==================== design 1
==> design_1/placed.png <==
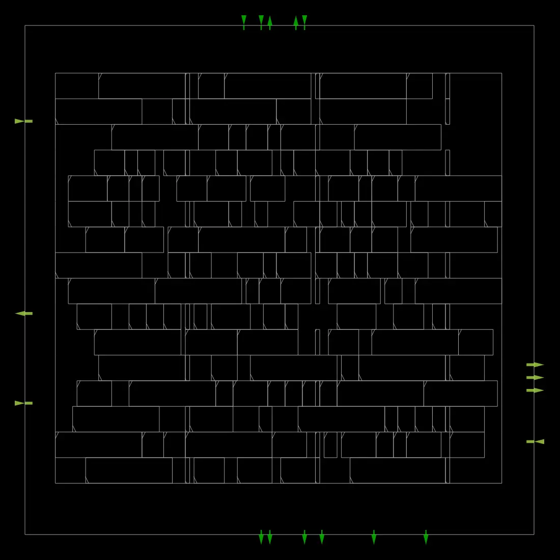

==> src/rtl/tff_toggle_monitor_if.sv <==
// Result channel of the toggle monitor: one window count per valid/ready transfer,
// plus the sticky overrun flag and its clear.
interface tff_toggle_monitor_if #(
  parameter int CNT_W = 8
);
  logic [CNT_W-1:0] count_data;
  logic             count_valid;
  logic             count_ready;
  logic             overrun;
  logic             clr_overrun;

  modport master (
    output count_data,
    output count_valid,
    output overrun,
    input  count_ready,
    input  clr_overrun
  );

  modport slave (
    input  count_data,
    input  count_valid,
    input  overrun,
    output count_ready,
    output clr_overrun
  );
endinterface

==> src/rtl/tff_toggle_monitor.sv <==
// Synchronises a T-flop Q, pulses rise/fall SYNC_STAGES cycles after a change, counts toggles per
// WINDOW enabled cycles; a result meeting a still-pending one under backpressure is dropped (overrun).
module tff_toggle_monitor #(
  parameter int CNT_W       = 8,
  parameter int WINDOW      = 16,
  parameter int SYNC_STAGES = 2
) (
  input  logic                  clk,
  input  logic                  reset,
  input  logic                  q_in,
  input  logic                  en,
  output logic                  rise,
  output logic                  fall,
  tff_toggle_monitor_if.master  res
);

  localparam int               TW      = (WINDOW > 1) ? $clog2(WINDOW) : 1;
  localparam logic [TW-1:0]    LAST    = TW'(WINDOW - 1);
  localparam logic [CNT_W-1:0] CNT_MAX = '1;

  logic [SYNC_STAGES-1:0] sync_q;
  logic                   q_sync;
  logic                   q_prev;
  logic                   ev;
  logic                   win_end;
  logic                   xfer;
  logic                   drop;
  logic [TW-1:0]          timer;
  logic [CNT_W-1:0]       cnt;
  logic [CNT_W-1:0]       result;

  assign q_sync  = sync_q[SYNC_STAGES-1];
  assign ev      = rise | fall;
  assign win_end = en & (timer == LAST);
  // Saturating increment; at window end this also folds in an event from the closing cycle.
  assign result  = (ev && (cnt != CNT_MAX)) ? cnt + 1'b1 : cnt;
  assign xfer    = res.count_valid & res.count_ready;
  assign drop    = win_end & res.count_valid & ~res.count_ready;

  always_ff @(posedge clk or negedge reset) begin
    if (!reset) begin
      sync_q <= '0;
      q_prev <= 1'b0;
      rise   <= 1'b0;
      fall   <= 1'b0;
    end else begin
      sync_q <= {sync_q[SYNC_STAGES-2:0], q_in};
      q_prev <= q_sync;
      rise   <= q_sync & ~q_prev;
      fall   <= ~q_sync & q_prev;
    end
  end

  always_ff @(posedge clk or negedge reset) begin
    if (!reset) begin
      timer <= '0;
      cnt   <= '0;
    end else if (en) begin
      if (win_end) begin
        timer <= '0;
        cnt   <= '0;
      end else begin
        timer <= timer + 1'b1;
        cnt   <= result;
      end
    end
  end

  always_ff @(posedge clk or negedge reset) begin
    if (!reset) begin
      res.count_data  <= '0;
      res.count_valid <= 1'b0;
      res.overrun     <= 1'b0;
    end else begin
      // A reload may coincide with a transfer; otherwise data is frozen while valid.
      if (win_end && (!res.count_valid || res.count_ready)) begin
        res.count_data  <= result;
        res.count_valid <= 1'b1;
      end else if (xfer) begin
        res.count_valid <= 1'b0;
      end

      if (drop) begin
        res.overrun <= 1'b1;
      end else if (res.clr_overrun) begin
        res.overrun <= 1'b0;
      end
    end
  end

endmodule

==> src/flat_wrapper.sv <==
// flat-port wrapper written by rule: the top's interface ports become plain ports
module tff_toggle_monitor_flat 
#(
  parameter int CNT_W       = 8,
  parameter int WINDOW      = 16,
  parameter int SYNC_STAGES = 2
)
  (clk, reset, q_in, en, rise, fall, res_count_data, res_count_valid, res_overrun, res_count_ready, res_clr_overrun);
  tff_toggle_monitor_if #(.CNT_W(CNT_W)) res_i ();
  input  logic clk;
  input  logic reset;
  input  logic q_in;
  input  logic en;
  output logic rise;
  output logic fall;
  output wire logic [$bits(res_i.count_data)-1:0] res_count_data;
  output wire logic [$bits(res_i.count_valid)-1:0] res_count_valid;
  output wire logic [$bits(res_i.overrun)-1:0] res_overrun;
  input wire logic [$bits(res_i.count_ready)-1:0] res_count_ready;
  input wire logic [$bits(res_i.clr_overrun)-1:0] res_clr_overrun;
  assign res_count_data = res_i.count_data;
  assign res_count_valid = res_i.count_valid;
  assign res_overrun = res_i.overrun;
  assign res_i.count_ready = res_count_ready;
  assign res_i.clr_overrun = res_clr_overrun;
  tff_toggle_monitor #(.CNT_W(CNT_W), .WINDOW(WINDOW), .SYNC_STAGES(SYNC_STAGES)) u_core (.clk(clk), .reset(reset), .q_in(q_in), .en(en), .rise(rise), .fall(fall), .res(res_i));
endmodule
==> config.mk <==
export PLATFORM = sky130hd
export DESIGN_NAME = tff_toggle_monitor_flat
export DESIGN_NICKNAME = d
export VERILOG_FILES = /design/src/rtl/tff_toggle_monitor_if.sv /design/src/rtl/tff_toggle_monitor.sv /design/src/flat_wrapper.sv
export SDC_FILE = /design/constraint.sdc
export NUM_CORES = 1
export LEC_CHECK = 0
export CAP_MARGIN = 40
export CORE_MARGIN = 3
export CORE_UTILIZATION = 56
export CTS_BUF_LIST = sky130_fd_sc_hd__clkbuf_4
export CTS_CLUSTER_DIAMETER = 40
export DETAILED_ROUTE_END_ITERATION = 10
export GPL_TIMING_DRIVEN = 0
export PLACE_DENSITY_LB_ADDON = 0.3
export SYNTH_ARGS = -nofsm -noshare
export SYNTH_HDL_FRONTEND = slang
export SYNTH_SLANG_ARGS = --single-unit
export TNS_END_PERCENT = 100
==> constraint.sdc <==
create_clock -name clk -period 2.1 [get_ports clk]
set_clock_uncertainty 0.15 [all_clocks]
set_input_delay 0.21 -clock clk [delete_from_list [all_inputs] [get_ports clk]]
set_output_delay 0.21 -clock clk [all_outputs]
set_load 0.005 [all_outputs]
==================== design 2
## src/rtl/spi_master.sv

```systemverilog
// -----------------------------------------------------------------------------
// spi_master
//   SPI mode-0 master (CPOL=0, CPHA=0), MSB first, full duplex.
//   Bytes arrive over a valid/ready stream and are shifted out on MOSI. At the
//   same time a byte is shifted in from MISO and returned with a one-cycle
//   rx_valid pulse. A burst keeps cs_n low until the byte tagged tx_last has
//   been shifted. All outputs are registered.
//
// Ports
//   clk       in   1       system clock, rising edge
//   rst       in   1       asynchronous active-high reset
//   tx_data   in   DATA_W  byte to transmit, sampled on accept
//   tx_valid  in   1       tx_data/tx_last valid
//   tx_last   in   1       byte ends the frame
//   tx_ready  out  1       master accepts a byte this cycle
//   rx_data   out  DATA_W  last byte received, held until the next one
//   rx_valid  out  1       one-cycle pulse, rx_data updated
//   busy      out  1       state is not IDLE
//   sclk      out  1       SPI clock, idles low
//   cs_n      out  1       chip select, active low
//   mosi      out  1       serial data out
//   miso      in   1       serial data in
// -----------------------------------------------------------------------------
module spi_master #(
   parameter int DATA_W   = 8,
   parameter int CLK_DIV  = 4,
   parameter int CS_SETUP = 2,
   parameter int CS_IDLE  = 2
) (
   input  logic              clk,
   input  logic              rst,
   input  logic [DATA_W-1:0] tx_data,
   input  logic              tx_valid,
   input  logic              tx_last,
   output logic              tx_ready,
   output logic [DATA_W-1:0] rx_data,
   output logic              rx_valid,
   output logic              busy,
   output logic              sclk,
   output logic              cs_n,
   output logic              mosi,
   input  logic              miso
);

   // One shared down-counter serves the SCLK half-period, the CS setup/hold
   // and the inter-frame gap, so it is sized for the largest of the three.
   localparam int CNT_M1  = (CLK_DIV > CS_SETUP) ? CLK_DIV : CS_SETUP;
   localparam int CNT_MAX = (CNT_M1 > CS_IDLE) ? CNT_M1 : CS_IDLE;
   localparam int CNT_W   = $clog2(CNT_MAX + 1);
   localparam int BIT_W   = (DATA_W > 1) ? $clog2(DATA_W) : 1;

   localparam logic [CNT_W-1:0] CNT_ONE    = CNT_W'(1);
   localparam logic [CNT_W-1:0] DIV_LAST   = CNT_W'(CLK_DIV - 1);
   localparam logic [CNT_W-1:0] SETUP_LAST = CNT_W'(CS_SETUP - 1);
   localparam logic [CNT_W-1:0] IDLE_LAST  = CNT_W'(CS_IDLE - 1);
   localparam logic [BIT_W-1:0] BIT_ONE    = BIT_W'(1);
   localparam logic [BIT_W-1:0] BIT_LAST   = BIT_W'(DATA_W - 1);

   typedef enum logic [2:0] {
      ST_IDLE  = 3'd0,
      ST_SETUP = 3'd1,
      ST_SHIFT = 3'd2,
      ST_NEXT  = 3'd3,
      ST_HOLD  = 3'd4,
      ST_GAP   = 3'd5
   } state_t;

   state_t              state_q, state_d;
   logic [CNT_W-1:0]    cnt_q, cnt_d;
   logic [BIT_W-1:0]    bit_q, bit_d;
   logic [DATA_W-1:0]   shreg_q, shreg_d;
   logic                samp_q, samp_d;
   logic                last_q, last_d;
   logic                tx_ready_q, tx_ready_d;
   logic [DATA_W-1:0]   rx_data_q, rx_data_d;
   logic                rx_valid_q, rx_valid_d;
   logic                busy_q, busy_d;
   logic                sclk_q, sclk_d;
   logic                cs_n_q, cs_n_d;
   logic                mosi_q, mosi_d;
   logic                accept;

   assign accept   = tx_valid && tx_ready_q;

   assign tx_ready = tx_ready_q;
   assign rx_data  = rx_data_q;
   assign rx_valid = rx_valid_q;
   assign busy     = busy_q;
   assign sclk     = sclk_q;
   assign cs_n     = cs_n_q;
   assign mosi     = mosi_q;

   // Next-state and next-output logic for the frame sequencer.
   always_comb begin
      state_d    = state_q;
      cnt_d      = cnt_q;
      bit_d      = bit_q;
      shreg_d    = shreg_q;
      samp_d     = samp_q;
      last_d     = last_q;
      rx_data_d  = rx_data_q;
      rx_valid_d = 1'b0;
      sclk_d     = sclk_q;
      cs_n_d     = cs_n_q;
      mosi_d     = mosi_q;

      case (state_q)
         ST_IDLE: begin
            if (accept) begin
               shreg_d = tx_data;
               last_d  = tx_last;
               mosi_d  = tx_data[DATA_W-1];
               cs_n_d  = 1'b0;
               cnt_d   = '0;
               state_d = ST_SETUP;
            end else begin
               cs_n_d  = 1'b1;
               sclk_d  = 1'b0;
            end
         end

         ST_SETUP: begin
            if (cnt_q == SETUP_LAST) begin
               cnt_d   = '0;
               bit_d   = '0;
               state_d = ST_SHIFT;
            end else begin
               cnt_d   = cnt_q + CNT_ONE;
            end
         end

         ST_SHIFT: begin
            if (cnt_q == DIV_LAST) begin
               cnt_d = '0;
               if (!sclk_q) begin
                  // Rising edge: capture MISO; it enters the shift LSB at the fall.
                  sclk_d = 1'b1;
                  samp_d = miso;
               end else begin
                  // Falling edge: shift and present the next MOSI bit.
                  sclk_d  = 1'b0;
                  shreg_d = {shreg_q[DATA_W-2:0], samp_q};
                  mosi_d  = shreg_q[DATA_W-2];
                  if (bit_q == BIT_LAST) begin
                     rx_data_d  = {shreg_q[DATA_W-2:0], samp_q};
                     rx_valid_d = 1'b1;
                     mosi_d     = 1'b0;
                     state_d    = last_q ? ST_HOLD : ST_NEXT;
                  end else begin
                     bit_d = bit_q + BIT_ONE;
                  end
               end
            end else begin
               cnt_d = cnt_q + CNT_ONE;
            end
         end

         ST_NEXT: begin
            // cs_n stays low and sclk idles until upstream offers the next byte.
            if (accept) begin
               shreg_d = tx_data;
               last_d  = tx_last;
               mosi_d  = tx_data[DATA_W-1];
               cnt_d   = '0;
               bit_d   = '0;
               state_d = ST_SHIFT;
            end else begin
               state_d = ST_NEXT;
            end
         end

         ST_HOLD: begin
            if (cnt_q == SETUP_LAST) begin
               cnt_d   = '0;
               cs_n_d  = 1'b1;
               state_d = ST_GAP;
            end else begin
               cnt_d   = cnt_q + CNT_ONE;
            end
         end

         ST_GAP: begin
            if (cnt_q == IDLE_LAST) begin
               cnt_d   = '0;
               state_d = ST_IDLE;
            end else begin
               cnt_d   = cnt_q + CNT_ONE;
            end
         end

         default: begin
            state_d = ST_IDLE;
            cnt_d   = '0;
            sclk_d  = 1'b0;
            cs_n_d  = 1'b1;
            mosi_d  = 1'b0;
         end
      endcase

      // Registered handshake/status follow the state being entered.
      tx_ready_d = (state_d == ST_IDLE) || (state_d == ST_NEXT);
      busy_d     = (state_d != ST_IDLE);
   end

   // State and output registers with asynchronous reset.
   always_ff @(posedge clk or posedge rst) begin
      if (rst) begin
         state_q    <= ST_IDLE;
         cnt_q      <= '0;
         bit_q      <= '0;
         shreg_q    <= '0;
         samp_q     <= 1'b0;
         last_q     <= 1'b0;
         tx_ready_q <= 1'b0;
         rx_data_q  <= '0;
         rx_valid_q <= 1'b0;
         busy_q     <= 1'b0;
         sclk_q     <= 1'b0;
         cs_n_q     <= 1'b1;
         mosi_q     <= 1'b0;
      end else begin
         state_q    <= state_d;
         cnt_q      <= cnt_d;
         bit_q      <= bit_d;
         shreg_q    <= shreg_d;
         samp_q     <= samp_d;
         last_q     <= last_d;
         tx_ready_q <= tx_ready_d;
         rx_data_q  <= rx_data_d;
         rx_valid_q <= rx_valid_d;
         busy_q     <= busy_d;
         sclk_q     <= sclk_d;
         cs_n_q     <= cs_n_d;
         mosi_q     <= mosi_d;
      end
   end

endmodule
```

## config.mk

```make
export PLATFORM = sky130hd
export DESIGN_NAME = spi_master
export DESIGN_NICKNAME = d
export VERILOG_FILES = /design/src/rtl/spi_master.sv
export SDC_FILE = /design/constraint.sdc
export NUM_CORES = 1
export LEC_CHECK = 0
export ABC_AREA = 0
export CORE_ASPECT_RATIO = 2
export CORE_MARGIN = 2
export CORE_UTILIZATION = 53
export CTS_CLUSTER_SIZE = 16
export DETAILED_ROUTE_END_ITERATION = 10
export PLACE_DENSITY = 0.9
export SETUP_SLACK_MARGIN = 0.3
export SYNTH_ARGS = -nofsm -noshare
export SYNTH_HDL_FRONTEND = slang
export SYNTH_SLANG_ARGS = --single-unit
```

## constraint.sdc

```tcl
create_clock -name clk -period 2.3 [get_ports clk]
set_input_delay 0.23 -clock clk [delete_from_list [all_inputs] [get_ports clk]]
set_output_delay 0.23 -clock clk [all_outputs]
set_load 0.02 [all_outputs]
```

==> design_2/placed.png <==
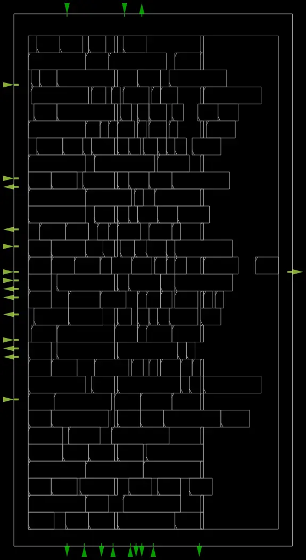
Fill cells: 202
sequential share of cell area: 0.377

==> run summary, design 2 <==
run results: status=completed, Ys Warns=0, EDFF count, synth=0, Layout non-clock buf frac=0.136, chip area line of the yosys report=1740 um^2, Worst R2R End=rx_data[0]$_DFFE_PP0P_, first-pass GRT wire length=6640 um, crit path time final=1.88 ns, max frequency=531 MHz, GP Congestion=0.862, fp util=0.553, Slew HR=0.703, first drt pass iteration count=4, Setup Skew=0.00424 ns, main flop type after synthesis=dfrtp_1, XOR/XNOR share of the synthesized area=0.0158, Startpoint Class=register, DP Area=2030 um^2, final sequential cell count=32, die width=44.6 um, placed cell count=203, clock root buffer=clkbuf_8, slack of the worst reg-to-reg path=0.42 ns, cell type taking the most area=logic gates, pre-CTS WS=0.301 ns
design 2: flip-flops by register name (all words and copies together) (netlist names):
signal,cells
state_q,3
tx_ready,1
mosi,1
cs_n,1
bit_q,3
rx_data,8
busy,1
rx_valid,1
shreg_q,7
samp_q,1
cnt_q,3
sclk,1
last_q,1
design 2: placed cells by master (no fill, tap or decap), types with 2 or more instances in the layout:
cell	count
clkdlybuf4s50_1	26
a22o_1	3
o21ai_0	5
mux2_1	7
mux2_2	12
mux2_4	7
nor2_1	4
nand3_1	2
ha_1	6
nand2_1	8
a21oi_1	9
inv_1	14
clkbuf_8	7
nand2b_1	2
dfrtp_1	30
buf_4	4
o311ai_0	2
nor2b_1	2
o32a_1	2
nor3_1	5
design 2: report_power, final:
part	switching (mW)	internal, mW
combinational	0.506	0.535
clock	0.197	0.266
sequential	0.211	0.747
design 2: routing by layer:
metal  up-vias  GRT usage  wire, um
li1        585          -         -
met1       635      0.270      1360
met2        51      0.415      2190
met3        19     0.0532       182
met4         0      0.102       138
met5         -          0         0
design 2: critical path: stages (launching register included):
cell and delay, ns:
dfrtp_1 0.41, ha_1 0.21, ha_2 0.25, nand3b_4 0.11
nor3_2 0.18, buf_4 0.23, mux2_2 0.37
==> design_1/port_trees.png <==
The bar under the picture is 20 um long.
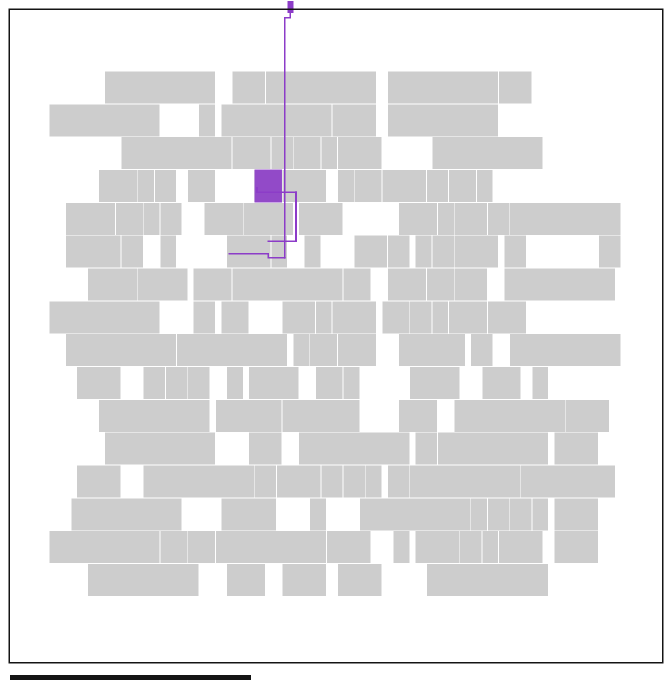
| port | colour | bits | direction | end cells | wire |
|---|---|---|---|---|---|
| `res_count_ready` | purple | 1 | input | 1 | 35.6 um |

Notes on design_1/placed.png above:
Non-Filler Instances: 167
final sequential cell count: 27
# Taps: 27
Site Rows: 16
Final Util: 0.752

==> run summary, design 1 <==
run results: status=completed, final hold violation count=0, Switch Pwr=639 uW, total sequential power=863 uW, Worst R2R Path Depth=5, CP Capture Type=register, H-tree levels=1, Complex Gates by Area=0.184, max frequency=522 MHz, worst r2r src=u_core.cnt[0]$_DFFE_PN0P_, sequential share of cell area=0.436, met3 routed WL=106 um, Clock net power=230 uW, tool warnings=26, Final Net Count=149, Fill cells=142, Avg Vias per Cell=5.82, first-pass GRT wire length=4530 um, Total GRT Usage=0.223, Post-synth area hogs=dfrtp_1, nand2_1, o21ai_1, routing usage on met1=0.281, TritonCTS clock tree=built, crit path to=u_core.cnt[0]$_DFFE_PN0P_, final instance area=1550 um^2, Logic Gate Count=82, Biggest consumer=sequential cells, PnR worst setup slack=0.183 ns, Flop pwr share=0.489, Comb power frac=0.381, Syn Inst Count=118, final setup fails=0, Mapped Nets=126, Highest Signal Layer=met4, Yosys Instances=118, IO Port Bufs=17, Final ANT Viol Nets=0, clock root buffer=clkbuf_4, slack of the worst reg-to-reg path=0.18 ns, chip area=2920 um^2, power share of the clock group=0.130, GP Congestion=0.863, met3 GRT Util=0.0360, Synth flops=27
## design 1: worst max-delay path: stages, from the launching register on
cell,delay (ns)
dfrtp_1,0.47
ha_1,0.33
nand3_2,0.19
o22ai_1,0.26
nor2_1,0.14
mux2_2,0.28
## design 1: sequential cells by signal (all words and copies together) (netlist names)
name,cells
u_core.rise,1
u_core.q_prev,1
u_core.sync_q,2
u_core.timer,4
u_core.res.overrun,1
u_core.cnt,8
u_core.fall,1
u_core.res.count_valid,1
u_core.res.count_data,8
## design 1: layout by cell type, fill, tap and decap left out, types with 2 or more instances in the layout
cell,instances
buf_2,2
o21ai_1,9
inv_1,4
a21o_1,2
clkbuf_4,3
nor2b_1,4
ha_1,2
nand4_1,2
and4_1,2
clkdlybuf4s50_1,17
nor3_1,2
dfrtp_1,27
nand2_1,15
nor2_1,3
o21ai_0,4
mux2_2,3
xnor2_1,5
o22ai_1,4
a21oi_1,5
o2111a_1,2
## design 1: logic make-up after synthesis
logic type,Yosys count
adders and majority gates,2
and+or+nand+nor,36
AOI/OAI and AO/OA,34
buffers and inverters,9
DFF,27
xor gates and xnor gates,6
muxes,4

## Gallery

PDN straps and rails.
(a)
The bar under the picture is 10 um long. Pins as bars on the die edge. Tap cells in grey.
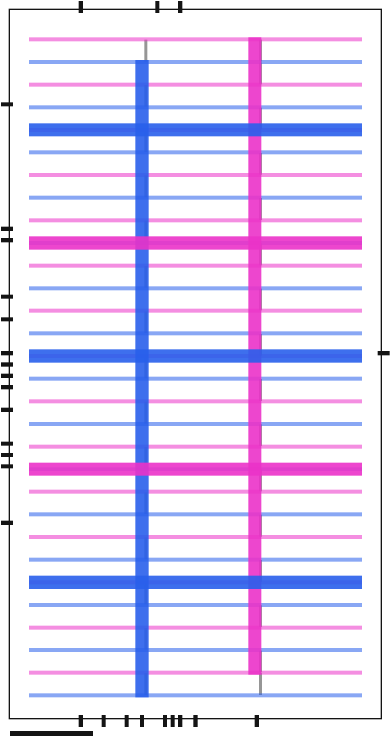
(b)
The bar under the picture is 20 um long. Pins as bars on the die edge. Tap cells in grey.
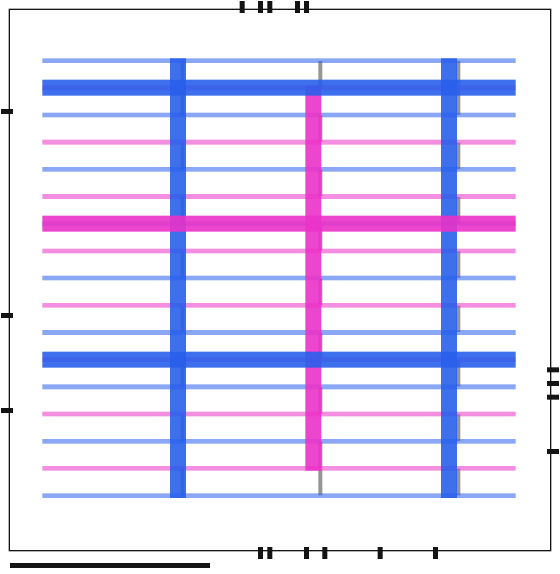
| picture | from |
|---|---|
| (b) | design 1 |
| (a) | design 2 |
The one with the most pins is (a).
The one with the largest die is (a).


==================== design 3
==> design_3/class_map.png <==
Fill, decap, tap and diode cells in grey.
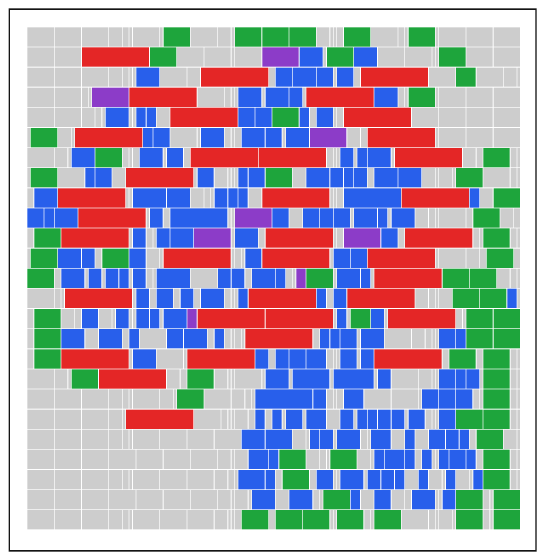

## src/rtl/multicycle_control.sv

```systemverilog
// multicycle_control: main control FSM of the multi-cycle MIPS core; optional MC_ILLEGAL_TRAP_EN traps unknown opcodes.
// Latency: lw 5, sw/R-type/ori 4, beq/j 3 cycles; outputs decode from the state register.
// Backpressure: FETCH, MEMRD and MEMWR hold while mem_ready=0, adding one cycle per stalled cycle.
module multicycle_control #(
    parameter int CNT_W = 32
) (
    input  logic             clk,
    input  logic             rst_n,
    input  logic [5:0]       op,
    input  logic             zero,
    input  logic             mem_ready,
    output logic             pc_write,
    output logic             pc_write_cond,
    output logic             i_or_d,
    output logic             mem_read,
    output logic             mem_write,
    output logic             ir_write,
    output logic             reg_dst,
    output logic             mem_to_reg,
    output logic             reg_write,
    output logic             alu_src_a,
    output logic [1:0]       alu_src_b,
    output logic [1:0]       pc_source,
    output logic [2:0]       ALUop,
    output logic [3:0]       state,
    output logic             retire,
    output logic [CNT_W-1:0] instr_count,
    output logic             trap
);

    localparam logic [3:0] S_INIT   = 4'd0;
    localparam logic [3:0] S_FETCH  = 4'd1;
    localparam logic [3:0] S_DECODE = 4'd2;
    localparam logic [3:0] S_MEMADR = 4'd3;
    localparam logic [3:0] S_MEMRD  = 4'd4;
    localparam logic [3:0] S_MEMWB  = 4'd5;
    localparam logic [3:0] S_MEMWR  = 4'd6;
    localparam logic [3:0] S_EXEC   = 4'd7;
    localparam logic [3:0] S_ALUWB  = 4'd8;
    localparam logic [3:0] S_BRANCH = 4'd9;
    localparam logic [3:0] S_ORIEX  = 4'd10;
    localparam logic [3:0] S_ORIWB  = 4'd11;
    localparam logic [3:0] S_JUMP   = 4'd12;
`ifdef MC_ILLEGAL_TRAP_EN
    localparam logic [3:0] S_TRAP   = 4'd13;
`endif

    localparam logic [5:0] OP_RTYPE = 6'b000000;
    localparam logic [5:0] OP_LW    = 6'b100011;
    localparam logic [5:0] OP_SW    = 6'b101011;
    localparam logic [5:0] OP_BEQ   = 6'b000100;
    localparam logic [5:0] OP_ORI   = 6'b001101;
    localparam logic [5:0] OP_J     = 6'b000010;

    logic [3:0] state_r;
    logic [3:0] state_nxt;
    logic       known_op;

    // The branch decision itself is made in the datapath via pc_write_cond.
    logic unused_zero;
    assign unused_zero = zero;

    always_comb begin
        known_op = 1'b0;
        case (op)
            OP_RTYPE, OP_LW, OP_SW, OP_BEQ, OP_ORI, OP_J: known_op = 1'b1;
            default:                                      known_op = 1'b0;
        endcase
    end

    always_comb begin
        state_nxt = state_r;
        case (state_r)
            S_INIT:   state_nxt = S_FETCH;
            S_FETCH:  state_nxt = mem_ready ? S_DECODE : S_FETCH;
            S_DECODE: begin
                case (op)
                    OP_RTYPE:     state_nxt = S_EXEC;
                    OP_LW, OP_SW: state_nxt = S_MEMADR;
                    OP_BEQ:       state_nxt = S_BRANCH;
                    OP_ORI:       state_nxt = S_ORIEX;
                    OP_J:         state_nxt = S_JUMP;
`ifdef MC_ILLEGAL_TRAP_EN
                    default:      state_nxt = S_TRAP;
`else
                    default:      state_nxt = S_FETCH;
`endif
                endcase
            end
            S_MEMADR: state_nxt = (op == OP_LW) ? S_MEMRD : S_MEMWR;
            S_MEMRD:  state_nxt = mem_ready ? S_MEMWB : S_MEMRD;
            S_MEMWB:  state_nxt = S_FETCH;
            S_MEMWR:  state_nxt = mem_ready ? S_FETCH : S_MEMWR;
            S_EXEC:   state_nxt = S_ALUWB;
            S_ALUWB:  state_nxt = S_FETCH;
            S_BRANCH: state_nxt = S_FETCH;
            S_ORIEX:  state_nxt = S_ORIWB;
            S_ORIWB:  state_nxt = S_FETCH;
            S_JUMP:   state_nxt = S_FETCH;
`ifdef MC_ILLEGAL_TRAP_EN
            S_TRAP:   state_nxt = S_TRAP;
`endif
            default:  state_nxt = S_INIT;
        endcase
    end

    always_ff @(posedge clk or negedge rst_n) begin
        if (!rst_n) begin
            state_r <= S_INIT;
        end else begin
            state_r <= state_nxt;
        end
    end

    // Outputs decode from state_r, so an async reset forces every strobe low at once.
    always_comb begin
        pc_write      = 1'b0;
        pc_write_cond = 1'b0;
        i_or_d        = 1'b0;
        mem_read      = 1'b0;
        mem_write     = 1'b0;
        ir_write      = 1'b0;
        reg_dst       = 1'b0;
        mem_to_reg    = 1'b0;
        reg_write     = 1'b0;
        alu_src_a     = 1'b0;
        alu_src_b     = 2'b00;
        pc_source     = 2'b00;
        ALUop         = 3'b000;
        retire        = 1'b0;
        case (state_r)
            S_FETCH: begin
                mem_read  = 1'b1;
                alu_src_b = 2'b01;
                ir_write  = mem_ready;
                pc_write  = mem_ready;
            end
            S_DECODE: begin
                alu_src_b = 2'b11;
`ifndef MC_ILLEGAL_TRAP_EN
                retire    = !known_op;
`endif
            end
            S_MEMADR: begin
                alu_src_a = 1'b1;
                alu_src_b = 2'b10;
            end
            S_MEMRD: begin
                mem_read = 1'b1;
                i_or_d   = 1'b1;
            end
            S_MEMWB: begin
                mem_to_reg = 1'b1;
                reg_write  = 1'b1;
                retire     = 1'b1;
            end
            S_MEMWR: begin
                mem_write = 1'b1;
                i_or_d    = 1'b1;
                retire    = mem_ready;
            end
            S_EXEC: begin
                alu_src_a = 1'b1;
                ALUop     = 3'b100;
            end
            S_ALUWB: begin
                reg_dst   = 1'b1;
                reg_write = 1'b1;
                retire    = 1'b1;
            end
            S_BRANCH: begin
                alu_src_a     = 1'b1;
                ALUop         = 3'b001;
                pc_source     = 2'b01;
                pc_write_cond = 1'b1;
                retire        = 1'b1;
            end
            S_ORIEX: begin
                alu_src_a = 1'b1;
                alu_src_b = 2'b10;
                ALUop     = 3'b010;
            end
            S_ORIWB: begin
                reg_write = 1'b1;
                retire    = 1'b1;
            end
            S_JUMP: begin
                pc_source = 2'b10;
                pc_write  = 1'b1;
                retire    = 1'b1;
            end
            default: ;
        endcase
    end

    always_ff @(posedge clk or negedge rst_n) begin
        if (!rst_n) begin
            instr_count <= '0;
        end else if (retire) begin
            instr_count <= instr_count + CNT_W'(1);
        end
    end

`ifdef MC_ILLEGAL_TRAP_EN
    assign trap = (state_r == S_TRAP);
`else
    logic unused_known_op;
    assign unused_known_op = known_op;
    assign trap = 1'b0;
`endif

    assign state = state_r;

endmodule

```

## config.mk

```make
export PLATFORM = sky130hd
export DESIGN_NAME = multicycle_control
export DESIGN_NICKNAME = d
export VERILOG_FILES = /design/src/rtl/multicycle_control.sv
export SDC_FILE = /design/constraint.sdc
export NUM_CORES = 1
export LEC_CHECK = 0
export CAP_MARGIN = 0
export CORE_AREA = 2 2 69 71
export CTS_CLUSTER_SIZE = 14
export DETAILED_ROUTE_END_ITERATION = 10
export DIE_AREA = 0 0 71 73
export PLACE_DENSITY = 0.87
export SLEW_MARGIN = 10
export SYNTH_ARGS = -nofsm -noshare
export SYNTH_HDL_FRONTEND = slang
export SYNTH_SLANG_ARGS = --single-unit
```

## constraint.sdc

```tcl
create_clock -name clk -period 6.1 [get_ports clk]
set_clock_uncertainty 0.15 [all_clocks]
set_input_delay 0.61 -clock clk [delete_from_list [all_inputs] [get_ports clk]]
set_output_delay 0.61 -clock clk [all_outputs]
set_load 0.01 [all_outputs]
```

==================== design 4
===== src/rtl/sr_bank_arbiter.sv =====
// ---------------------------------------------------------------------------
// sr_bank_arbiter
//
// A round-robin arbiter in front of a bank of SR-style flags. Several
// requesters share the bank. One operation completes every two cycles at
// most. In IDLE the arbiter picks a winner, starting the search at ptr, and
// latches that requester's (s, r, idx). In APPLY it pulses the grant and
// writes the flag. The written value shows on q at the edge that ends APPLY.
//
// Ports
//   clk      : single clock, rising edge
//   rst_n    : asynchronous active-low reset
//   req      : [NREQ]    per-requester request, held until its gnt bit is seen
//   s, r     : [NREQ]    per-requester set / reset bits, sampled with req
//   idx      : [NREQ*3]  per-requester flag index, requester i in [3i+2:3i]
//   err_clr  : clears the sticky error flag
//   gnt      : [NREQ]    one-hot, one-cycle grant pulse (registered)
//   q        : [NFLAG]   flag values (registered)
//   err      : sticky illegal-operation flag (S=R=1 or index out of range)
//   busy     : high while the FSM is in APPLY
// ---------------------------------------------------------------------------
module sr_bank_arbiter #(
    parameter int NREQ  = 4,
    parameter int NFLAG = 8
) (
    input  logic              clk,
    input  logic              rst_n,
    input  logic [NREQ-1:0]   req,
    input  logic [NREQ-1:0]   s,
    input  logic [NREQ-1:0]   r,
    input  logic [NREQ*3-1:0] idx,
    input  logic              err_clr,
    output logic [NREQ-1:0]   gnt,
    output logic [NFLAG-1:0]  q,
    output logic              err,
    output logic              busy
);

    localparam int PW = (NREQ > 1) ? $clog2(NREQ) : 1;

    typedef enum logic [0:0] {
        ST_IDLE  = 1'b0,
        ST_APPLY = 1'b1
    } state_t;

    state_t           state_q,  state_d;
    logic [PW-1:0]    ptr_q,    ptr_d;
    logic [PW-1:0]    win_q,    win_d;
    logic             op_s_q,   op_s_d;
    logic             op_r_q,   op_r_d;
    logic [2:0]       op_idx_q, op_idx_d;
    logic [NREQ-1:0]  gnt_q,    gnt_d;
    logic [NFLAG-1:0] q_q,      q_d;
    logic             err_q,    err_d;
    logic             busy_q,   busy_d;

    logic             found_s;
    logic [PW-1:0]    win_s;
    logic             err_set_s;
    logic             bad_idx_s;

    // Round-robin search: the first asserted request at or above ptr wins,
    // wrapping from NREQ-1 back to 0.
    always_comb begin
        found_s = 1'b0;
        win_s   = {PW{1'b0}};
        for (int k = 0; k < NREQ; k++) begin
            if (!found_s && req[(int'(ptr_q) + k) % NREQ]) begin
                found_s = 1'b1;
                win_s   = PW'((int'(ptr_q) + k) % NREQ);
            end else begin
                found_s = found_s;
            end
        end
    end

    // Next-state logic for the FSM, the latched operation and the flag bank.
    always_comb begin
        state_d   = state_q;
        ptr_d     = ptr_q;
        win_d     = win_q;
        op_s_d    = op_s_q;
        op_r_d    = op_r_q;
        op_idx_d  = op_idx_q;
        gnt_d     = {NREQ{1'b0}};
        busy_d    = 1'b0;
        q_d       = q_q;
        err_set_s = 1'b0;
        bad_idx_s = (int'(op_idx_q) >= NFLAG);

        case (state_q)
            ST_IDLE: begin
                if (found_s) begin
                    state_d  = ST_APPLY;
                    win_d    = win_s;
                    op_s_d   = s[win_s];
                    op_r_d   = r[win_s];
                    op_idx_d = idx[int'(win_s) * 3 +: 3];
                    busy_d   = 1'b1;
                    for (int i = 0; i < NREQ; i++) begin
                        gnt_d[i] = (PW'(i) == win_s);
                    end
                end else begin
                    state_d = ST_IDLE;
                end
            end
            ST_APPLY: begin
                state_d = ST_IDLE;
                ptr_d   = (win_q == PW'(NREQ - 1)) ? {PW{1'b0}} : (win_q + PW'(1));
                if (bad_idx_s) begin
                    // Out-of-range index: request is still granted, but only
                    // the error flag is touched.
                    err_set_s = 1'b1;
                end else begin
                    case ({op_s_q, op_r_q})
                        2'b10: begin
                            for (int f = 0; f < NFLAG; f++) begin
                                if (int'(op_idx_q) == f) begin
                                    q_d[f] = 1'b1;
                                end else begin
                                    q_d[f] = q_q[f];
                                end
                            end
                        end
                        2'b01: begin
                            for (int f = 0; f < NFLAG; f++) begin
                                if (int'(op_idx_q) == f) begin
                                    q_d[f] = 1'b0;
                                end else begin
                                    q_d[f] = q_q[f];
                                end
                            end
                        end
                        2'b11: begin
                            err_set_s = 1'b1;
                        end
                        default: begin
                            q_d = q_q;
                        end
                    endcase
                end
            end
            default: begin
                state_d = ST_IDLE;
            end
        endcase

        // A new error outranks a coincident clear request.
        if (err_set_s) begin
            err_d = 1'b1;
        end else if (err_clr) begin
            err_d = 1'b0;
        end else begin
            err_d = err_q;
        end
    end

    // State, latched operation and registered outputs; reset aborts any
    // operation in flight.
    always_ff @(posedge clk or negedge rst_n) begin
        if (!rst_n) begin
            state_q  <= ST_IDLE;
            ptr_q    <= {PW{1'b0}};
            win_q    <= {PW{1'b0}};
            op_s_q   <= 1'b0;
            op_r_q   <= 1'b0;
            op_idx_q <= 3'd0;
            gnt_q    <= {NREQ{1'b0}};
            q_q      <= {NFLAG{1'b0}};
            err_q    <= 1'b0;
            busy_q   <= 1'b0;
        end else begin
            state_q  <= state_d;
            ptr_q    <= ptr_d;
            win_q    <= win_d;
            op_s_q   <= op_s_d;
            op_r_q   <= op_r_d;
            op_idx_q <= op_idx_d;
            gnt_q    <= gnt_d;
            q_q      <= q_d;
            err_q    <= err_d;
            busy_q   <= busy_d;
        end
    end

    assign gnt  = gnt_q;
    assign q    = q_q;
    assign err  = err_q;
    assign busy = busy_q;

endmodule

===== config.mk =====
export PLATFORM = sky130hd
export DESIGN_NAME = sr_bank_arbiter
export DESIGN_NICKNAME = d
export VERILOG_FILES = /design/src/rtl/sr_bank_arbiter.sv
export SDC_FILE = /design/constraint.sdc
export NUM_CORES = 1
export LEC_CHECK = 0
export ABC_CLOCK_PERIOD_IN_PS = 2100
export CORE_MARGIN = 8
export CORE_UTILIZATION = 45
export CTS_BUF_LIST = sky130_fd_sc_hd__clkbuf_16
export CTS_CLUSTER_DIAMETER = 30
export DETAILED_ROUTE_END_ITERATION = 10
export HOLD_SLACK_MARGIN = 0.08
export PLACE_DENSITY = 0.79
export SYNTH_ARGS = -nofsm -noshare
export SYNTH_HDL_FRONTEND = slang
export SYNTH_SLANG_ARGS = --single-unit

===== constraint.sdc =====
create_clock -name clk -period 2.1 [get_ports clk]
set_input_delay 0.42 -clock clk [delete_from_list [all_inputs] [get_ports clk]]
set_output_delay 0.42 -clock clk [all_outputs]
set_load 0.1 [all_outputs]

==================== design 5
`config.mk`:
```
export PLATFORM = sky130hd
export DESIGN_NAME = student_bitscan16
export DESIGN_NICKNAME = d
export VERILOG_FILES = /design/src/rtl/student_bitscan16.sv
export SDC_FILE = /design/constraint.sdc
export NUM_CORES = 1
export LEC_CHECK = 0
export CORE_MARGIN = 2
export CORE_UTILIZATION = 35
export DETAILED_ROUTE_END_ITERATION = 7
export PLACE_DENSITY = 0.63
export REMOVE_ABC_BUFFERS = 1
export SYNTH_ARGS = -nofsm -noshare
export SYNTH_HDL_FRONTEND = slang
export SYNTH_SLANG_ARGS = --single-unit
```
`constraint.sdc`:
```
create_clock -name clk -period 1.8 [get_ports clk]
set_clock_uncertainty 0.05 [all_clocks]
set_input_delay 0.36 -clock clk [delete_from_list [all_inputs] [get_ports clk]]
set_output_delay 0.36 -clock clk [all_outputs]
set_load 0.01 [all_outputs]
```
`src/rtl/student_bitscan16.sv`:
```
// rtl/student_bitscan16.sv - expands a 16-bit word into one output beat per set bit
//
// Purpose:
//   Accepts a 16-bit word when idle and emits one beat per set bit carrying that
//   bit's index. An all-zero word yields a single beat flagged out_none. One word
//   is processed at a time; input is back-pressured while a word is being emitted.
//
// Ports:
//   clk       in   1   clock, all state updates on rising edge
//   reset_n   in   1   synchronous active-low reset
//   in_word   in  16   word to expand
//   in_valid  in   1   in_word valid
//   in_ready  out  1   block can accept a word (IDLE)
//   out_idx   out  4   index of the bit reported by the current beat
//   out_none  out  1   current beat reports an all-zero word (out_idx = 0)
//   out_last  out  1   current beat is the final beat of the word
//   out_valid out  1   beat outputs valid (SCAN)
//   out_ready in   1   consumer accepts the current beat
//
// Configuration:
//   STUDENT_BITSCAN_MSB_FIRST_EN  when defined, bits are reported highest index
//                                 first; otherwise lowest index first.

module student_bitscan16 (
  input  logic        clk,
  input  logic        reset_n,
  input  logic [15:0] in_word,
  input  logic        in_valid,
  output logic        in_ready,
  output logic [3:0]  out_idx,
  output logic        out_none,
  output logic        out_last,
  output logic        out_valid,
  input  logic        out_ready
);

  localparam logic [0:0] ST_IDLE = 1'b0;
  localparam logic [0:0] ST_SCAN = 1'b1;

  logic [0:0]  state_q, state_d;
  logic [15:0] pending_q, pending_d;

  logic [3:0]  sel_idx;
  logic        pending_zero;
  logic        pending_single;
  logic        scan;

  // Priority pick of the bit to report next. The loop direction decides which
  // set bit wins: the last assignment in iteration order takes effect.
  always_comb begin
    sel_idx = 4'd0;
`ifdef STUDENT_BITSCAN_MSB_FIRST_EN
    for (int i = 0; i < 16; i++) begin
      if (pending_q[i]) sel_idx = 4'(i);
    end
`else
    for (int i = 15; i >= 0; i--) begin
      if (pending_q[i]) sel_idx = 4'(i);
    end
`endif
  end

  assign scan           = (state_q == ST_SCAN);
  assign pending_zero   = (pending_q == 16'h0000);
  // x & (x-1) clears the lowest set bit; zero result means at most one bit set.
  assign pending_single = !pending_zero && ((pending_q & (pending_q - 16'd1)) == 16'h0000);

  assign in_ready  = !scan;
  assign out_valid = scan;
  assign out_idx   = scan ? sel_idx : 4'd0;
  // Pending can only be zero in SCAN when the accepted word itself was zero,
  // since the last set bit always returns the block to IDLE.
  assign out_none  = scan && pending_zero;
  assign out_last  = scan && (pending_zero || pending_single);

  always_comb begin
    state_d   = state_q;
    pending_d = pending_q;
    case (state_q)
      ST_IDLE: begin
        if (in_valid) begin
          pending_d = in_word;
          state_d   = ST_SCAN;
        end
      end
      ST_SCAN: begin
        if (out_ready) begin
          pending_d = pending_q & ~(16'h0001 << sel_idx);
          if (out_last) state_d = ST_IDLE;
        end
      end
      default: begin
        state_d   = ST_IDLE;
        pending_d = 16'h0000;
      end
    endcase
  end

  always_ff @(posedge clk) begin
    if (!reset_n) begin
      state_q   <= ST_IDLE;
      pending_q <= 16'h0000;
    end else begin
      state_q   <= state_d;
      pending_q <= pending_d;
    end
  end

endmodule

```
==================== design 6
[src/rtl/shreg_seq_pkg.sv]
// Shared types and constants for the shift-register command sequencer.
// Holds the op and state encodings plus the cmd_arg field positions.
package shreg_seq_pkg;

    typedef enum logic [1:0] {
        OP_LOAD = 2'b00,
        OP_SHL  = 2'b01,
        OP_SHR  = 2'b10,
        OP_ROT  = 2'b11
    } op_e;

    typedef enum logic [1:0] {
        IDLE = 2'b00,
        EXEC = 2'b01,
        DONE = 2'b10
    } state_e;

    localparam int CNT_LSB  = 0;
    localparam int CNT_MSB  = 3;
    localparam int DIR_BIT  = 4;
    localparam int FILL_BIT = 7;

    // Returns {l, r} for the downstream register; ROT borrows the SHL/SHR code.
    function automatic logic [1:0] lr_encode(input op_e op, input logic dir);
        logic [1:0] lr;
        case (op)
            OP_LOAD: lr = 2'b11;
            OP_SHL:  lr = 2'b01;
            OP_SHR:  lr = 2'b10;
            OP_ROT:  lr = dir ? 2'b10 : 2'b01;
            default: lr = 2'b00;
        endcase
        return lr;
    endfunction

endpackage

[src/rtl/shreg_seq_cnt.sv]
// Loadable down-counter for the sequencer: loads a 4-bit count clamped to W,
// decrements while enabled and flags the last step with is_one_o.
module shreg_seq_cnt #(
    parameter int W  = 8,
    parameter int CW = $clog2(W) + 1
) (
    input  logic       clk_i,
    input  logic       rst_i,
    input  logic       load_i,
    input  logic       dec_i,
    input  logic [3:0] val_i,
    output logic       is_one_o
);

    logic [CW-1:0] cnt_q;
    logic [CW-1:0] cnt_d;

    function automatic logic [CW-1:0] clamp(input logic [3:0] v);
        if (int'(v) > W) return CW'(W);
        return CW'(v);
    endfunction

    always_comb begin
        cnt_d = cnt_q;
        if (load_i) begin
            cnt_d = clamp(val_i);
        end else if (dec_i && (cnt_q != '0)) begin
            cnt_d = cnt_q - CW'(1);
        end
    end

    always_ff @(posedge clk_i or posedge rst_i) begin
        if (rst_i) begin
            cnt_q <= '0;
        end else begin
            cnt_q <= cnt_d;
        end
    end

    assign is_one_o = (cnt_q == CW'(1));

endmodule

[src/rtl/shreg_seq.sv]
// Command sequencer for the 8-bit universal shift register: turns one
// LOAD/SHL/SHR/ROT command into per-cycle l/r/d/i drive and a done pulse.
module shreg_seq
    import shreg_seq_pkg::*;
#(
    parameter int W  = 8,
    parameter int CW = $clog2(W) + 1
) (
    input  logic         clk,
    input  logic         rst,
    input  logic         cmd_valid,
    output logic         cmd_ready,
    input  logic [1:0]   cmd_op,
    input  logic [W-1:0] cmd_arg,
    input  logic [W-1:0] q,
    output logic         l,
    output logic         r,
    output logic [W-1:0] d,
    output logic         i,
    output logic         busy,
    output logic         done
);

    state_e       state_q;
    op_e          op_q;
    logic         fill_q;
    logic         dir_q;
    logic [W-1:0] d_q;
    logic         l_q;
    logic         r_q;
    logic         busy_q;
    logic         done_q;
    logic         ready_q;

    logic         accept;
    op_e          op_in;
    logic [3:0]   cnt_field;
    logic [3:0]   cnt_load_val;
    logic         cnt_is_one;
    logic [1:0]   lr_next;
    logic         unused_q;

    assign op_in        = op_e'(cmd_op);
    assign accept       = cmd_valid & ready_q;
    assign cnt_field    = cmd_arg[CNT_MSB:CNT_LSB];
    assign cnt_load_val = (op_in == OP_LOAD) ? 4'd1 : cnt_field;
    assign lr_next      = lr_encode(op_in, cmd_arg[DIR_BIT]);
    assign unused_q     = ^q[W-2:1];

    shreg_seq_cnt #(
        .W  (W),
        .CW (CW)
    ) u_cnt (
        .clk_i    (clk),
        .rst_i    (rst),
        .load_i   (accept),
        .dec_i    (state_q == EXEC),
        .val_i    (cnt_load_val),
        .is_one_o (cnt_is_one)
    );

    always_ff @(posedge clk or posedge rst) begin
        if (rst) begin
            state_q <= IDLE;
            op_q    <= OP_LOAD;
            fill_q  <= 1'b0;
            dir_q   <= 1'b0;
            d_q     <= '0;
            l_q     <= 1'b0;
            r_q     <= 1'b0;
            busy_q  <= 1'b0;
            done_q  <= 1'b0;
            ready_q <= 1'b1;
        end else begin
            case (state_q)
                IDLE: begin
                    if (accept) begin
                        op_q    <= op_in;
                        fill_q  <= cmd_arg[FILL_BIT];
                        dir_q   <= cmd_arg[DIR_BIT];
                        ready_q <= 1'b0;
                        if (op_in == OP_LOAD) begin
                            d_q <= cmd_arg;
                        end
                        // A zero count skips EXEC entirely so the register never moves.
                        if ((op_in != OP_LOAD) && (cnt_field == 4'd0)) begin
                            state_q <= DONE;
                            done_q  <= 1'b1;
                        end else begin
                            state_q <= EXEC;
                            busy_q  <= 1'b1;
                            l_q     <= lr_next[1];
                            r_q     <= lr_next[0];
                        end
                    end
                end
                EXEC: begin
                    if (cnt_is_one) begin
                        state_q <= DONE;
                        l_q     <= 1'b0;
                        r_q     <= 1'b0;
                        busy_q  <= 1'b0;
                        done_q  <= 1'b1;
                    end
                end
                DONE: begin
                    state_q <= IDLE;
                    done_q  <= 1'b0;
                    ready_q <= 1'b1;
                end
                default: begin
                    state_q <= IDLE;
                    l_q     <= 1'b0;
                    r_q     <= 1'b0;
                    busy_q  <= 1'b0;
                    done_q  <= 1'b0;
                    ready_q <= 1'b1;
                end
            endcase
        end
    end

    // Rotate feeds back the same-cycle q so the wrapped bit lands on this edge.
    always_comb begin
        i = 1'b0;
        if (state_q == EXEC) begin
            case (op_q)
                OP_SHL, OP_SHR: i = fill_q;
                OP_ROT:         i = dir_q ? q[0] : q[W-1];
                default:        i = 1'b0;
            endcase
        end
    end

    assign l         = l_q;
    assign r         = r_q;
    assign d         = d_q;
    assign busy      = busy_q;
    assign done      = done_q;
    assign cmd_ready = ready_q;

endmodule

[config.mk]
export PLATFORM = sky130hd
export DESIGN_NAME = shreg_seq
export DESIGN_NICKNAME = d
export VERILOG_FILES = /design/src/rtl/shreg_seq_pkg.sv /design/src/rtl/shreg_seq_cnt.sv /design/src/rtl/shreg_seq.sv
export SDC_FILE = /design/constraint.sdc
export NUM_CORES = 1
export LEC_CHECK = 0
export ABC_AREA = 1
export CAP_MARGIN = 20
export CORE_AREA = 5 5 58 65
export DETAILED_ROUTE_END_ITERATION = 6
export DIE_AREA = 0 0 63 70
export GPL_TIMING_DRIVEN = 0
export PLACE_DENSITY = 0.7
export SYNTH_ARGS = -nofsm -noshare
export SYNTH_HDL_FRONTEND = slang
export SYNTH_SLANG_ARGS = --single-unit
[constraint.sdc]
create_clock -name clk -period 1.1 [get_ports clk]
set_input_delay 0.33 -clock clk [delete_from_list [all_inputs] [get_ports clk]]
set_output_delay 0.33 -clock clk [all_outputs]
set_load 0.02 [all_outputs]
==> design_6/route_heat.png <==
13 x 14 tiles, from dark blue (low) to red (high), scaled to the fullest tile. Values are wire area over tile area, all layers added.
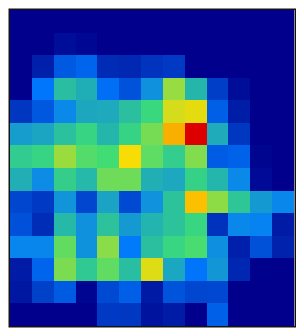
nearly empty tiles: 30%
emptiest ninth of the die: top right
tiles over half the peak: 12%
densest ninth of the die: middle

==> run summary, design 6 <==
run results: Flop area=577 um^2, crit path to=i, Fill cells=272, DRC viols=0, PnR worst setup slack=-0.685 ns, Routed WL=3120 um, Commonest cells post-synth=nand2_1, inv_1, dfrtp_1, Clock Pin Slew Worst Setup and Hold Paths=0.14 ns, Leak=0.964 nW, final setup fails=37, largest net degree at the start of global routing=24, Final ANT Viol Nets=0, Syn Area/Cell=8.21 um^2, Mapped Nets=174, CP Class=reg -> out, Clock net power=412 uW, worst path required time=0.77 ns, Slew @ Worst Pin=0.516 ns, hold crit path type=in -> async, hpwl dp=2060 um, Slew HR=0.655, FFs w/ async S/R, synth=1.00, Synth flops=23, CP Capture Type=primary output, Seq share, synth=0.475, DP Area=1540 um^2, failing checks=negative setup slack, share of cells above drive strength 1=0.382, most frequent CP cell=nand2_1, crit-path cells=inv_1 -> ha_1 -> nand2_1 -> o21ai_1 -> nand2_1 -> nor2_2 -> buf_6, critical path's top delay family=flip-flops, fin crit share=1.62, layer with the highest usage=met2, Total GRT Usage=0.142, Sw Share=0.427, I/O Pins=35, RSZ-0062 raised after global routing=yes, first drt pass iteration count=4, status=finished, violations left, met2 routed WL=1660 um, Worst R2R Path Depth=9, final hold violation count=0, Switch Pwr=2.17 mW, routing usage on met1=0.155
design 6: cell families after synthesis:
family / synth area share
AND-OR/OR-AND: 0.104
XOR/XNOR: 0.00721
flip-flops: 0.475
buffers and inverters: 0.0927
AND/OR/NAND/NOR: 0.270
adder cells (fa/ha/maj): 0.0515
design 6: registers in the layout, summed over array words and instances, names as in the netlist:
register     flops
state_q          2
op_q             2
u_cnt.cnt_q      4
l                1
cmd_ready        1
d                8
done             1
dir_q            1
r                1
fill_q           1
busy             1
design 6: area by class of cell:
| cell class | count | area share |
|---|---|---|
| multi-input combinational | 99 | 0.327 |
| inverter | 25 | 0.0575 |
| timing repair buffer | 47 | 0.262 |
| sequential | 23 | 0.308 |
| tap | 34 | 0.0227 |
| clock buffer | 4 | 0.0140 |
| buffer | 1 | 0.00803 |
design 6: through the flow:
| stage | power, mW | instances | util |
|---|---|---|---|
| after global routing | 5.47 | 233 | 0.619 |
| after floorplan | 2.95 | 148 | - |
| after global placement | 3.69 | 210 | 0.510 |
| after CTS | 4.80 | 228 | 0.590 |
| after detailed placement | 3.79 | 210 | 0.510 |
| final | 5.09 | 233 | 0.619 |
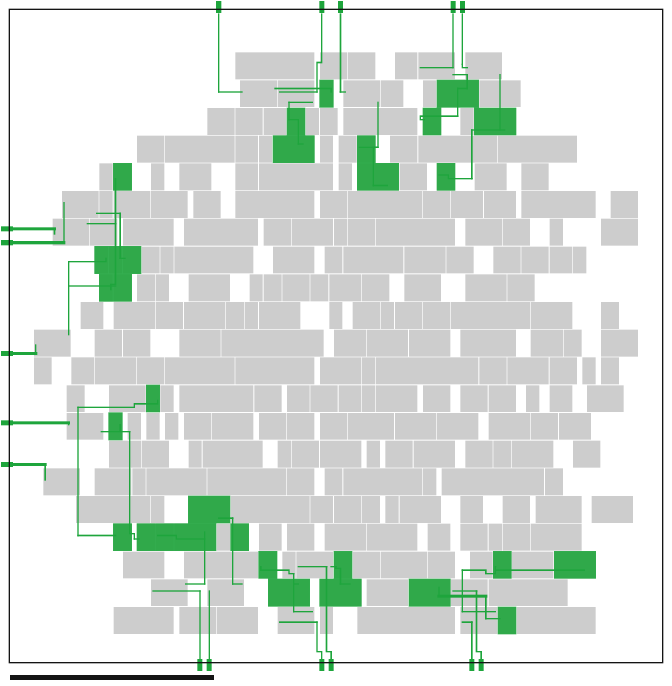
(design_5/port_trees.png)
The bar under the picture is 20 um long.
| port | colour | bits | direction | end cells | wire |
|---|---|---|---|---|---|
| `in_word` | green | 16 | input | 31 | 315 um |

==> run summary, design 5 <==
run results: status=finished, violations left, failing checks=negative setup slack, Routed WL=5650 um, Ys Warns=0, GP Congestion=0.899, tool warnings=27, IO Port Bufs=27, Seq share, synth=0.270, pre-CTS WS=-0.764 ns, core box area=3390 um^2, Hold Path Cell Cnt=3, main flop type after synthesis=dfxtp_1, via count=1772, Max-area cell share=0.270, final hold violation count=0, EDFF count, synth=0, Overall Power=1.71 mW, Yosys top cell by area=dfxtp_1, grt met2 use=0.464, worst r2r src=pending_q[11]$_SDFFE_PN0P_, Yosys Instances=167, final setup fails=19, number of global-route vias before repair=1697, Fill cells=224, TritonCTS clock tree=built, maximum clock insertion buffer count=2, fp util=0.371, Resized cells post-CTS=88, crit-path cells=nor4_4 -> buf_4 -> nand2_4 -> a2111oi_4 -> o2111ai_2 -> o21ai_1 -> buf_2, CP max stage delay=0.36 ns, diode count=0, Highest Signal Layer=met4, first drt pass iteration count=5, PnR worst setup slack=-0.658 ns, Total GRT Usage=0.273, Comb area=1150 um^2, Avg Vias per Cell=5.81, Setup TNS=-5.74 ns, die width=64.0 um, H-tree levels=1, met2 routed WL=2730 um, worst path required time=1.39 ns, met1 WL=2190 um, hpwl dp=3380 um, Final ANT Viol Nets=0, share of cells above drive strength 1=0.529, Startpoint Class=register, Syn Area/Cell=7.54 um^2, first-pass GRT wire length=8530 um, routing usage on met1=0.332, Synth flops=17, gr ovfl total=0, CTS Buf Count=3, Flop area=352 um^2, final instance area=2430 um^2, DP Area=1940 um^2, mapped cell area=1260 um^2
design 5: per-stage QoR:
step	cells	util
global placement	284	0.573
CTS	301	0.683
floorplan	160	-
finish	305	0.716
global route	305	0.716
detailed placement	284	0.573
design 5: kinds of logic after synthesis:
logic type      count (synthesis)  synth area share
compound gates                 58             0.326
fa+ha+maj                       1           0.00795
buf+inv                        11            0.0338
flops                          17             0.270
mux                            10            0.0895
simple gates                   70             0.272
design 5: path summary, 6_finish.rpt:
path	endpoint	slack [ns]
worst max-delay path	out_last	-0.66
worst min-delay path	pending_q[0]$_SDFFE_PN0P_	0.54
worst max register to register	pending_q[10]$_SDFFE_PN0P_	-0.31
worst min register to register	pending_q[0]$_SDFFE_PN0P_	0.62
design 5: flip-flops by register name, summed over array words and instances, names as in the netlist:
name,count
out_valid,1
pending_q,16
design 5: power breakdown:
group	leakage [nW]	internal (mW)	switching, mW
Clock	0.0150	0.0868	0.143
Sequential	0.143	0.405	0.0301
Combinational	0.843	0.554	0.490
Total	1.00	1.05	0.664
design 5: final cells by class:
class                      count  share of cell area
tap                           46              0.0237
inverter                       4             0.00619
timing repair buffer          95               0.341
sequential                    17               0.145
multi-input combinational    139               0.474
clock buffer                   4              0.0108
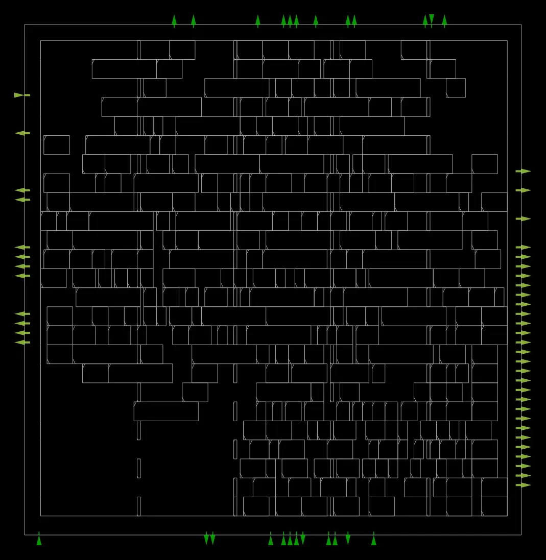
(design_3/placed.png)
sequential share of cell area: 0.318
Non-Filler Instances: 339

Notes on design_3/class_map.png above:
| class | colour | cells | share of their area |
|---|---|---|---|
| registers | red | 36 | 33% |
| clock drivers and dummy loads | purple | 8 | 3.3% |
| remaining buffers and delay cells | green | 64 | 23% |
| remaining logic cells | blue | 177 | 41% |

==> run summary, design 3 <==
run results: status=completed, Mapped Nets=236, Total GRT Usage=0.199, Clock net power=170 uW, Resized cells post-CTS=0, Slew Viols, Final=0, Die Y-Extent=73 um, TritonCTS clock tree=built, Flop area=901 um^2, CTS Sinks=36, Slew HR=0.495, Avg Vias per Cell=5.69, crit path time final=3.93 ns, DRC viols=0, worst path required time=5.34 ns, power share of the clock group=0.191, adder share=0.00591, Synth flops=36, DR iter-0 viols=159, synth unique cells=46, crit-path cells=clkdlybuf4s50_1 -> and3b_1 -> o21ai_1 -> a221oi_2 -> buf_4 -> inv_1 -> clkdlybuf4s50_1, cell type taking the most area=logic gates, Worst R2R End=instr_count[30]$_DFFE_PN0P_, Final clock-cell share=0.0318, hold path endpoint=instr_count[31]$_DFFE_PN0P_, Peak VDD IR=0.187 mV, via count=1929, Area growth syn-to-layout=34.0%, Clock Pin Slew Worst Setup and Hold Paths=0.07 ns, comb area leader=simple AND/OR/NAND/NOR gates, chip area=5180 um^2, final instance area=2840 um^2, pwr dens=315 nW/um^2, total of max-cap violations=0, Ys Warns=0
==> design 3: registers in the layout, indices dropped and copies added (netlist names) <==
signal and flops:
state 4, instr_count 32
==> design 3: Yosys cell counts, types with 2 or more instances <==
library cell	count	share of area
nand3_1	14	0.033
o21ai_0	4	0.0095
and4_1	3	0.012
o22ai_1	2	0.0059
nor2_1	20	0.035
nand2b_1	3	0.0089
a21oi_1	4	0.0095
nand4_1	17	0.050
xor2_1	9	0.037
and2_1	2	0.0059
nor4_1	4	0.012
buf_2	2	0.0047
nor4_4	2	0.020
nor2b_1	2	0.0059
inv_1	6	0.011
buf_4	5	0.018
a211oi_1	3	0.011
clkbuf_1	4	0.0071
dfrtp_1	36	0.43
xnor2_1	24	0.099
and3_1	4	0.012
or3_1	2	0.0059
nor3_1	12	0.028
nand2_1	19	0.034
==> design 3: layer usage <==
metal | vias up | part of all wire | track usage
met3 | 4 | 0.062 | 0.0525
met1 | 930 | 0.45 | 0.253
met2 | 68 | 0.48 | 0.340
met5 | - | 0 | 0
met4 | 0 | 0.0063 | 0.0524
li1 | 927 | - | -
==> design_4/route_heat.png <==
14 x 14 tiles, from dark blue (low) to red (high), scaled to the fullest tile. Values are wire area over tile area, all layers added.
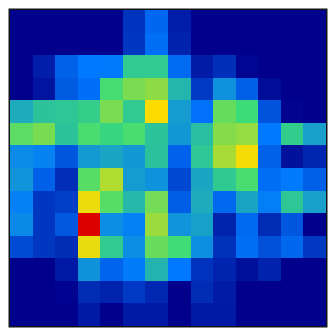
tiles over half the peak: 13%
fullest tile: 0.50
emptiest ninth of the die: top right
mean over tiles: 0.11
nearly empty tiles: 28%

==> run summary, design 4 <==
run results: status=completed, Setup Skew=0.00618 ns, Flop area=576 um^2, routing usage on met1=0.148, P_comb=1.66 mW, final hold violation count=0, final setup fails=0, XOR/XNOR share of the synthesized area=0, Max-area cell share=0.461, Yosys top cell by area=dfrtp_1, Hold Path Cell Cnt=1, Synth flops=23, cell type taking the most area=logic gates, pre-CTS WS=-0.0898 ns, max FFs per register=8, CP Buf/Inv Count=1, # Taps=31, Inverters=7, Area growth syn-to-layout=40.4%, Die Y-Extent=68.7 um
design 4: cells by family (layout without fill, tap and decap cells):
| family | Yosys count | count (layout) |
|---|---|---|
| compound gates | 39 | 39 |
| flops | 23 | 23 |
| simple gates | 43 | 43 |
| fa+ha+maj | 4 | 4 |
| buf+inv | 11 | 60 |
| mux | 7 | 7 |
design 4: per-stage QoR:
stage / util / instance area (um^2) / total power [mW]
3_3_place_gp: 0.622 / 1670 / 2.39
2_1_floorplan: - / 1250 / 2.04
5_1_grt: 0.652 / 1750 / 3.00
6_report: 0.652 / 1750 / 2.84
3_5_place_dp: 0.622 / 1670 / 2.44
4_1_cts: 0.652 / 1750 / 2.86
design 4: placed cells by master (no fill, tap or decap), types with 2 or more instances in the layout:
master,Yosys,layout
a2111oi_0,3,3
a2111oi_2,2,2
a211oi_1,5,5
a21o_1,2,2
a21oi_1,5,5
and2_1,4,4
and3_1,3,3
buf_4,0,23
clkbuf_16,0,3
clkdlybuf4s50_1,0,26
dfrtp_1,23,23
ha_1,4,4
inv_1,6,6
mux2i_1,6,6
nand2_1,9,9
nand2b_1,3,3
nor2_1,8,8
nor3_1,7,7
nor4_1,2,2
o21ai_0,18,18
or2_2,3,3

==================== design 7
==> design_7/port_trees.png <==
The bar under the picture is 10 um long.
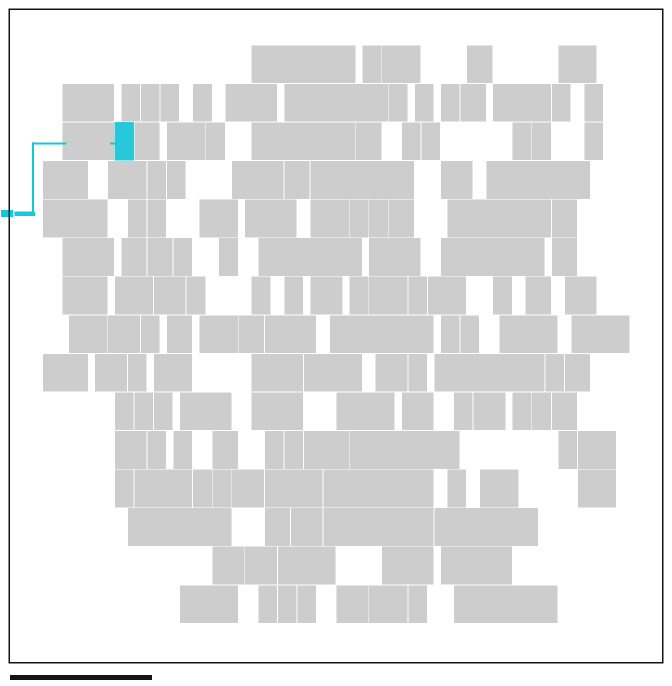

[config.mk]
export PLATFORM = sky130hd
export DESIGN_NAME = ks_control_unit
export DESIGN_NICKNAME = d
export VERILOG_FILES = /design/src/rtl/k_and_s_pkg.sv /design/src/rtl/ks_control_unit.sv
export SDC_FILE = /design/constraint.sdc
export NUM_CORES = 1
export LEC_CHECK = 0
export ABC_AREA = 1
export ABC_CLOCK_PERIOD_IN_PS = 1250
export CAP_MARGIN = 20
export CORE_MARGIN = 2
export CORE_UTILIZATION = 47
export DETAILED_ROUTE_END_ITERATION = 10
export PLACE_DENSITY = 0.77
export RECOVER_POWER = 50
export SYNTH_ARGS = -nofsm -noshare
export SYNTH_HDL_FRONTEND = slang
export SYNTH_SLANG_ARGS = --single-unit
[constraint.sdc]
create_clock -name clk -period 1.25 [get_ports clk]
set_input_delay 0.3125 -clock clk [delete_from_list [all_inputs] [get_ports clk]]
set_output_delay 0.3125 -clock clk [all_outputs]
set_load 0.02 [all_outputs]
[src/rtl/k_and_s_pkg.sv]
// rtl/k_and_s_pkg.sv - shared decode types for the K&S processor
package k_and_s_pkg;

  typedef enum logic [3:0] {
    I_NOP, I_HALT, I_LOAD, I_STORE,
    I_MOVE, I_ADD, I_SUB, I_AND, I_OR,
    I_BRANCH, I_BZERO, I_BNZERO, I_BNEG, I_BNNEG, I_BOV, I_BNOV
  } decoded_instruction_type;

endpackage

[src/rtl/ks_control_unit.sv]
// rtl/ks_control_unit.sv - multicycle fetch/decode/execute control FSM for the K&S datapath
// Optional KS_CTRL_PERF_CNT_EN adds instr_retired / cycle_count counters.
module ks_control_unit
  import k_and_s_pkg::*;
#(
  parameter int RAM_WAIT_CYCLES = 0
) (
  input  logic                    clk,
  input  logic                    rst,
  input  decoded_instruction_type decoded_instruction,
  input  logic                    zero_op,
  input  logic                    neg_op,
  input  logic                    unsigned_overflow,
  input  logic                    signed_overflow,
  output logic                    branch,
  output logic                    pc_enable,
  output logic                    ir_enable,
  output logic                    addr_sel,
  output logic                    c_sel,
  output logic [1:0]              operation,
  output logic                    write_reg_enable,
  output logic                    flags_reg_enable,
  output logic                    ram_write_enable,
  output logic                    halt
`ifdef KS_CTRL_PERF_CNT_EN
  ,
  output logic [15:0]             instr_retired,
  output logic [15:0]             cycle_count
`endif
);

  localparam int CW = (RAM_WAIT_CYCLES > 0) ? $clog2(RAM_WAIT_CYCLES + 1) : 1;
  localparam logic [CW-1:0] W_MAX = CW'(RAM_WAIT_CYCLES);

  typedef enum logic [2:0] {
    FETCH, DECODE, LOAD_MEM, STORE_MEM, EXEC_ALU, BRANCH_EVAL, NEXT_PC, HALTED
  } state_t;

  state_t        state, nxt_state;
  logic [CW-1:0] wait_cnt, nxt_cnt;
  logic          wait_done, nxt_last, taken;
  logic [1:0]    alu_op;
  logic          branch_q, pc_q, ir_q, addr_q, c_q, wr_q, fl_q, ram_q, halt_q;
  logic [1:0]    op_q;

  // Signed overflow is carried for future branch types; no current branch tests it.
  logic unused_flags;
  assign unused_flags = signed_overflow;

  assign wait_done = (wait_cnt == W_MAX);

  always_comb begin
    taken  = 1'b0;
    alu_op = 2'b00;
    case (decoded_instruction)
      I_BRANCH: taken = 1'b1;
      I_BZERO:  taken = zero_op;
      I_BNZERO: taken = !zero_op;
      I_BNEG:   taken = neg_op;
      I_BNNEG:  taken = !neg_op;
      I_BOV:    taken = unsigned_overflow;
      I_BNOV:   taken = !unsigned_overflow;
      I_AND:    alu_op = 2'b01;
      I_OR:     alu_op = 2'b10;
      I_SUB:    alu_op = 2'b11;
      default:  ;
    endcase
  end

  always_comb begin
    nxt_state = state;
    case (state)
      FETCH:       if (wait_done) nxt_state = DECODE;
      DECODE: begin
        case (decoded_instruction)
          I_NOP:   nxt_state = NEXT_PC;
          I_HALT:  nxt_state = HALTED;
          I_LOAD:  nxt_state = LOAD_MEM;
          I_STORE: nxt_state = STORE_MEM;
          I_MOVE, I_ADD, I_SUB, I_AND, I_OR: nxt_state = EXEC_ALU;
          default: nxt_state = BRANCH_EVAL;
        endcase
      end
      LOAD_MEM,
      STORE_MEM:   if (wait_done) nxt_state = NEXT_PC;
      EXEC_ALU:    nxt_state = NEXT_PC;
      BRANCH_EVAL: nxt_state = branch_q ? FETCH : NEXT_PC;
      NEXT_PC:     nxt_state = FETCH;
      HALTED:      nxt_state = HALTED;
      default:     nxt_state = FETCH;
    endcase
    nxt_cnt  = (nxt_state != state) ? '0 : (wait_done ? wait_cnt : wait_cnt + 1'b1);
    nxt_last = (nxt_cnt == W_MAX);
  end

  // Outputs are registered for the state being entered, so they line up with that state's cycle.
  always_ff @(posedge clk) begin
    if (rst) begin
      state    <= FETCH;
      wait_cnt <= '0;
      branch_q <= 1'b0; pc_q  <= 1'b0; addr_q <= 1'b0; c_q    <= 1'b0;
      wr_q     <= 1'b0; fl_q  <= 1'b0; ram_q  <= 1'b0; halt_q <= 1'b0;
      op_q     <= 2'b00;
      ir_q     <= (RAM_WAIT_CYCLES == 0);
    end else begin
      state    <= nxt_state;
      wait_cnt <= nxt_cnt;
      branch_q <= 1'b0; pc_q  <= 1'b0; ir_q   <= 1'b0; addr_q <= 1'b0; c_q <= 1'b0;
      wr_q     <= 1'b0; fl_q  <= 1'b0; ram_q  <= 1'b0; halt_q <= 1'b0;
      op_q     <= 2'b00;
      case (nxt_state)
        FETCH:       ir_q <= nxt_last;
        LOAD_MEM:    begin addr_q <= 1'b1; wr_q  <= nxt_last; end
        STORE_MEM:   begin addr_q <= 1'b1; ram_q <= nxt_last; end
        EXEC_ALU: begin
          c_q  <= 1'b1;
          wr_q <= 1'b1;
          op_q <= alu_op;
          fl_q <= (decoded_instruction != I_MOVE);
        end
        BRANCH_EVAL: begin branch_q <= taken; pc_q <= taken; end
        NEXT_PC:     pc_q   <= 1'b1;
        HALTED:      halt_q <= 1'b1;
        default:     ;
      endcase
    end
  end

  assign branch           = branch_q & ~rst;
  assign pc_enable        = pc_q & ~rst;
  assign ir_enable        = ir_q & ~rst;
  assign addr_sel         = addr_q & ~rst;
  assign c_sel            = c_q & ~rst;
  assign operation        = op_q & {2{~rst}};
  assign write_reg_enable = wr_q & ~rst;
  assign flags_reg_enable = fl_q & ~rst;
  assign ram_write_enable = ram_q & ~rst;
  assign halt             = halt_q & ~rst;

`ifdef KS_CTRL_PERF_CNT_EN
  always_ff @(posedge clk) begin
    if (rst) begin
      instr_retired <= 16'h0000;
      cycle_count   <= 16'h0000;
    end else begin
      if (pc_enable)       instr_retired <= instr_retired + 16'h0001;
      if (state != HALTED) cycle_count   <= cycle_count + 16'h0001;
    end
  end
`endif

endmodule

==================== design 8
<file path="src/rtl/coke_vend_pkg.sv">
// Shared types and constants for the Coke vending controller.
// Coin values, one-hot coin bits, change codes and the FSM states.
package coke_vend_pkg;

   typedef enum logic [1:0] {
      IDLE     = 2'd0,
      COLLECT  = 2'd1,
      DISPENSE = 2'd2,
      CHANGE   = 2'd3
   } state_t;

   localparam int COIN_N = 0;
   localparam int COIN_D = 1;
   localparam int COIN_Q = 2;

   localparam logic [1:0] CHG_NONE = 2'b00;
   localparam logic [1:0] CHG_N    = 2'b01;
   localparam logic [1:0] CHG_D    = 2'b10;
   localparam logic [1:0] CHG_Q    = 2'b11;

   localparam int VAL_N = 5;
   localparam int VAL_D = 10;
   localparam int VAL_Q = 25;

endpackage

</file>
<file path="src/rtl/change_sel.sv">
// Greedy change selector: largest coin not exceeding the credit.
// Two cascaded 2:1 select stages (dime/nickel, then quarter).
module change_sel
   import coke_vend_pkg::*;
#(
   parameter int CREDIT_W = 7
) (
   input  logic [CREDIT_W-1:0] credit,
   output logic [1:0]          typ,
   output logic [CREDIT_W-1:0] value
);

   logic                ge_d;
   logic                ge_q;
   logic [1:0]          typ_lo;
   logic [CREDIT_W-1:0] val_lo;

   assign ge_d = credit >= CREDIT_W'(VAL_D);
   assign ge_q = credit >= CREDIT_W'(VAL_Q);

   assign typ_lo = ge_d ? CHG_D : CHG_N;
   assign val_lo = ge_d ? CREDIT_W'(VAL_D) : CREDIT_W'(VAL_N);

   assign typ   = ge_q ? CHG_Q : typ_lo;
   assign value = ge_q ? CREDIT_W'(VAL_Q) : val_lo;

endmodule

</file>
<file path="src/rtl/coke_vend_ctrl.sv">
// Vending sequencer: coin collection, dispense handshake and
// coin-at-a-time change/refund through the shared chute.
module coke_vend_ctrl
   import coke_vend_pkg::*;
#(
   parameter int PRICE    = 50,
   parameter int CREDIT_W = 7
) (
   input  logic                clk,
   input  logic                reset,
   input  logic [2:0]          coin_in,
   input  logic                cancel,
   input  logic                sold_out,
   input  logic                vend_done,
   input  logic                chg_ready,
   output logic                vend_req,
   output logic                chg_valid,
   output logic [1:0]          chg_type,
   output logic                coin_reject,
   output logic [CREDIT_W-1:0] credit,
   output logic                busy
);

   localparam logic [CREDIT_W-1:0] PRICE_W = CREDIT_W'(PRICE);

   state_t              state_q, state_d;
   logic [CREDIT_W-1:0] credit_q, credit_d;
   logic                reject_q, reject_d;
   logic                sold_out_q;

   logic                coin_ok;
   logic                coin_multi;
   logic                so_rise;
   logic [CREDIT_W-1:0] coin_val;
   logic [1:0]          sel_typ;
   logic [CREDIT_W-1:0] sel_val;

   assign coin_ok    = $onehot(coin_in);
   assign coin_multi = (coin_in != 3'b000) && !coin_ok;
   assign so_rise    = sold_out && !sold_out_q;

   always_comb begin
      coin_val = '0;
      if (coin_ok) begin
         unique case (1'b1)
            coin_in[COIN_N]: coin_val = CREDIT_W'(VAL_N);
            coin_in[COIN_D]: coin_val = CREDIT_W'(VAL_D);
            coin_in[COIN_Q]: coin_val = CREDIT_W'(VAL_Q);
         endcase
      end
   end

   change_sel #(
      .CREDIT_W(CREDIT_W)
   ) u_sel (
      .credit(credit_q),
      .typ   (sel_typ),
      .value (sel_val)
   );

   always_ff @(posedge clk) begin
      if (reset) begin
         state_q    <= IDLE;
         credit_q   <= '0;
         reject_q   <= 1'b0;
         sold_out_q <= 1'b0;
      end else begin
         state_q    <= state_d;
         credit_q   <= credit_d;
         reject_q   <= reject_d;
         sold_out_q <= sold_out;
      end
   end

   always_comb begin
      state_d  = state_q;
      credit_d = credit_q;
      reject_d = coin_multi;
      unique case (state_q)
         IDLE: begin
            if (coin_ok) begin
               if (sold_out) begin
                  reject_d = 1'b1;
               end else begin
                  credit_d = coin_val;
                  state_d  = COLLECT;
               end
            end
         end
         COLLECT: begin
            // A reached price commits the sale ahead of cancel or coins.
            if (credit_q >= PRICE_W) begin
               state_d  = DISPENSE;
               reject_d = reject_d | coin_ok;
            end else if (cancel || so_rise) begin
               state_d  = CHANGE;
               reject_d = reject_d | coin_ok;
            end else if (coin_ok) begin
               credit_d = credit_q + coin_val;
            end
         end
         DISPENSE: begin
            reject_d = reject_d | coin_ok;
            if (vend_done) begin
               credit_d = credit_q - PRICE_W;
               state_d  = (credit_q == PRICE_W) ? IDLE : CHANGE;
            end
         end
         CHANGE: begin
            reject_d = reject_d | coin_ok;
            if (chg_ready) begin
               credit_d = credit_q - sel_val;
               if (credit_q == sel_val) state_d = IDLE;
            end
         end
      endcase
   end

   always_comb begin
      vend_req    = state_q == DISPENSE;
      chg_valid   = state_q == CHANGE;
      chg_type    = chg_valid ? sel_typ : CHG_NONE;
      busy        = vend_req || chg_valid;
      coin_reject = reject_q;
      credit      = credit_q;
   end

endmodule

</file>
<file path="config.mk">
export PLATFORM = sky130hd
export DESIGN_NAME = coke_vend_ctrl
export DESIGN_NICKNAME = d
export VERILOG_FILES = /design/src/rtl/coke_vend_pkg.sv /design/src/rtl/change_sel.sv /design/src/rtl/coke_vend_ctrl.sv
export SDC_FILE = /design/constraint.sdc
export NUM_CORES = 1
export LEC_CHECK = 0
export CAP_MARGIN = 30
export CORE_AREA = 5 5 70 53
export DETAILED_ROUTE_END_ITERATION = 6
export DIE_AREA = 0 0 75 58
export GPL_TIMING_DRIVEN = 0
export PLACE_DENSITY = 0.78
export SLEW_MARGIN = 20
export SYNTH_ARGS = -nofsm -noshare
export SYNTH_HDL_FRONTEND = slang
export SYNTH_HIERARCHICAL = 1
export SYNTH_SLANG_ARGS = --single-unit
export TNS_END_PERCENT = 50
</file>
<file path="constraint.sdc">
create_clock -name clk -period 4.6 [get_ports clk]
set_input_delay 1.15 -clock clk [delete_from_list [all_inputs] [get_ports clk]]
set_output_delay 1.15 -clock clk [all_outputs]
set_load 0.02 [all_outputs]
</file>
==> design_7/floorplan.png <==
The bar under the picture is 10 um long. Pins as bars on the die edge. Tap cells in grey.
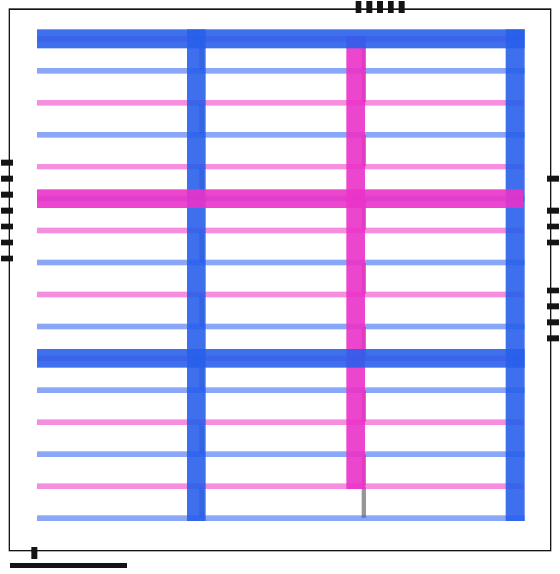
| net | colour |
|---|---|
| VSS | blue |
| VDD | magenta |
signal pins: 21
met4 straps: 3
met1 rails: 16

Notes on design_7/port_trees.png above:
| port | colour | bits | direction | end cells | wire |
|---|---|---|---|---|---|
| `unsigned_overflow` | cyan | 1 | input | 1 | 8.80 um |

==> run summary, design 7 <==
run results: Site Rows=15, final instance area=1140 um^2, Seq share, synth=0.338, TritonCTS clock tree=built, fp util=0.490, status=completed, hold path endpoint=state[0]$_SDFF_PP0_, Clock Pin Slew Worst Setup and Hold Paths=0.08 ns, total of max-cap violations=0, Post-synth area hogs=dfxtp_1, inv_1, nand2_1, Slew Viols, Final=0, Overall Power=2.28 mW, RSZ-0062 raised after global routing=no, hold buffer count at CTS=0, crit path time final=1.21 ns, CP max stage delay=0.32 ns, CP Class=reg -> out, first drt pass iteration count=5, IO Port Bufs=19, main flop type after synthesis=dfxtp_1, Post-CTS Setup Repair Bufs=0, Area growth syn-to-layout=37.5%, clock root buffer=clkbuf_4, Final Util=0.674, mapped cell area=828 um^2, met3 GRT Util=0.0119, Routed WL=1640 um, Syn Area/Cell=7.20 um^2, Total GRT Usage=0.173, diode count=0, I/O Pins=21, Ys Warns=0, synth unique cells=21, final hold slack=0.470 ns, placed cell count=159, first-pass GRT wire length=2590 um, GP Congestion=0.712, Die Y-Extent=46.0 um, Worst R2R Path Depth=10, Final Net Count=158, Peak VDD IR=1.49 mV, layer with the highest usage=met2, Synth top cell by count=inv_1, worst path required time=0.94 ns, Worst setup startpoint=op_q[1]$_SDFF_PP0_, worst r2r src=branch_q$_SDFF_PP0_, Resized cells post-CTS=67, DR iter-0 viols=4, CTS Buf Count=3, crit path DAT=0.89 ns, Synth flops=14, CP max-delay cell=dfxtp_1, FFs w/ async S/R, synth=0, routing usage on met1=0.160, Leak=0.573 nW, insertion delay at the late pin of the worst-skew pair=0.28 ns, number of global-route vias before repair=701, grt met2 use=0.353
design 7: critical path, delay by kind of cell, from the launching register on:
kind	cells	cell delay [ns]
flip-flops	1	0.32
AND/OR/NAND/NOR	1	0.07
buffers and inverters	2	0.22
design 7: final cells by class:
class                   count  area, um^2
inverters                  29         119
multi-input cells          71         455
fillers                   159         551
repair buffers             29         221
flip-flops and latches     14         285
clock buffers               4        36.3
well taps                  17        21.3
design 7: state kept, by name, summed over array words and instances (netlist names):
signal    cells
wr_q          1
pc_q          1
addr_q        1
ram_q         1
state         3
halt_q        1
fl_q          1
ir_q          1
c_q           1
branch_q      1
op_q          2
design 7: cell families after synthesis:
family                 share of synthesized area
and+or+nand+nor                            0.495
AOI/OAI and AO/OA                         0.0211
DFF                                        0.338
buffers and inverters                      0.145
design 7: power breakdown:
part | internal (mW) | total [mW] | switching (mW)
clock network | 0.177 | 0.321 | 0.144
logic | 0.439 | 1.28 | 0.843
registers | 0.583 | 0.676 | 0.0932
design 7: metal layers:
metal / vias to the layer above / wire (um)
met5: - / 0
met4: 0 / 44
met3: 5 / 67
met2: 20 / 940
met1: 332 / 584
li1: 406 / -
==> design_8/route_heat.png <==
15 x 12 tiles, from dark blue (low) to red (high), scaled to the fullest tile. Values are wire area over tile area, all layers added.
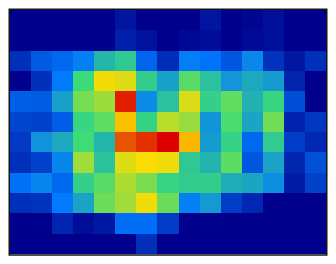
fullest tile: 0.59
tiles over half the peak: 17%
densest ninth of the die: middle
emptiest ninth of the die: bottom right

==> design_8/port_trees.png <==
The bar under the picture is 20 um long.
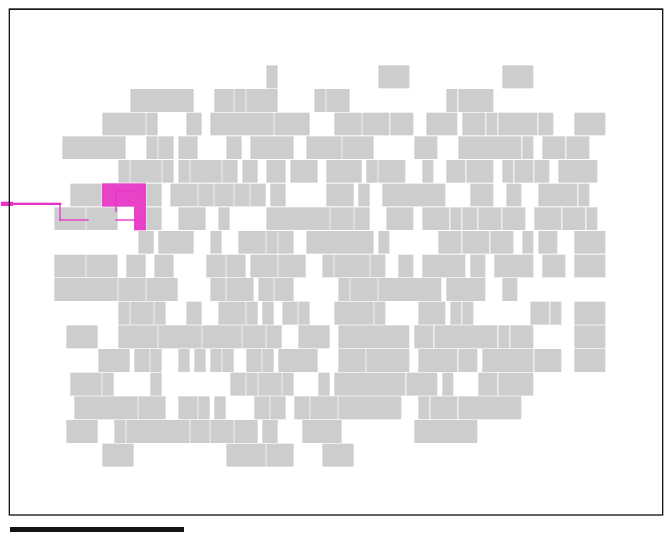
| port | colour | bits | direction | end cells | wire |
|---|---|---|---|---|---|
| `sold_out` | magenta | 1 | input | 3 | 17.9 um |

==> run summary, design 8 <==
run results: Commonest cells post-synth=inv_1, nor2_1, a21oi_1, Yosys top cell by area=dfxtp_1, hold crit path type=reg -> reg, Comb power frac=0.508, hold buffer count at CTS=0, core box area=3000 um^2, routing usage on met1=0.289, Resized cells post-CTS=0, slack of the worst reg-to-reg path=1.68 ns, met3 routed WL=342 um, crit path time final=4.30 ns, Sw Share=0.401, Worst R2R Path Depth=12, largest net degree at the start of global routing=15, Peak VDD IR=0.173 mV, Syn Inst Count=195, Ys Warns=6, status=completed, Setup Skew=0.00661 ns, initial antenna violation count=0, Slew Viols, Final=0, hpwl dp=3030 um, final setup fails=0, synth unique cells=56, first-pass GRT wire length=6390 um
-- design 8: stage by stage --
stage	setup WS [ns]	std cells	instance area, um^2	total power [mW]	hold slack (ns)
after global placement	0.106	255	1800	0.345	0.615
after floorplan	0.856	196	1550	0.288	0.639
final	0.296	259	1850	0.453	0.646
after CTS	0.337	259	1850	0.455	0.650
after detailed placement	0.0849	255	1800	0.347	0.634
after global routing	0.103	259	1850	0.487	0.696
-- design 8: cell families after synthesis --
family / after synthesis / synth area share
AND/OR/NAND/NOR: 58 / 0.208
AND-OR/OR-AND: 57 / 0.257
buffers and inverters: 35 / 0.130
adder cells (fa/ha/maj): 15 / 0.136
XOR/XNOR: 12 / 0.0682
flip-flops: 11 / 0.143
multiplexers: 6 / 0.0560
other: 1 / 0.00243
-- design 8: cell type report --
| type | instances | area (um^2) |
|---|---|---|
| fillers | 268 | 1150 |
| multi-input cells | 150 | 1120 |
| flip-flops and latches | 11 | 220 |
| repair buffers | 21 | 210 |
| plain buffers | 15 | 125 |
| inverters | 20 | 75.1 |
| well taps | 38 | 47.5 |
| clock buffers | 4 | 45.0 |
-- design 8: registers in the layout (all words and copies together) (netlist names) --
register     cells
credit           7
state_q          2
coin_reject      1
sold_out_q       1

==> layout pictures side by side <==
Cell classes on the final placement.
Fill, decap, tap and diode cells in grey.
shot_01.png
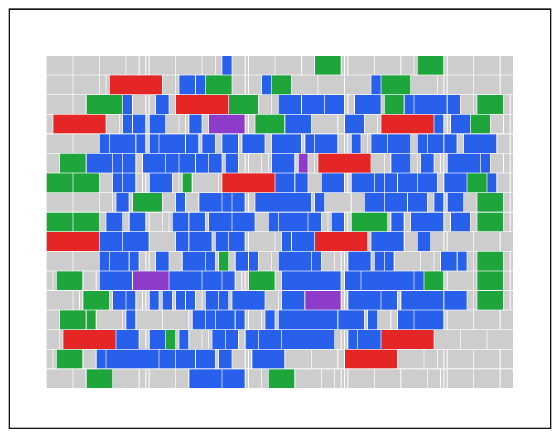
shot_02.png
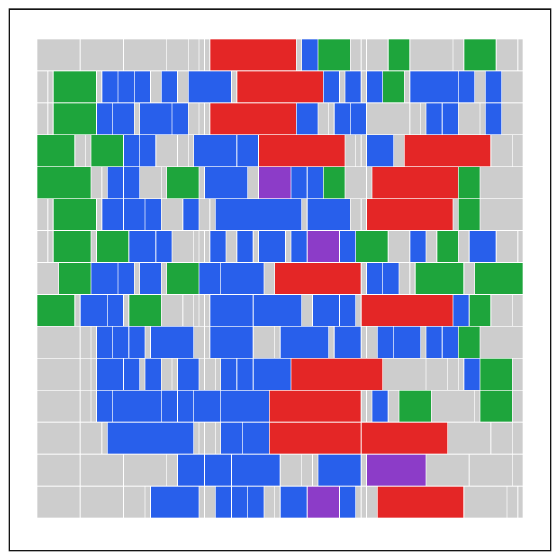
For design 8, see shot_01.png.
For design 7, see shot_02.png.
- most cells: shot_01.png


==================== design 9
`src/rtl/alu_operand_stage_if.sv`:
```
// Bundle of the operand stage's handshake, issue, result and writeback signals.
//   slave  : modport used by the operand stage itself
//   master : modport for the upstream issue logic / ALU-writeback side
// Signals:
//   in_valid/in_ready         instruction handshake into the stage
//   in_op, in_ra, in_rb, in_rd, in_use_imm, in_imm   instruction fields
//   out_valid/out_ready       handshake toward the ALU
//   inputa, inputb, op, out_rd registered operands/opcode/destination
//   wb_en, wb_addr, wb_data   register-file writeback port
//   stall_cnt                 saturating back-pressure cycle counter
interface alu_operand_stage_if #(
  parameter int unsigned DW   = 8,
  parameter int unsigned AW   = 3,
  parameter int unsigned OPW  = 3,
  parameter int unsigned IMMW = 3
);
  logic            in_valid;
  logic            in_ready;
  logic [OPW-1:0]  in_op;
  logic [AW-1:0]   in_ra;
  logic [AW-1:0]   in_rb;
  logic [AW-1:0]   in_rd;
  logic            in_use_imm;
  logic [IMMW-1:0] in_imm;
  logic            out_valid;
  logic            out_ready;
  logic [DW-1:0]   inputa;
  logic [DW-1:0]   inputb;
  logic [OPW-1:0]  op;
  logic [AW-1:0]   out_rd;
  logic            wb_en;
  logic [AW-1:0]   wb_addr;
  logic [DW-1:0]   wb_data;
  logic [7:0]      stall_cnt;

  modport slave (
    input  in_valid, in_op, in_ra, in_rb, in_rd, in_use_imm, in_imm,
    input  out_ready, wb_en, wb_addr, wb_data,
    output in_ready, out_valid, inputa, inputb, op, out_rd, stall_cnt
  );

  modport master (
    output in_valid, in_op, in_ra, in_rb, in_rd, in_use_imm, in_imm,
    output out_ready, wb_en, wb_addr, wb_data,
    input  in_ready, out_valid, inputa, inputb, op, out_rd, stall_cnt
  );
endinterface

```
`src/rtl/alu_operand_stage.sv`:
```
// Operand-fetch/issue stage in front of the 8-bit combinational ALU.
// Holds the register file, reads two sources per instruction with same-cycle
// writeback forwarding, selects register or zero-extended immediate for
// operand B, and presents inputa/inputb/op/out_rd from a single-entry output
// register behind a valid/ready handshake.
// Ports:
//   clk      clock, all state on posedge
//   reset_n  synchronous active-low reset
//   bus      alu_operand_stage_if.slave (handshake, operands, writeback, stall_cnt)
module alu_operand_stage #(
  parameter int unsigned DW   = 8,
  parameter int unsigned NREG = 8,
  parameter int unsigned AW   = 3,
  parameter int unsigned OPW  = 3,
  parameter int unsigned IMMW = 3
) (
  input logic                clk,
  input logic                reset_n,
  alu_operand_stage_if.slave bus
);

  localparam int unsigned NSlots = 2 ** AW;

  // Slots at or above NREG are never written, so they stay at reset zero.
  logic [DW-1:0]  rf_q [NSlots];

  logic           out_valid_q, out_valid_d;
  logic [DW-1:0]  inputa_q, inputa_d;
  logic [DW-1:0]  inputb_q, inputb_d;
  logic [OPW-1:0] op_q, op_d;
  logic [AW-1:0]  out_rd_q, out_rd_d;
  logic [7:0]     stall_cnt_q, stall_cnt_d;

  logic           accept;
  logic [DW-1:0]  src_a, src_b, opnd_b;

  function automatic logic addr_ok(input logic [AW-1:0] addr);
    return 32'(addr) < NREG;
  endfunction

  // Source read with writeback bypass so a dependent instruction issued in the
  // same cycle as its producer's writeback sees the new value.
  always_comb begin
    src_a = '0;
    src_b = '0;
    if (addr_ok(bus.in_ra)) begin
      src_a = (bus.wb_en && bus.wb_addr == bus.in_ra) ? bus.wb_data : rf_q[bus.in_ra];
    end
    if (addr_ok(bus.in_rb)) begin
      src_b = (bus.wb_en && bus.wb_addr == bus.in_rb) ? bus.wb_data : rf_q[bus.in_rb];
    end
    opnd_b = bus.in_use_imm ? {{(DW - IMMW){1'b0}}, bus.in_imm} : src_b;
  end

  assign bus.in_ready = !out_valid_q || bus.out_ready;
  assign accept       = bus.in_valid && bus.in_ready;

  always_comb begin
    out_valid_d = out_valid_q;
    inputa_d    = inputa_q;
    inputb_d    = inputb_q;
    op_d        = op_q;
    out_rd_d    = out_rd_q;
    stall_cnt_d = stall_cnt_q;
    if (accept) begin
      out_valid_d = 1'b1;
      inputa_d    = src_a;
      inputb_d    = opnd_b;
      op_d        = bus.in_op;
      out_rd_d    = bus.in_rd;
    end else if (out_valid_q && bus.out_ready) begin
      // Drain: outputs keep their last values, only valid drops.
      out_valid_d = 1'b0;
    end
    if (out_valid_q && !bus.out_ready && stall_cnt_q != 8'hFF) begin
      stall_cnt_d = stall_cnt_q + 8'd1;
    end
  end

  always_ff @(posedge clk) begin
    if (!reset_n) begin
      for (int unsigned i = 0; i < NSlots; i++) begin
        rf_q[i] <= '0;
      end
      out_valid_q <= 1'b0;
      inputa_q    <= '0;
      inputb_q    <= '0;
      op_q        <= '0;
      out_rd_q    <= '0;
      stall_cnt_q <= '0;
    end else begin
      for (int unsigned i = 0; i < NSlots; i++) begin
        if (bus.wb_en && bus.wb_addr == AW'(i) && i < NREG) begin
          rf_q[i] <= bus.wb_data;
        end
      end
      out_valid_q <= out_valid_d;
      inputa_q    <= inputa_d;
      inputb_q    <= inputb_d;
      op_q        <= op_d;
      out_rd_q    <= out_rd_d;
      stall_cnt_q <= stall_cnt_d;
    end
  end

  assign bus.out_valid = out_valid_q;
  assign bus.inputa    = inputa_q;
  assign bus.inputb    = inputb_q;
  assign bus.op        = op_q;
  assign bus.out_rd    = out_rd_q;
  assign bus.stall_cnt = stall_cnt_q;

endmodule

```
`src/flat_wrapper.sv`:
```
// flat-port wrapper written by rule: the top's interface ports become plain ports
module alu_operand_stage_flat 
#(
  parameter int unsigned DW   = 8,
  parameter int unsigned NREG = 8,
  parameter int unsigned AW   = 3,
  parameter int unsigned OPW  = 3,
  parameter int unsigned IMMW = 3
)
  (clk, reset_n, bus_in_valid, bus_in_op, bus_in_ra, bus_in_rb, bus_in_rd, bus_in_use_imm, bus_in_imm, bus_out_ready, bus_wb_en, bus_wb_addr, bus_wb_data, bus_in_ready, bus_out_valid, bus_inputa, bus_inputb, bus_op, bus_out_rd, bus_stall_cnt);
  alu_operand_stage_if #(.DW(DW), .AW(AW), .OPW(OPW), .IMMW(IMMW)) bus_i ();
  input logic clk;
  input logic reset_n;
  input wire logic [$bits(bus_i.in_valid)-1:0] bus_in_valid;
  input wire logic [$bits(bus_i.in_op)-1:0] bus_in_op;
  input wire logic [$bits(bus_i.in_ra)-1:0] bus_in_ra;
  input wire logic [$bits(bus_i.in_rb)-1:0] bus_in_rb;
  input wire logic [$bits(bus_i.in_rd)-1:0] bus_in_rd;
  input wire logic [$bits(bus_i.in_use_imm)-1:0] bus_in_use_imm;
  input wire logic [$bits(bus_i.in_imm)-1:0] bus_in_imm;
  input wire logic [$bits(bus_i.out_ready)-1:0] bus_out_ready;
  input wire logic [$bits(bus_i.wb_en)-1:0] bus_wb_en;
  input wire logic [$bits(bus_i.wb_addr)-1:0] bus_wb_addr;
  input wire logic [$bits(bus_i.wb_data)-1:0] bus_wb_data;
  output wire logic [$bits(bus_i.in_ready)-1:0] bus_in_ready;
  output wire logic [$bits(bus_i.out_valid)-1:0] bus_out_valid;
  output wire logic [$bits(bus_i.inputa)-1:0] bus_inputa;
  output wire logic [$bits(bus_i.inputb)-1:0] bus_inputb;
  output wire logic [$bits(bus_i.op)-1:0] bus_op;
  output wire logic [$bits(bus_i.out_rd)-1:0] bus_out_rd;
  output wire logic [$bits(bus_i.stall_cnt)-1:0] bus_stall_cnt;
  assign bus_i.in_valid = bus_in_valid;
  assign bus_i.in_op = bus_in_op;
  assign bus_i.in_ra = bus_in_ra;
  assign bus_i.in_rb = bus_in_rb;
  assign bus_i.in_rd = bus_in_rd;
  assign bus_i.in_use_imm = bus_in_use_imm;
  assign bus_i.in_imm = bus_in_imm;
  assign bus_i.out_ready = bus_out_ready;
  assign bus_i.wb_en = bus_wb_en;
  assign bus_i.wb_addr = bus_wb_addr;
  assign bus_i.wb_data = bus_wb_data;
  assign bus_in_ready = bus_i.in_ready;
  assign bus_out_valid = bus_i.out_valid;
  assign bus_inputa = bus_i.inputa;
  assign bus_inputb = bus_i.inputb;
  assign bus_op = bus_i.op;
  assign bus_out_rd = bus_i.out_rd;
  assign bus_stall_cnt = bus_i.stall_cnt;
  alu_operand_stage #(.DW(DW), .NREG(NREG), .AW(AW), .OPW(OPW), .IMMW(IMMW)) u_core (.clk(clk), .reset_n(reset_n), .bus(bus_i));
endmodule
```
`config.mk`:
```
export PLATFORM = sky130hd
export DESIGN_NAME = alu_operand_stage_flat
export DESIGN_NICKNAME = d
export VERILOG_FILES = /design/src/rtl/alu_operand_stage_if.sv /design/src/rtl/alu_operand_stage.sv /design/src/flat_wrapper.sv
export SDC_FILE = /design/constraint.sdc
export NUM_CORES = 1
export LEC_CHECK = 0
export CORE_ASPECT_RATIO = 1.1
export CORE_MARGIN = 4
export CORE_UTILIZATION = 55
export CTS_CLUSTER_SIZE = 25
export DETAILED_ROUTE_END_ITERATION = 10
export PLACE_DENSITY = 0.83
export SYNTH_ARGS = -nofsm -noshare
export SYNTH_HDL_FRONTEND = slang
export SYNTH_SLANG_ARGS = --single-unit
```
`constraint.sdc`:
```
create_clock -name clk -period 2.1 [get_ports clk]
set_input_delay 0.42 -clock clk [delete_from_list [all_inputs] [get_ports clk]]
set_output_delay 0.42 -clock clk [all_outputs]
set_load 0.1 [all_outputs]
```
==================== design 10
$ cat src/rtl/call_stack.sv
// Hardware call/return stack holding {return PC, ALU flags} pairs.
// Push stores a frame, pop returns the top frame through registered outputs
// one cycle later, push+pop together swaps the top frame.
// Overflow and underflow are sticky until cleared.
module call_stack #(
    parameter int DEPTH   = 5,
    parameter int PC_W    = 8,
    parameter int FLAGS_W = 4
) (
    input  logic               in_clk,
    input  logic               in_rst_n,
    input  logic               in_push,
    input  logic               in_pop,
    input  logic [PC_W-1:0]    in_pc,
    input  logic [FLAGS_W-1:0] in_flags,
    input  logic               in_clear_err,
    output logic [PC_W-1:0]    out_pc,
    output logic [FLAGS_W-1:0] out_flags,
    output logic               out_pop_valid,
    output logic [2:0]         out_depth,
    output logic               out_empty,
    output logic               out_full,
    output logic               out_overflow,
    output logic               out_underflow
);

    localparam int         ENTRY_W = PC_W + FLAGS_W;
    localparam logic [2:0] DEPTH_V = 3'(DEPTH);

    logic [ENTRY_W-1:0] mem [DEPTH];
    logic [2:0]         sp;
    logic [2:0]         top_idx;

    logic do_pop;
    logic do_swap;
    logic do_push_only;
    logic overflow_evt;
    logic underflow_evt;

    // Classify the request against the current pointer.  A push+pop on an
    // empty stack degenerates into a plain push (plus underflow).
    always_comb begin
        top_idx       = sp - 3'd1;
        do_pop        = in_pop && (sp != 3'd0);
        do_swap       = in_push && in_pop && (sp != 3'd0);
        do_push_only  = in_push && (!in_pop || (sp == 3'd0)) && (sp != DEPTH_V);
        overflow_evt  = in_push && !in_pop && (sp == DEPTH_V);
        underflow_evt = in_pop && (sp == 3'd0);
    end

    // Frame storage; not reset because entries at or above sp are never read.
    always_ff @(posedge in_clk) begin
        if (do_push_only) begin
            mem[sp] <= {in_pc, in_flags};
        end else if (do_swap) begin
            mem[top_idx] <= {in_pc, in_flags};
        end
    end

    // Stack pointer, registered pop result and sticky error flags.
    always_ff @(posedge in_clk or negedge in_rst_n) begin
        if (!in_rst_n) begin
            sp            <= 3'd0;
            out_pc        <= '0;
            out_flags     <= '0;
            out_pop_valid <= 1'b0;
            out_overflow  <= 1'b0;
            out_underflow <= 1'b0;
        end else begin
            out_pop_valid <= do_pop;
            if (do_pop) begin
                {out_pc, out_flags} <= mem[top_idx];
            end
            if (do_push_only) begin
                sp <= sp + 3'd1;
            end else if (do_pop && !do_swap) begin
                sp <= sp - 3'd1;
            end
            // An error in the same cycle as a clear wins over the clear.
            out_overflow  <= overflow_evt  || (out_overflow  && !in_clear_err);
            out_underflow <= underflow_evt || (out_underflow && !in_clear_err);
        end
    end

    // Status decoded straight from sp so it tracks the pointer without delay.
    always_comb begin
        out_depth = sp;
        out_empty = (sp == 3'd0);
        out_full  = (sp == DEPTH_V);
    end

endmodule

$ cat config.mk
export PLATFORM = sky130hd
export DESIGN_NAME = call_stack
export DESIGN_NICKNAME = d
export VERILOG_FILES = /design/src/rtl/call_stack.sv
export SDC_FILE = /design/constraint.sdc
export NUM_CORES = 1
export LEC_CHECK = 0
export CORE_ASPECT_RATIO = 1.1
export CORE_UTILIZATION = 40
export CTS_CLUSTER_DIAMETER = 60
export CTS_CLUSTER_SIZE = 40
export DETAILED_ROUTE_END_ITERATION = 8
export PLACE_DENSITY = 0.68
export REMOVE_ABC_BUFFERS = 1
export SLEW_MARGIN = 15
export SYNTH_ARGS = -nofsm -noshare
export SYNTH_HDL_FRONTEND = slang
export SYNTH_SLANG_ARGS = --single-unit
$ cat constraint.sdc
create_clock -name in_clk -period 4.2 [get_ports in_clk]
set_input_delay 1.26 -clock in_clk [delete_from_list [all_inputs] [get_ports in_clk]]
set_output_delay 1.26 -clock in_clk [all_outputs]
set_load 0.01 [all_outputs]
==================== design 11
<file path="src/rtl/video_timing_det.sv">
// Video timing detector: measures active/total geometry of a vs/hs/de stream and locks on a stable format.
// Optional frame counter output enabled by defining VTD_FRAME_CNT_EN.
module video_timing_det #(
   parameter int X_BITS      = 13,
   parameter int Y_BITS      = 13,
   parameter int LOCK_FRAMES = 2
) (
   input  logic              pix_clk,
   input  logic              rst,
   input  logic              vs_in,
   input  logic              hs_in,
   input  logic              de_in,
   output logic              vs_out,
   output logic              hs_out,
   output logic              de_out,
   output logic [X_BITS-1:0] act_x,
   output logic [Y_BITS-1:0] act_y,
   output logic [11:0]       h_act,
   output logic [11:0]       v_act,
   output logic [11:0]       h_total,
   output logic [11:0]       v_total,
   output logic              locked,
`ifdef VTD_FRAME_CNT_EN
   output logic [15:0]       frame_cnt,
`endif
   output logic              fmt_change
);

   typedef enum logic [1:0] {SEARCH = 2'd0, MEASURE = 2'd1, LOCKED = 2'd2} state_t;

   localparam logic [11:0]       CMAX   = 12'hFFF;
   localparam logic [X_BITS-1:0] X_ONE  = {{(X_BITS-1){1'b0}}, 1'b1};
   localparam logic [Y_BITS-1:0] Y_ONE  = {{(Y_BITS-1){1'b0}}, 1'b1};
   localparam logic [4:0]        LOCK_N = 5'(LOCK_FRAMES);

   function automatic logic [11:0] sat_inc12(input logic [11:0] v);
      return (v == CMAX) ? v : v + 12'd1;
   endfunction

   state_t            state_q, state_d;
   logic              vs_dly_q, hs_dly_q, de_dly_q;
   logic [X_BITS-1:0] act_x_q, act_x_d;
   logic [Y_BITS-1:0] act_y_q, act_y_d;
   logic [11:0]       hcyc_q, hcyc_d, last_hcyc_q, last_hcyc_d;
   logic [11:0]       pix_q, pix_d, lines_q, lines_d, hlines_q, hlines_d;
   logic [11:0]       ref_pix_q, ref_pix_d;
   logic              ref_vld_q, ref_vld_d, bad_q, bad_d;
   logic [3:0]        match_q, match_d;
   logic [47:0]       prev_q, prev_d;
   logic              prev_vld_q, prev_vld_d;
   logic [11:0]       h_act_q, h_act_d, v_act_q, v_act_d;
   logic [11:0]       h_total_q, h_total_d, v_total_q, v_total_d;
   logic              locked_q, locked_d, fmt_change_q, fmt_change_d;

   logic              vs_rise_s, hs_rise_s, de_rise_s, de_fall_s;
   logic [11:0]       last_hcyc_nx_s, hlines_nx_s, lines_nx_s, ref_pix_nx_s;
   logic              ref_vld_nx_s, bad_nx_s;
   logic [47:0]       cand_s;
   logic              cand_ok_s, loss_s;
   logic [3:0]        match_nx_s;

   assign vs_rise_s = vs_in & ~vs_dly_q;
   assign hs_rise_s = hs_in & ~hs_dly_q;
   assign de_rise_s = de_in & ~de_dly_q;
   assign de_fall_s = ~de_in & de_dly_q;

   // A hs edge coincident with vs_rise still belongs to the closing frame.
   assign last_hcyc_nx_s = hs_rise_s ? hcyc_q : last_hcyc_q;
   assign hlines_nx_s    = hs_rise_s ? sat_inc12(hlines_q) : hlines_q;
   assign lines_nx_s     = de_rise_s ? sat_inc12(lines_q) : lines_q;

   always_comb begin
      ref_pix_nx_s = ref_pix_q;
      ref_vld_nx_s = ref_vld_q;
      bad_nx_s     = bad_q;
      if (de_fall_s) begin
         if (!ref_vld_q) begin
            ref_pix_nx_s = pix_q;
            ref_vld_nx_s = 1'b1;
         end else if (pix_q != ref_pix_q) begin
            bad_nx_s = 1'b1;
         end else begin
            bad_nx_s = bad_q;
         end
      end else begin
         ref_vld_nx_s = ref_vld_q;
      end
   end

   assign cand_s    = {ref_pix_nx_s, lines_nx_s, last_hcyc_nx_s, hlines_nx_s};
   assign cand_ok_s = ref_vld_nx_s & ~bad_nx_s & (lines_nx_s != 12'd0) &
                      (ref_pix_nx_s != CMAX) & (lines_nx_s != CMAX) &
                      (last_hcyc_nx_s != CMAX) & (hlines_nx_s != CMAX) & (hcyc_q != CMAX);

   always_comb begin
      act_x_d = act_x_q;
      if (de_fall_s) begin
         act_x_d = '0;
      end else if (de_dly_q && (act_x_q != {X_BITS{1'b1}})) begin
         act_x_d = act_x_q + X_ONE;
      end else begin
         act_x_d = act_x_q;
      end

      act_y_d = act_y_q;
      if (vs_rise_s) begin
         act_y_d = '0;
      end else if (de_fall_s && (act_y_q != {Y_BITS{1'b1}})) begin
         act_y_d = act_y_q + Y_ONE;
      end else begin
         act_y_d = act_y_q;
      end

      hcyc_d      = hs_rise_s ? 12'd1 : sat_inc12(hcyc_q);
      last_hcyc_d = last_hcyc_nx_s;
      pix_d       = de_rise_s ? 12'd1 : (de_in ? sat_inc12(pix_q) : pix_q);
      ref_pix_d   = ref_pix_nx_s;

      if (vs_rise_s) begin
         lines_d   = 12'd0;
         hlines_d  = 12'd0;
         ref_vld_d = 1'b0;
         bad_d     = 1'b0;
      end else begin
         lines_d   = lines_nx_s;
         hlines_d  = hlines_nx_s;
         ref_vld_d = ref_vld_nx_s;
         bad_d     = bad_nx_s;
      end
   end

   always_comb begin
      state_d      = state_q;
      match_d      = match_q;
      prev_d       = prev_q;
      prev_vld_d   = prev_vld_q;
      h_act_d      = h_act_q;
      v_act_d      = v_act_q;
      h_total_d    = h_total_q;
      v_total_d    = v_total_q;
      locked_d     = locked_q;
      fmt_change_d = 1'b0;
      loss_s       = 1'b0;
      match_nx_s   = 4'd0;
      if (cand_ok_s && prev_vld_q && (cand_s == prev_q)) begin
         match_nx_s = (match_q == 4'hF) ? match_q : match_q + 4'd1;
      end else begin
         match_nx_s = 4'd0;
      end

      case (state_q)
         SEARCH: begin
            if (vs_rise_s) begin
               state_d    = MEASURE;
               match_d    = 4'd0;
               prev_vld_d = 1'b0;
            end else begin
               state_d = SEARCH;
            end
         end
         MEASURE: begin
            if (vs_rise_s) begin
               match_d = match_nx_s;
               if (match_nx_s == 4'd0) begin
                  prev_d     = cand_s;
                  prev_vld_d = cand_ok_s;
               end else begin
                  prev_d = prev_q;
               end
               if (cand_ok_s && (({1'b0, match_nx_s} + 5'd1) >= LOCK_N)) begin
                  h_act_d   = ref_pix_nx_s;
                  v_act_d   = lines_nx_s;
                  h_total_d = last_hcyc_nx_s;
                  v_total_d = hlines_nx_s;
                  locked_d  = 1'b1;
                  match_d   = 4'd0;
                  state_d   = LOCKED;
               end else begin
                  state_d = MEASURE;
               end
            end else begin
               state_d = MEASURE;
            end
         end
         LOCKED: begin
            // Loss of hs entirely restarts from SEARCH rather than MEASURE.
            if (hcyc_q == CMAX) begin
               loss_s       = 1'b1;
               locked_d     = 1'b0;
               fmt_change_d = 1'b1;
               match_d      = 4'd0;
               prev_vld_d   = 1'b0;
               state_d      = SEARCH;
            end else if (vs_rise_s && (!cand_ok_s ||
                         (cand_s != {h_act_q, v_act_q, h_total_q, v_total_q}))) begin
               loss_s       = 1'b1;
               locked_d     = 1'b0;
               fmt_change_d = 1'b1;
               match_d      = 4'd0;
               prev_vld_d   = 1'b0;
               state_d      = MEASURE;
            end else begin
               state_d = LOCKED;
            end
         end
         default: begin
            state_d  = SEARCH;
            locked_d = 1'b0;
         end
      endcase
   end

`ifdef VTD_FRAME_CNT_EN
   logic [15:0] frame_cnt_q, frame_cnt_d;

   always_comb begin
      if (loss_s) begin
         frame_cnt_d = 16'd0;
      end else if ((state_q == LOCKED) && vs_rise_s) begin
         frame_cnt_d = frame_cnt_q + 16'd1;
      end else begin
         frame_cnt_d = frame_cnt_q;
      end
   end

   always_ff @(posedge pix_clk) begin
      if (rst) begin
         frame_cnt_q <= 16'd0;
      end else begin
         frame_cnt_q <= frame_cnt_d;
      end
   end

   assign frame_cnt = frame_cnt_q;
`endif

   always_ff @(posedge pix_clk) begin
      if (rst) begin
         state_q      <= SEARCH;
         vs_dly_q     <= 1'b0;
         hs_dly_q     <= 1'b0;
         de_dly_q     <= 1'b0;
         act_x_q      <= '0;
         act_y_q      <= '0;
         hcyc_q       <= 12'd0;
         last_hcyc_q  <= 12'd0;
         pix_q        <= 12'd0;
         lines_q      <= 12'd0;
         hlines_q     <= 12'd0;
         ref_pix_q    <= 12'd0;
         ref_vld_q    <= 1'b0;
         bad_q        <= 1'b0;
         match_q      <= 4'd0;
         prev_q       <= 48'd0;
         prev_vld_q   <= 1'b0;
         h_act_q      <= 12'd0;
         v_act_q      <= 12'd0;
         h_total_q    <= 12'd0;
         v_total_q    <= 12'd0;
         locked_q     <= 1'b0;
         fmt_change_q <= 1'b0;
      end else begin
         state_q      <= state_d;
         vs_dly_q     <= vs_in;
         hs_dly_q     <= hs_in;
         de_dly_q     <= de_in;
         act_x_q      <= act_x_d;
         act_y_q      <= act_y_d;
         hcyc_q       <= hcyc_d;
         last_hcyc_q  <= last_hcyc_d;
         pix_q        <= pix_d;
         lines_q      <= lines_d;
         hlines_q     <= hlines_d;
         ref_pix_q    <= ref_pix_d;
         ref_vld_q    <= ref_vld_d;
         bad_q        <= bad_d;
         match_q      <= match_d;
         prev_q       <= prev_d;
         prev_vld_q   <= prev_vld_d;
         h_act_q      <= h_act_d;
         v_act_q      <= v_act_d;
         h_total_q    <= h_total_d;
         v_total_q    <= v_total_d;
         locked_q     <= locked_d;
         fmt_change_q <= fmt_change_d;
      end
   end

   assign vs_out     = vs_dly_q;
   assign hs_out     = hs_dly_q;
   assign de_out     = de_dly_q;
   assign act_x      = act_x_q;
   assign act_y      = act_y_q;
   assign h_act      = h_act_q;
   assign v_act      = v_act_q;
   assign h_total    = h_total_q;
   assign v_total    = v_total_q;
   assign locked     = locked_q;
   assign fmt_change = fmt_change_q;

endmodule

</file>
<file path="config.mk">
export PLATFORM = sky130hd
export DESIGN_NAME = video_timing_det
export DESIGN_NICKNAME = d
export VERILOG_FILES = /design/src/rtl/video_timing_det.sv
export SDC_FILE = /design/constraint.sdc
export NUM_CORES = 1
export LEC_CHECK = 0
export ABC_AREA = 1
export CAP_MARGIN = 10
export CORE_MARGIN = 3
export CORE_UTILIZATION = 48
export CTS_BUF_LIST = sky130_fd_sc_hd__clkbuf_2
export CTS_CLUSTER_SIZE = 12
export DETAILED_ROUTE_END_ITERATION = 12
export PLACE_DENSITY = 0.66
export SYNTH_ARGS = -nofsm -noshare
export SYNTH_HDL_FRONTEND = slang
export SYNTH_SLANG_ARGS = --single-unit
</file>
<file path="constraint.sdc">
create_clock -name pix_clk -period 3.96 [get_ports pix_clk]
set_clock_uncertainty 0.05 [all_clocks]
set_input_delay 0.792 -clock pix_clk [delete_from_list [all_inputs] [get_ports pix_clk]]
set_output_delay 0.792 -clock pix_clk [all_outputs]
set_load 0.02 [all_outputs]
</file>

==> screenshots <==
Nets reached from selected ports.
Plate I
The bar under the picture is 50 um long.
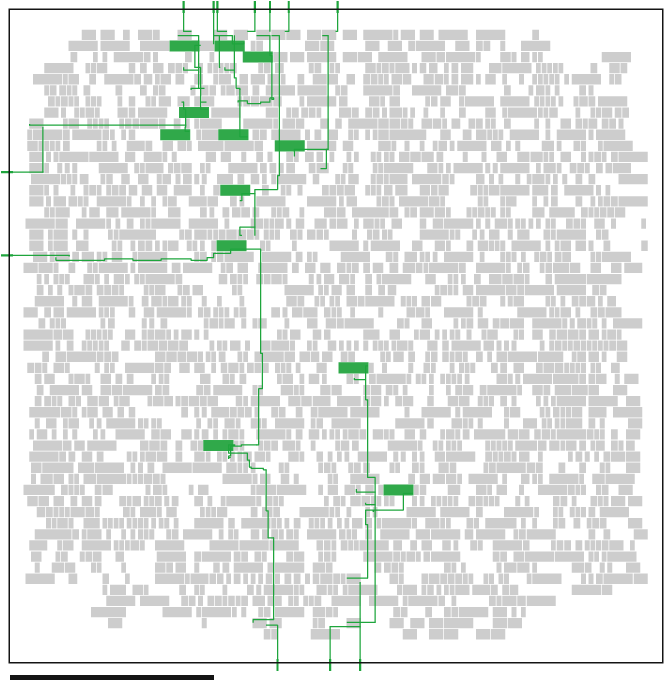
Plate II
The bar under the picture is 20 um long.
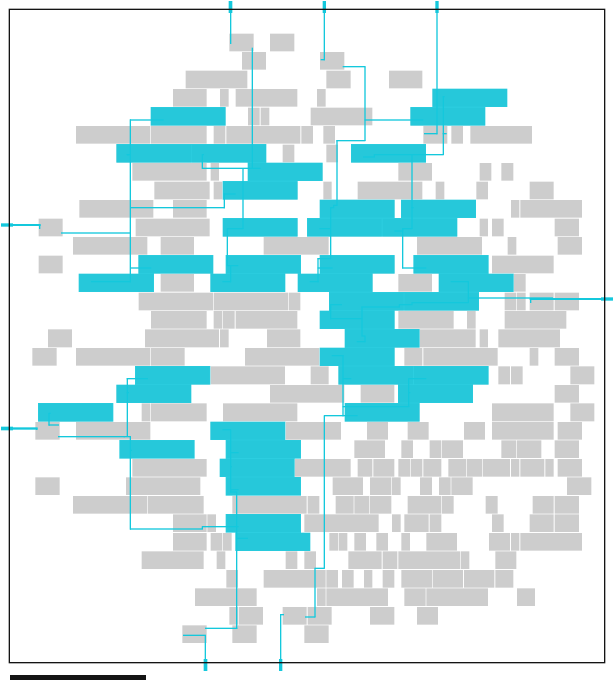
Plate III
The bar under the picture is 20 um long.
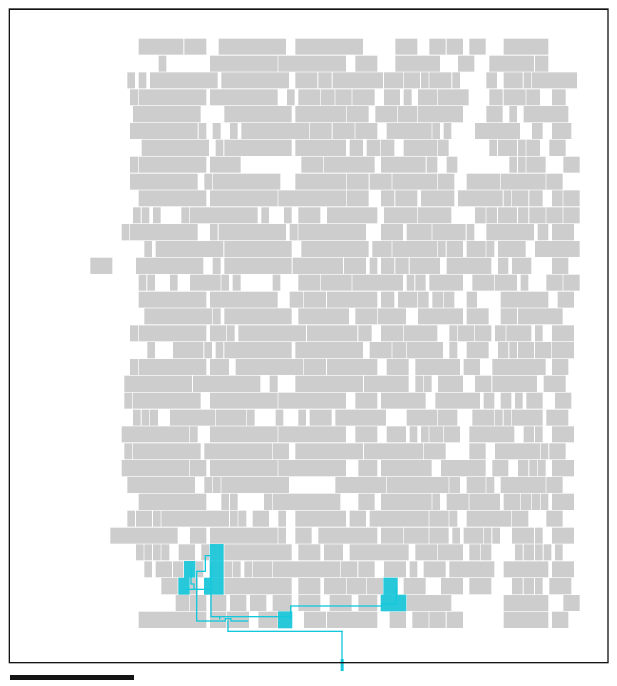
The one with the smallest die is Plate II.
The one with the fewest cells is Plate II.
| from | picture |
|---|---|
| design 9 | Plate III |
| design 10 | Plate II |
| design 11 | Plate I |

Key to Plate III:
| port | colour | bits | direction | end cells | wire |
|---|---|---|---|---|---|
| `bus_wb_en` | cyan | 1 | input | 8 | 98.9 um |

==> design_11/class_map.png <==
Fill, decap, tap and diode cells in grey.
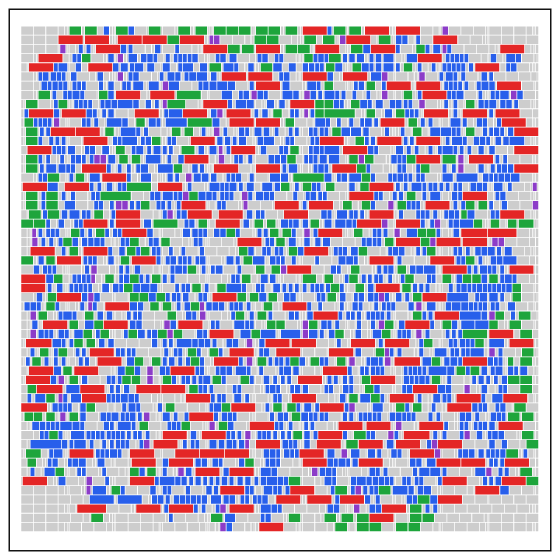
| class | colour | cells | share of their area |
|---|---|---|---|
| registers | red | 208 | 29% |
| remaining logic cells | blue | 1508 | 49% |
| clock drivers and dummy loads | purple | 98 | 3.3% |
| remaining buffers and delay cells | green | 306 | 18% |

==> design_11/route_heat.png <==
32 x 32 tiles, from dark blue (low) to red (high), scaled to the fullest tile. Values are wire area over tile area, all layers added.
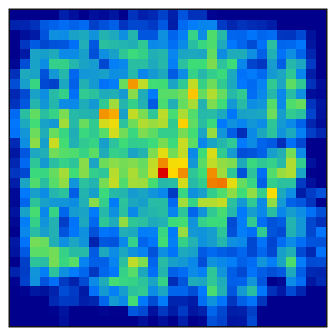
emptiest ninth of the die: bottom right
fullest tile: 0.79
tiles over half the peak: 15%

==> run summary, design 11 <==
run results: first-pass GRT wire length=58100 um, Worst R2R Path Depth=26, diode count=1, fin crit share=0.950, Final Util=0.646, FFs w/ async S/R, synth=0, CP max stage delay=0.40 ns, CP max-delay cell=dfxtp_2, hold path endpoint=de_out$_SDFF_PP0_, Inverters=253, HP Start=de_in, CP Class=reg -> reg, Ys Warns=0, DRC viols=0, Basic Gates by Area=0.366, Startpoint Class=register, internal power=2.99 mW, status=completed, crit-path max FO=7, final setup fails=0, Die Y-Extent=160 um, first drt pass iteration count=5, tool warnings=28, WL per Instance=15.5 um, Final ANT Viol Nets=0, Worst R2R End=v_act[6]$_SDFFE_PP0P_, Routed WL=37700 um, power share of the clock group=0.337, hold crit path type=in -> reg, Mapped Nets=1779, Fill cells=2238, Logic Gate Count=1255, chip area line of the yosys report=11300 um^2, Slew HR=0.180, hpwl dp=27200 um, Hold Path Cell Cnt=3, placed cell count=2313, Complex Gates by Area=0.109, Top cells excl fill/tap=nand2_1, inv_1, nor2_1, buf_4, dfxtp_1
design 11: layer usage:
layer	share of wire	track usage	vias up
met1	0.42	0.348	5745
met4	0.035	0.0982	0
met2	0.48	0.476	413
met5	0	0	-
met3	0.065	0.0454	98
li1	-	-	6305
design 11: worst min-delay path: stages:
cell	delay, ns
dlymetal6s2s_1	0.12
inv_2	0.07
nor2_1	0.08
design 11: power by group through the flow:
stage | Combinational [mW] | Clock [mW] | Sequential [mW]
global placement | 0.662 | 0 | 2.24
floorplan | 0.383 | 0 | 2.23
detailed placement | 0.669 | 0 | 2.24
CTS | 0.675 | 1.52 | 2.19
finish | 0.712 | 1.48 | 2.19
global route | 0.784 | 1.62 | 2.20
design 11: synth_stat cells, drive strengths merged, types with 22 or more instances:
cell type  instances  area share
nand4             70       0.040
o21ai             93       0.041
nand2            483        0.16
inv              251       0.083
nor2             231       0.080
nor3              40       0.018
clkbuf            27      0.0089
xor2              37       0.029
a21oi            120       0.053
nand3            101       0.047
buf               22       0.014
dfxtp            208        0.37
design 11: what timing repair did:
action,4_1_cts,5_1_grt
pin swaps,0,12
setup endpoints to repair,6,101
cloned,0,5
setup buffers,0,17
hold buffers,0,0
gates resized,1,64
==> design_10/class_map.png <==
Fill, decap, tap and diode cells in grey.
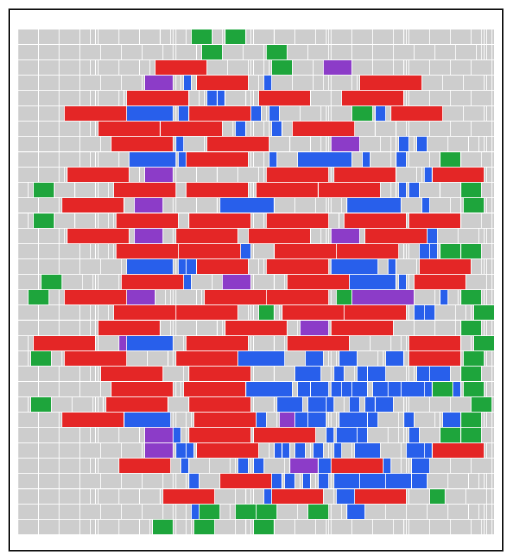
| class | colour | cells | share of their area |
|---|---|---|---|
| registers | red | 78 | 60% |
| remaining buffers and delay cells | green | 39 | 10% |
| clock drivers and dummy loads | purple | 16 | 5.9% |
| remaining logic cells | blue | 111 | 23% |

==> design_10/placed.png <==
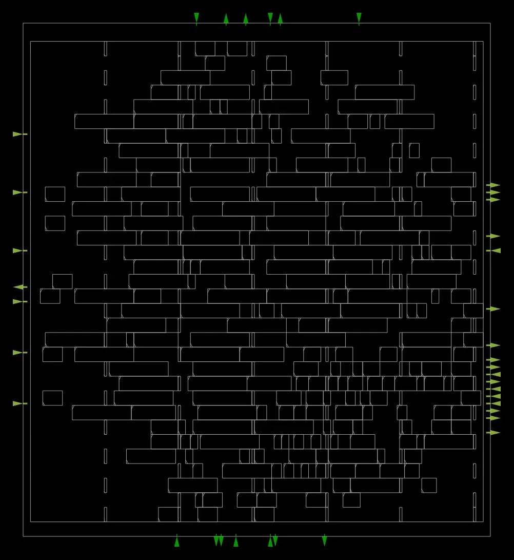
Final Util: 0.508
Site Rows: 33
Fill cells: 665

==> run summary, design 10 <==
run results: Setup Skew=0.00822 ns, P_comb=1.11 mW, pre-CTS WS=0.603 ns, share of cells above drive strength 1=0.156, Routed WL=5890 um, Logic Gate Count=105, CP Capture Type=primary output, main flop type after synthesis=edfxtp_1, synth unique cells=41, layer with the highest usage=met2, Area growth syn-to-layout=20.3%, CTS Sinks=78, mapped cell area=3210 um^2, Syn Area/Cell=16.0 um^2, Synth top cell by count=edfxtp_1, number of global-route vias before repair=1708, Switch Pwr=934 uW, crit path time final=3.38 ns, Slew Viols, Final=0, die width=87.4 um, Setup TNS=0 ns, # Taps=105, TritonCTS clock tree=built, status=completed, Clock Pin Slew Worst Setup and Hold Paths=0.08 ns, largest net degree at the start of global routing=19, IO Port Bufs=36, H-tree levels=3, max frequency=296 MHz, DR iter-0 viols=79, Slew @ Worst Pin=1.07 ns, grt met2 use=0.242, CP max stage delay=0.53 ns, routing usage on met1=0.210, Ys Warns=0, Inverters=6, Highest Signal Layer=met4, internal power=1.88 mW, RSZ-0062 raised after global routing=no, clock root buffer=clkbuf_8, Total GRT Usage=0.159, crit-path cells=buf_4 -> inv_6 -> ha_1 -> nand2b_4 -> inv_4 -> clkdlybuf4s50_1, initial antenna violation count=0, met1 WL=2640 um, total sequential power=1.10 mW, via count=1789, PnR worst setup slack=0.822 ns, DRC viols=0, Final Net Count=260
==> design 10: worst paths after layout <==
| kind | from | depth (start not counted) | to |
|---|---|---|---|
| setup / recovery | out_depth[0]$_DFFE_PN0P_ | 6 | out_empty |
| hold / removal | out_overflow$_DFF_PN0_ | 1 | out_overflow$_DFF_PN0_ |
| setup reg to reg | out_depth[0]$_DFFE_PN0P_ | 5 | mem[3][11]$_DFFE_PP_ |
| hold reg to reg | out_overflow$_DFF_PN0_ | 1 | out_overflow$_DFF_PN0_ |
| max in group asynchronous | in_rst_n | 1 | out_pc[2]$_DFFE_PN0P_ |
| min in group asynchronous | in_rst_n | 1 | out_underflow$_DFF_PN0_ |
==> design 10: per-stage QoR <==
step	instances	hold slack (ns)	util
after CTS	349	0.497	0.508
after global placement	333	0.493	0.479
final	349	0.492	0.508
after global routing	349	0.501	0.508
after floorplan	189	0.512	-
after detailed placement	333	0.482	0.479
==> design 10: worst max-delay path: cells and delay by family (launching register included) <==
family | cells | cell delay, ns
flops | 1 | 0.37
simple gates | 1 | 0.13
fa+ha+maj | 1 | 0.29
buf+inv | 4 | 0.97
==> design_9/floorplan.png <==
The bar under the picture is 20 um long. Pins as bars on the die edge. Tap cells in grey.
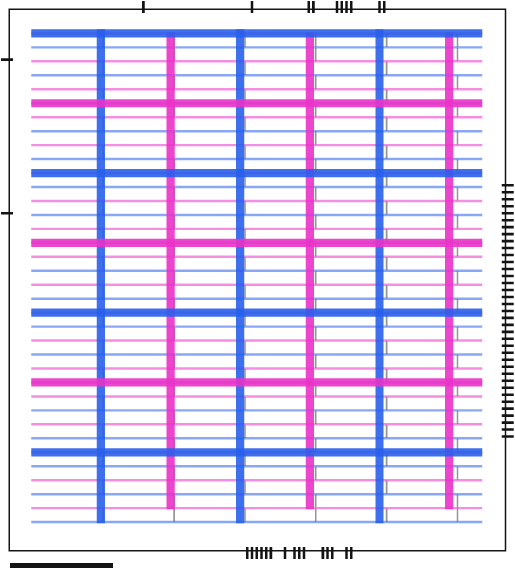
| net | colour |
|---|---|
| VSS | blue |
| VDD | magenta |
met1 rails: 36
rows: 35
met4 straps: 6

==> run summary, design 9 <==
run results: initial antenna violation count=0, Site Rows=35, Basic Gates by Area=0.122, comb area leader=multiplexers, adder share=0.00265, largest net degree at the start of global routing=21, final instance area=5870 um^2, max frequency=508 MHz, pre-CTS WS=-0.150 ns, final hold slack=0.461 ns, status=completed, chip area line of the yosys report=4720 um^2, synth unique cells=47, placed cell count=576, crit-path max FO=20, Synth flops=95, Top cell excl fill/tap=edfxtp_1, Syn Area/Cell=12.1 um^2, worst path required time=2.33 ns, CP Class=in -> reg, CP Buf/Inv Count=3
[design 9: repair_timing]
item	4_1_cts	5_1_grt
cloned	0	0
gates resized	1	3
endpoints found under the hold margin	0	0
setup endpoints to repair	1	1
setup buffers	0	0
[design 9: cells in the mapped netlist (9+ instances only)]
cell type / n / area, um^2
nand2_1: 46 / 173
nor2_1: 56 / 210
a21oi_1: 20 / 100
mux4_2: 18 / 405
inv_1: 11 / 41.3
edfxtp_1: 64 / 1920
o22ai_1: 10 / 62.6
dfxtp_1: 31 / 621
mux2i_1: 31 / 310
buf_2: 9 / 45.0
[design 9: per-layer routing]
| metal | up-vias | track usage |
|---|---|---|
| li1 | 1639 | - |
| met1 | 1771 | 0.311 |
| met2 | 180 | 0.424 |
| met3 | 41 | 0.0439 |
| met4 | 0 | 0.124 |
| met5 | - | 0 |
[design 9: flip-flops by register name (all words and copies together) (netlist names)]
register	count
u_core.bus.inputa	8
u_core.bus.op	3
u_core.bus.stall_cnt	8
u_core.rf_q	64
u_core.bus.out_valid	1
u_core.bus.out_rd	3
u_core.bus.inputb	8
[design 9: power breakdown]
part / switching (mW) / internal, mW
logic: 0.559 / 0.341
clock network: 0.707 / 0.577
registers: 0.0870 / 2.13
total: 1.35 / 3.04


==> layout pictures side by side <==
Signal metal coverage by tile.
image #1
17 x 19 tiles, from dark blue (low) to red (high), scaled to the fullest tile. Values are wire area over tile area, all layers added.
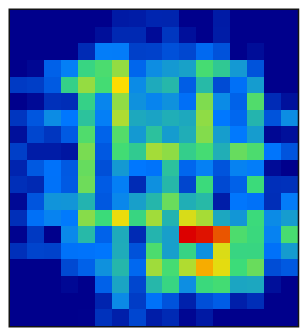
image #2
13 x 13 tiles, from dark blue (low) to red (high), scaled to the fullest tile. Values are wire area over tile area, all layers added.
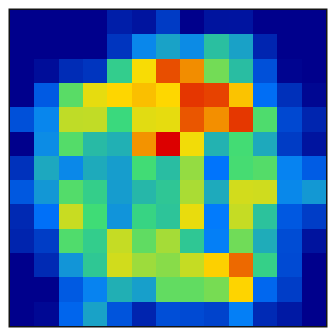
image #3
11 x 11 tiles, from dark blue (low) to red (high), scaled to the fullest tile. Values are wire area over tile area, all layers added.
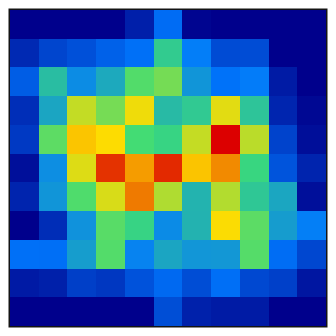
image #4
9 x 9 tiles, from dark blue (low) to red (high), scaled to the fullest tile. Values are wire area over tile area, all layers added.
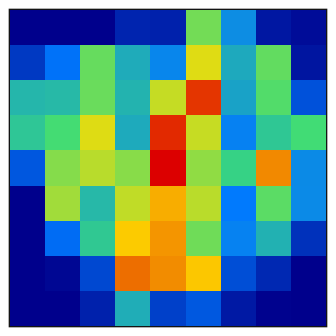
image #5
19 x 21 tiles, from dark blue (low) to red (high), scaled to the fullest tile. Values are wire area over tile area, all layers added.
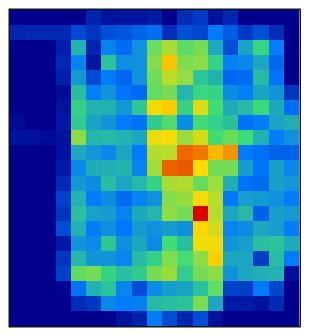
image #6
9 x 17 tiles, from dark blue (low) to red (high), scaled to the fullest tile. Values are wire area over tile area, all layers added.
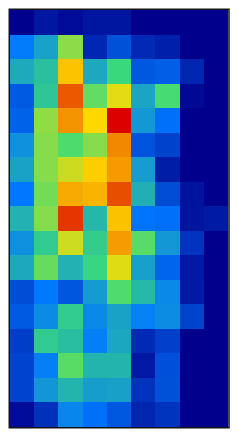
- image #4 = design 7
- image #6 = design 2
- image #1 = design 10
- image #5 = design 9
- image #2 = design 5
- image #3 = design 1


==> screenshots <==
PDN straps and rails.
panel A
The bar under the picture is 20 um long. Pins as bars on the die edge. Tap cells in grey.
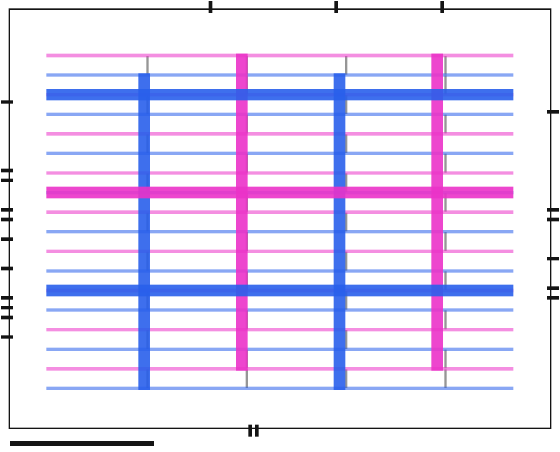
panel B
The bar under the picture is 20 um long. Pins as bars on the die edge. Tap cells in grey.
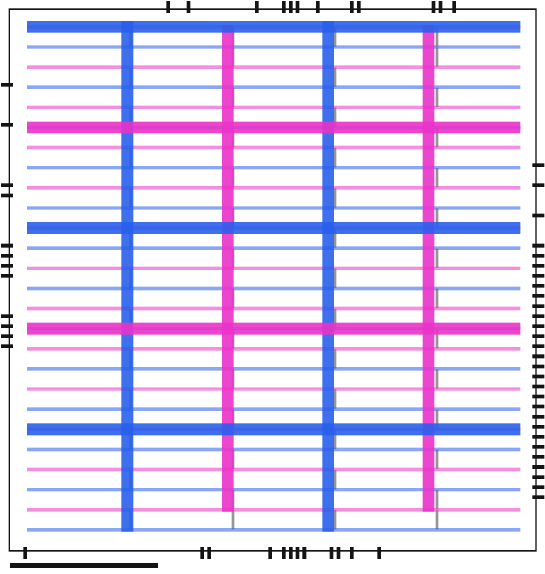
panel C
The bar under the picture is 20 um long. Pins as bars on the die edge. Tap cells in grey.
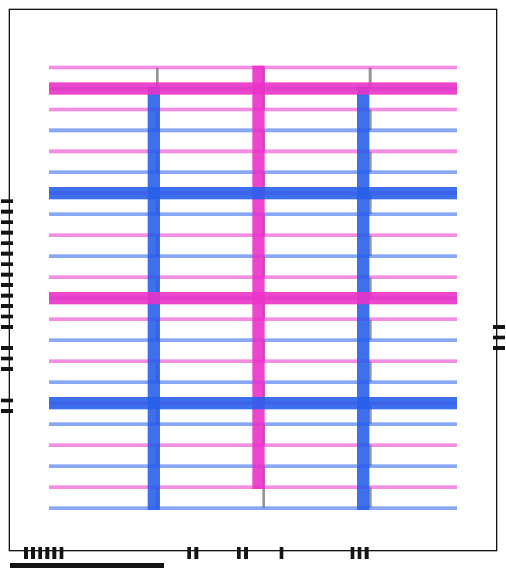
panel D
The bar under the picture is 50 um long. Pins as bars on the die edge. Tap cells in grey.
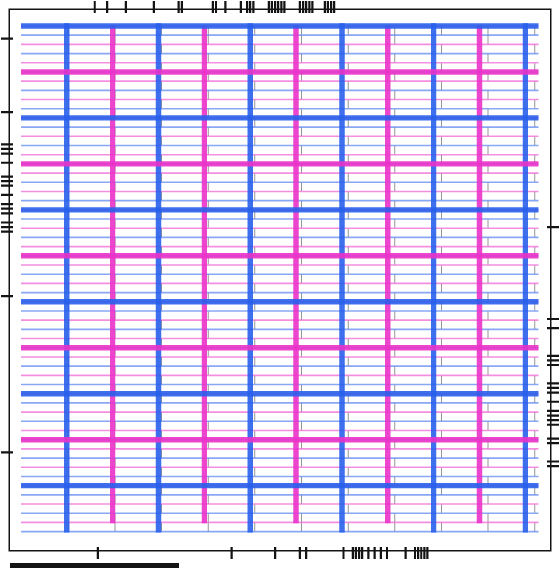
panel E
The bar under the picture is 20 um long. Pins as bars on the die edge. Tap cells in grey.
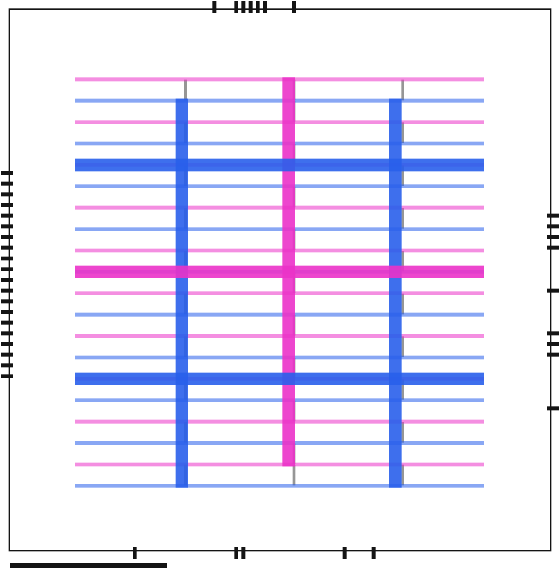
panel F
The bar under the picture is 20 um long. Pins as bars on the die edge. Tap cells in grey.
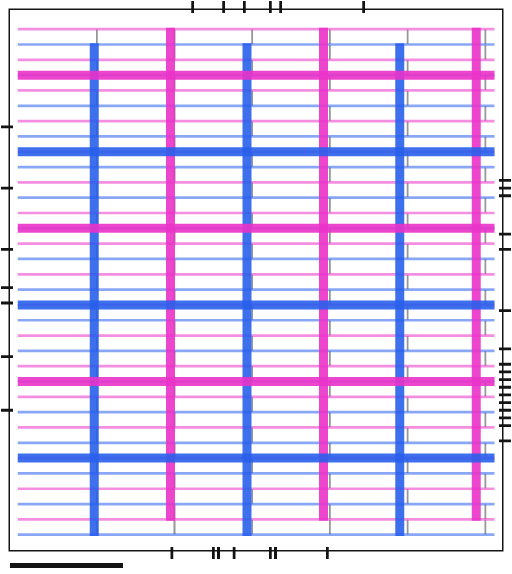
The one with the largest die is panel D.
The one with the most pins is panel D.
- panel A = design 8
- panel C = design 6
- panel F = design 10
- panel D = design 11
- panel B = design 3
- panel E = design 4

No activity file was given, so power comes from the tool's default toggle rates.
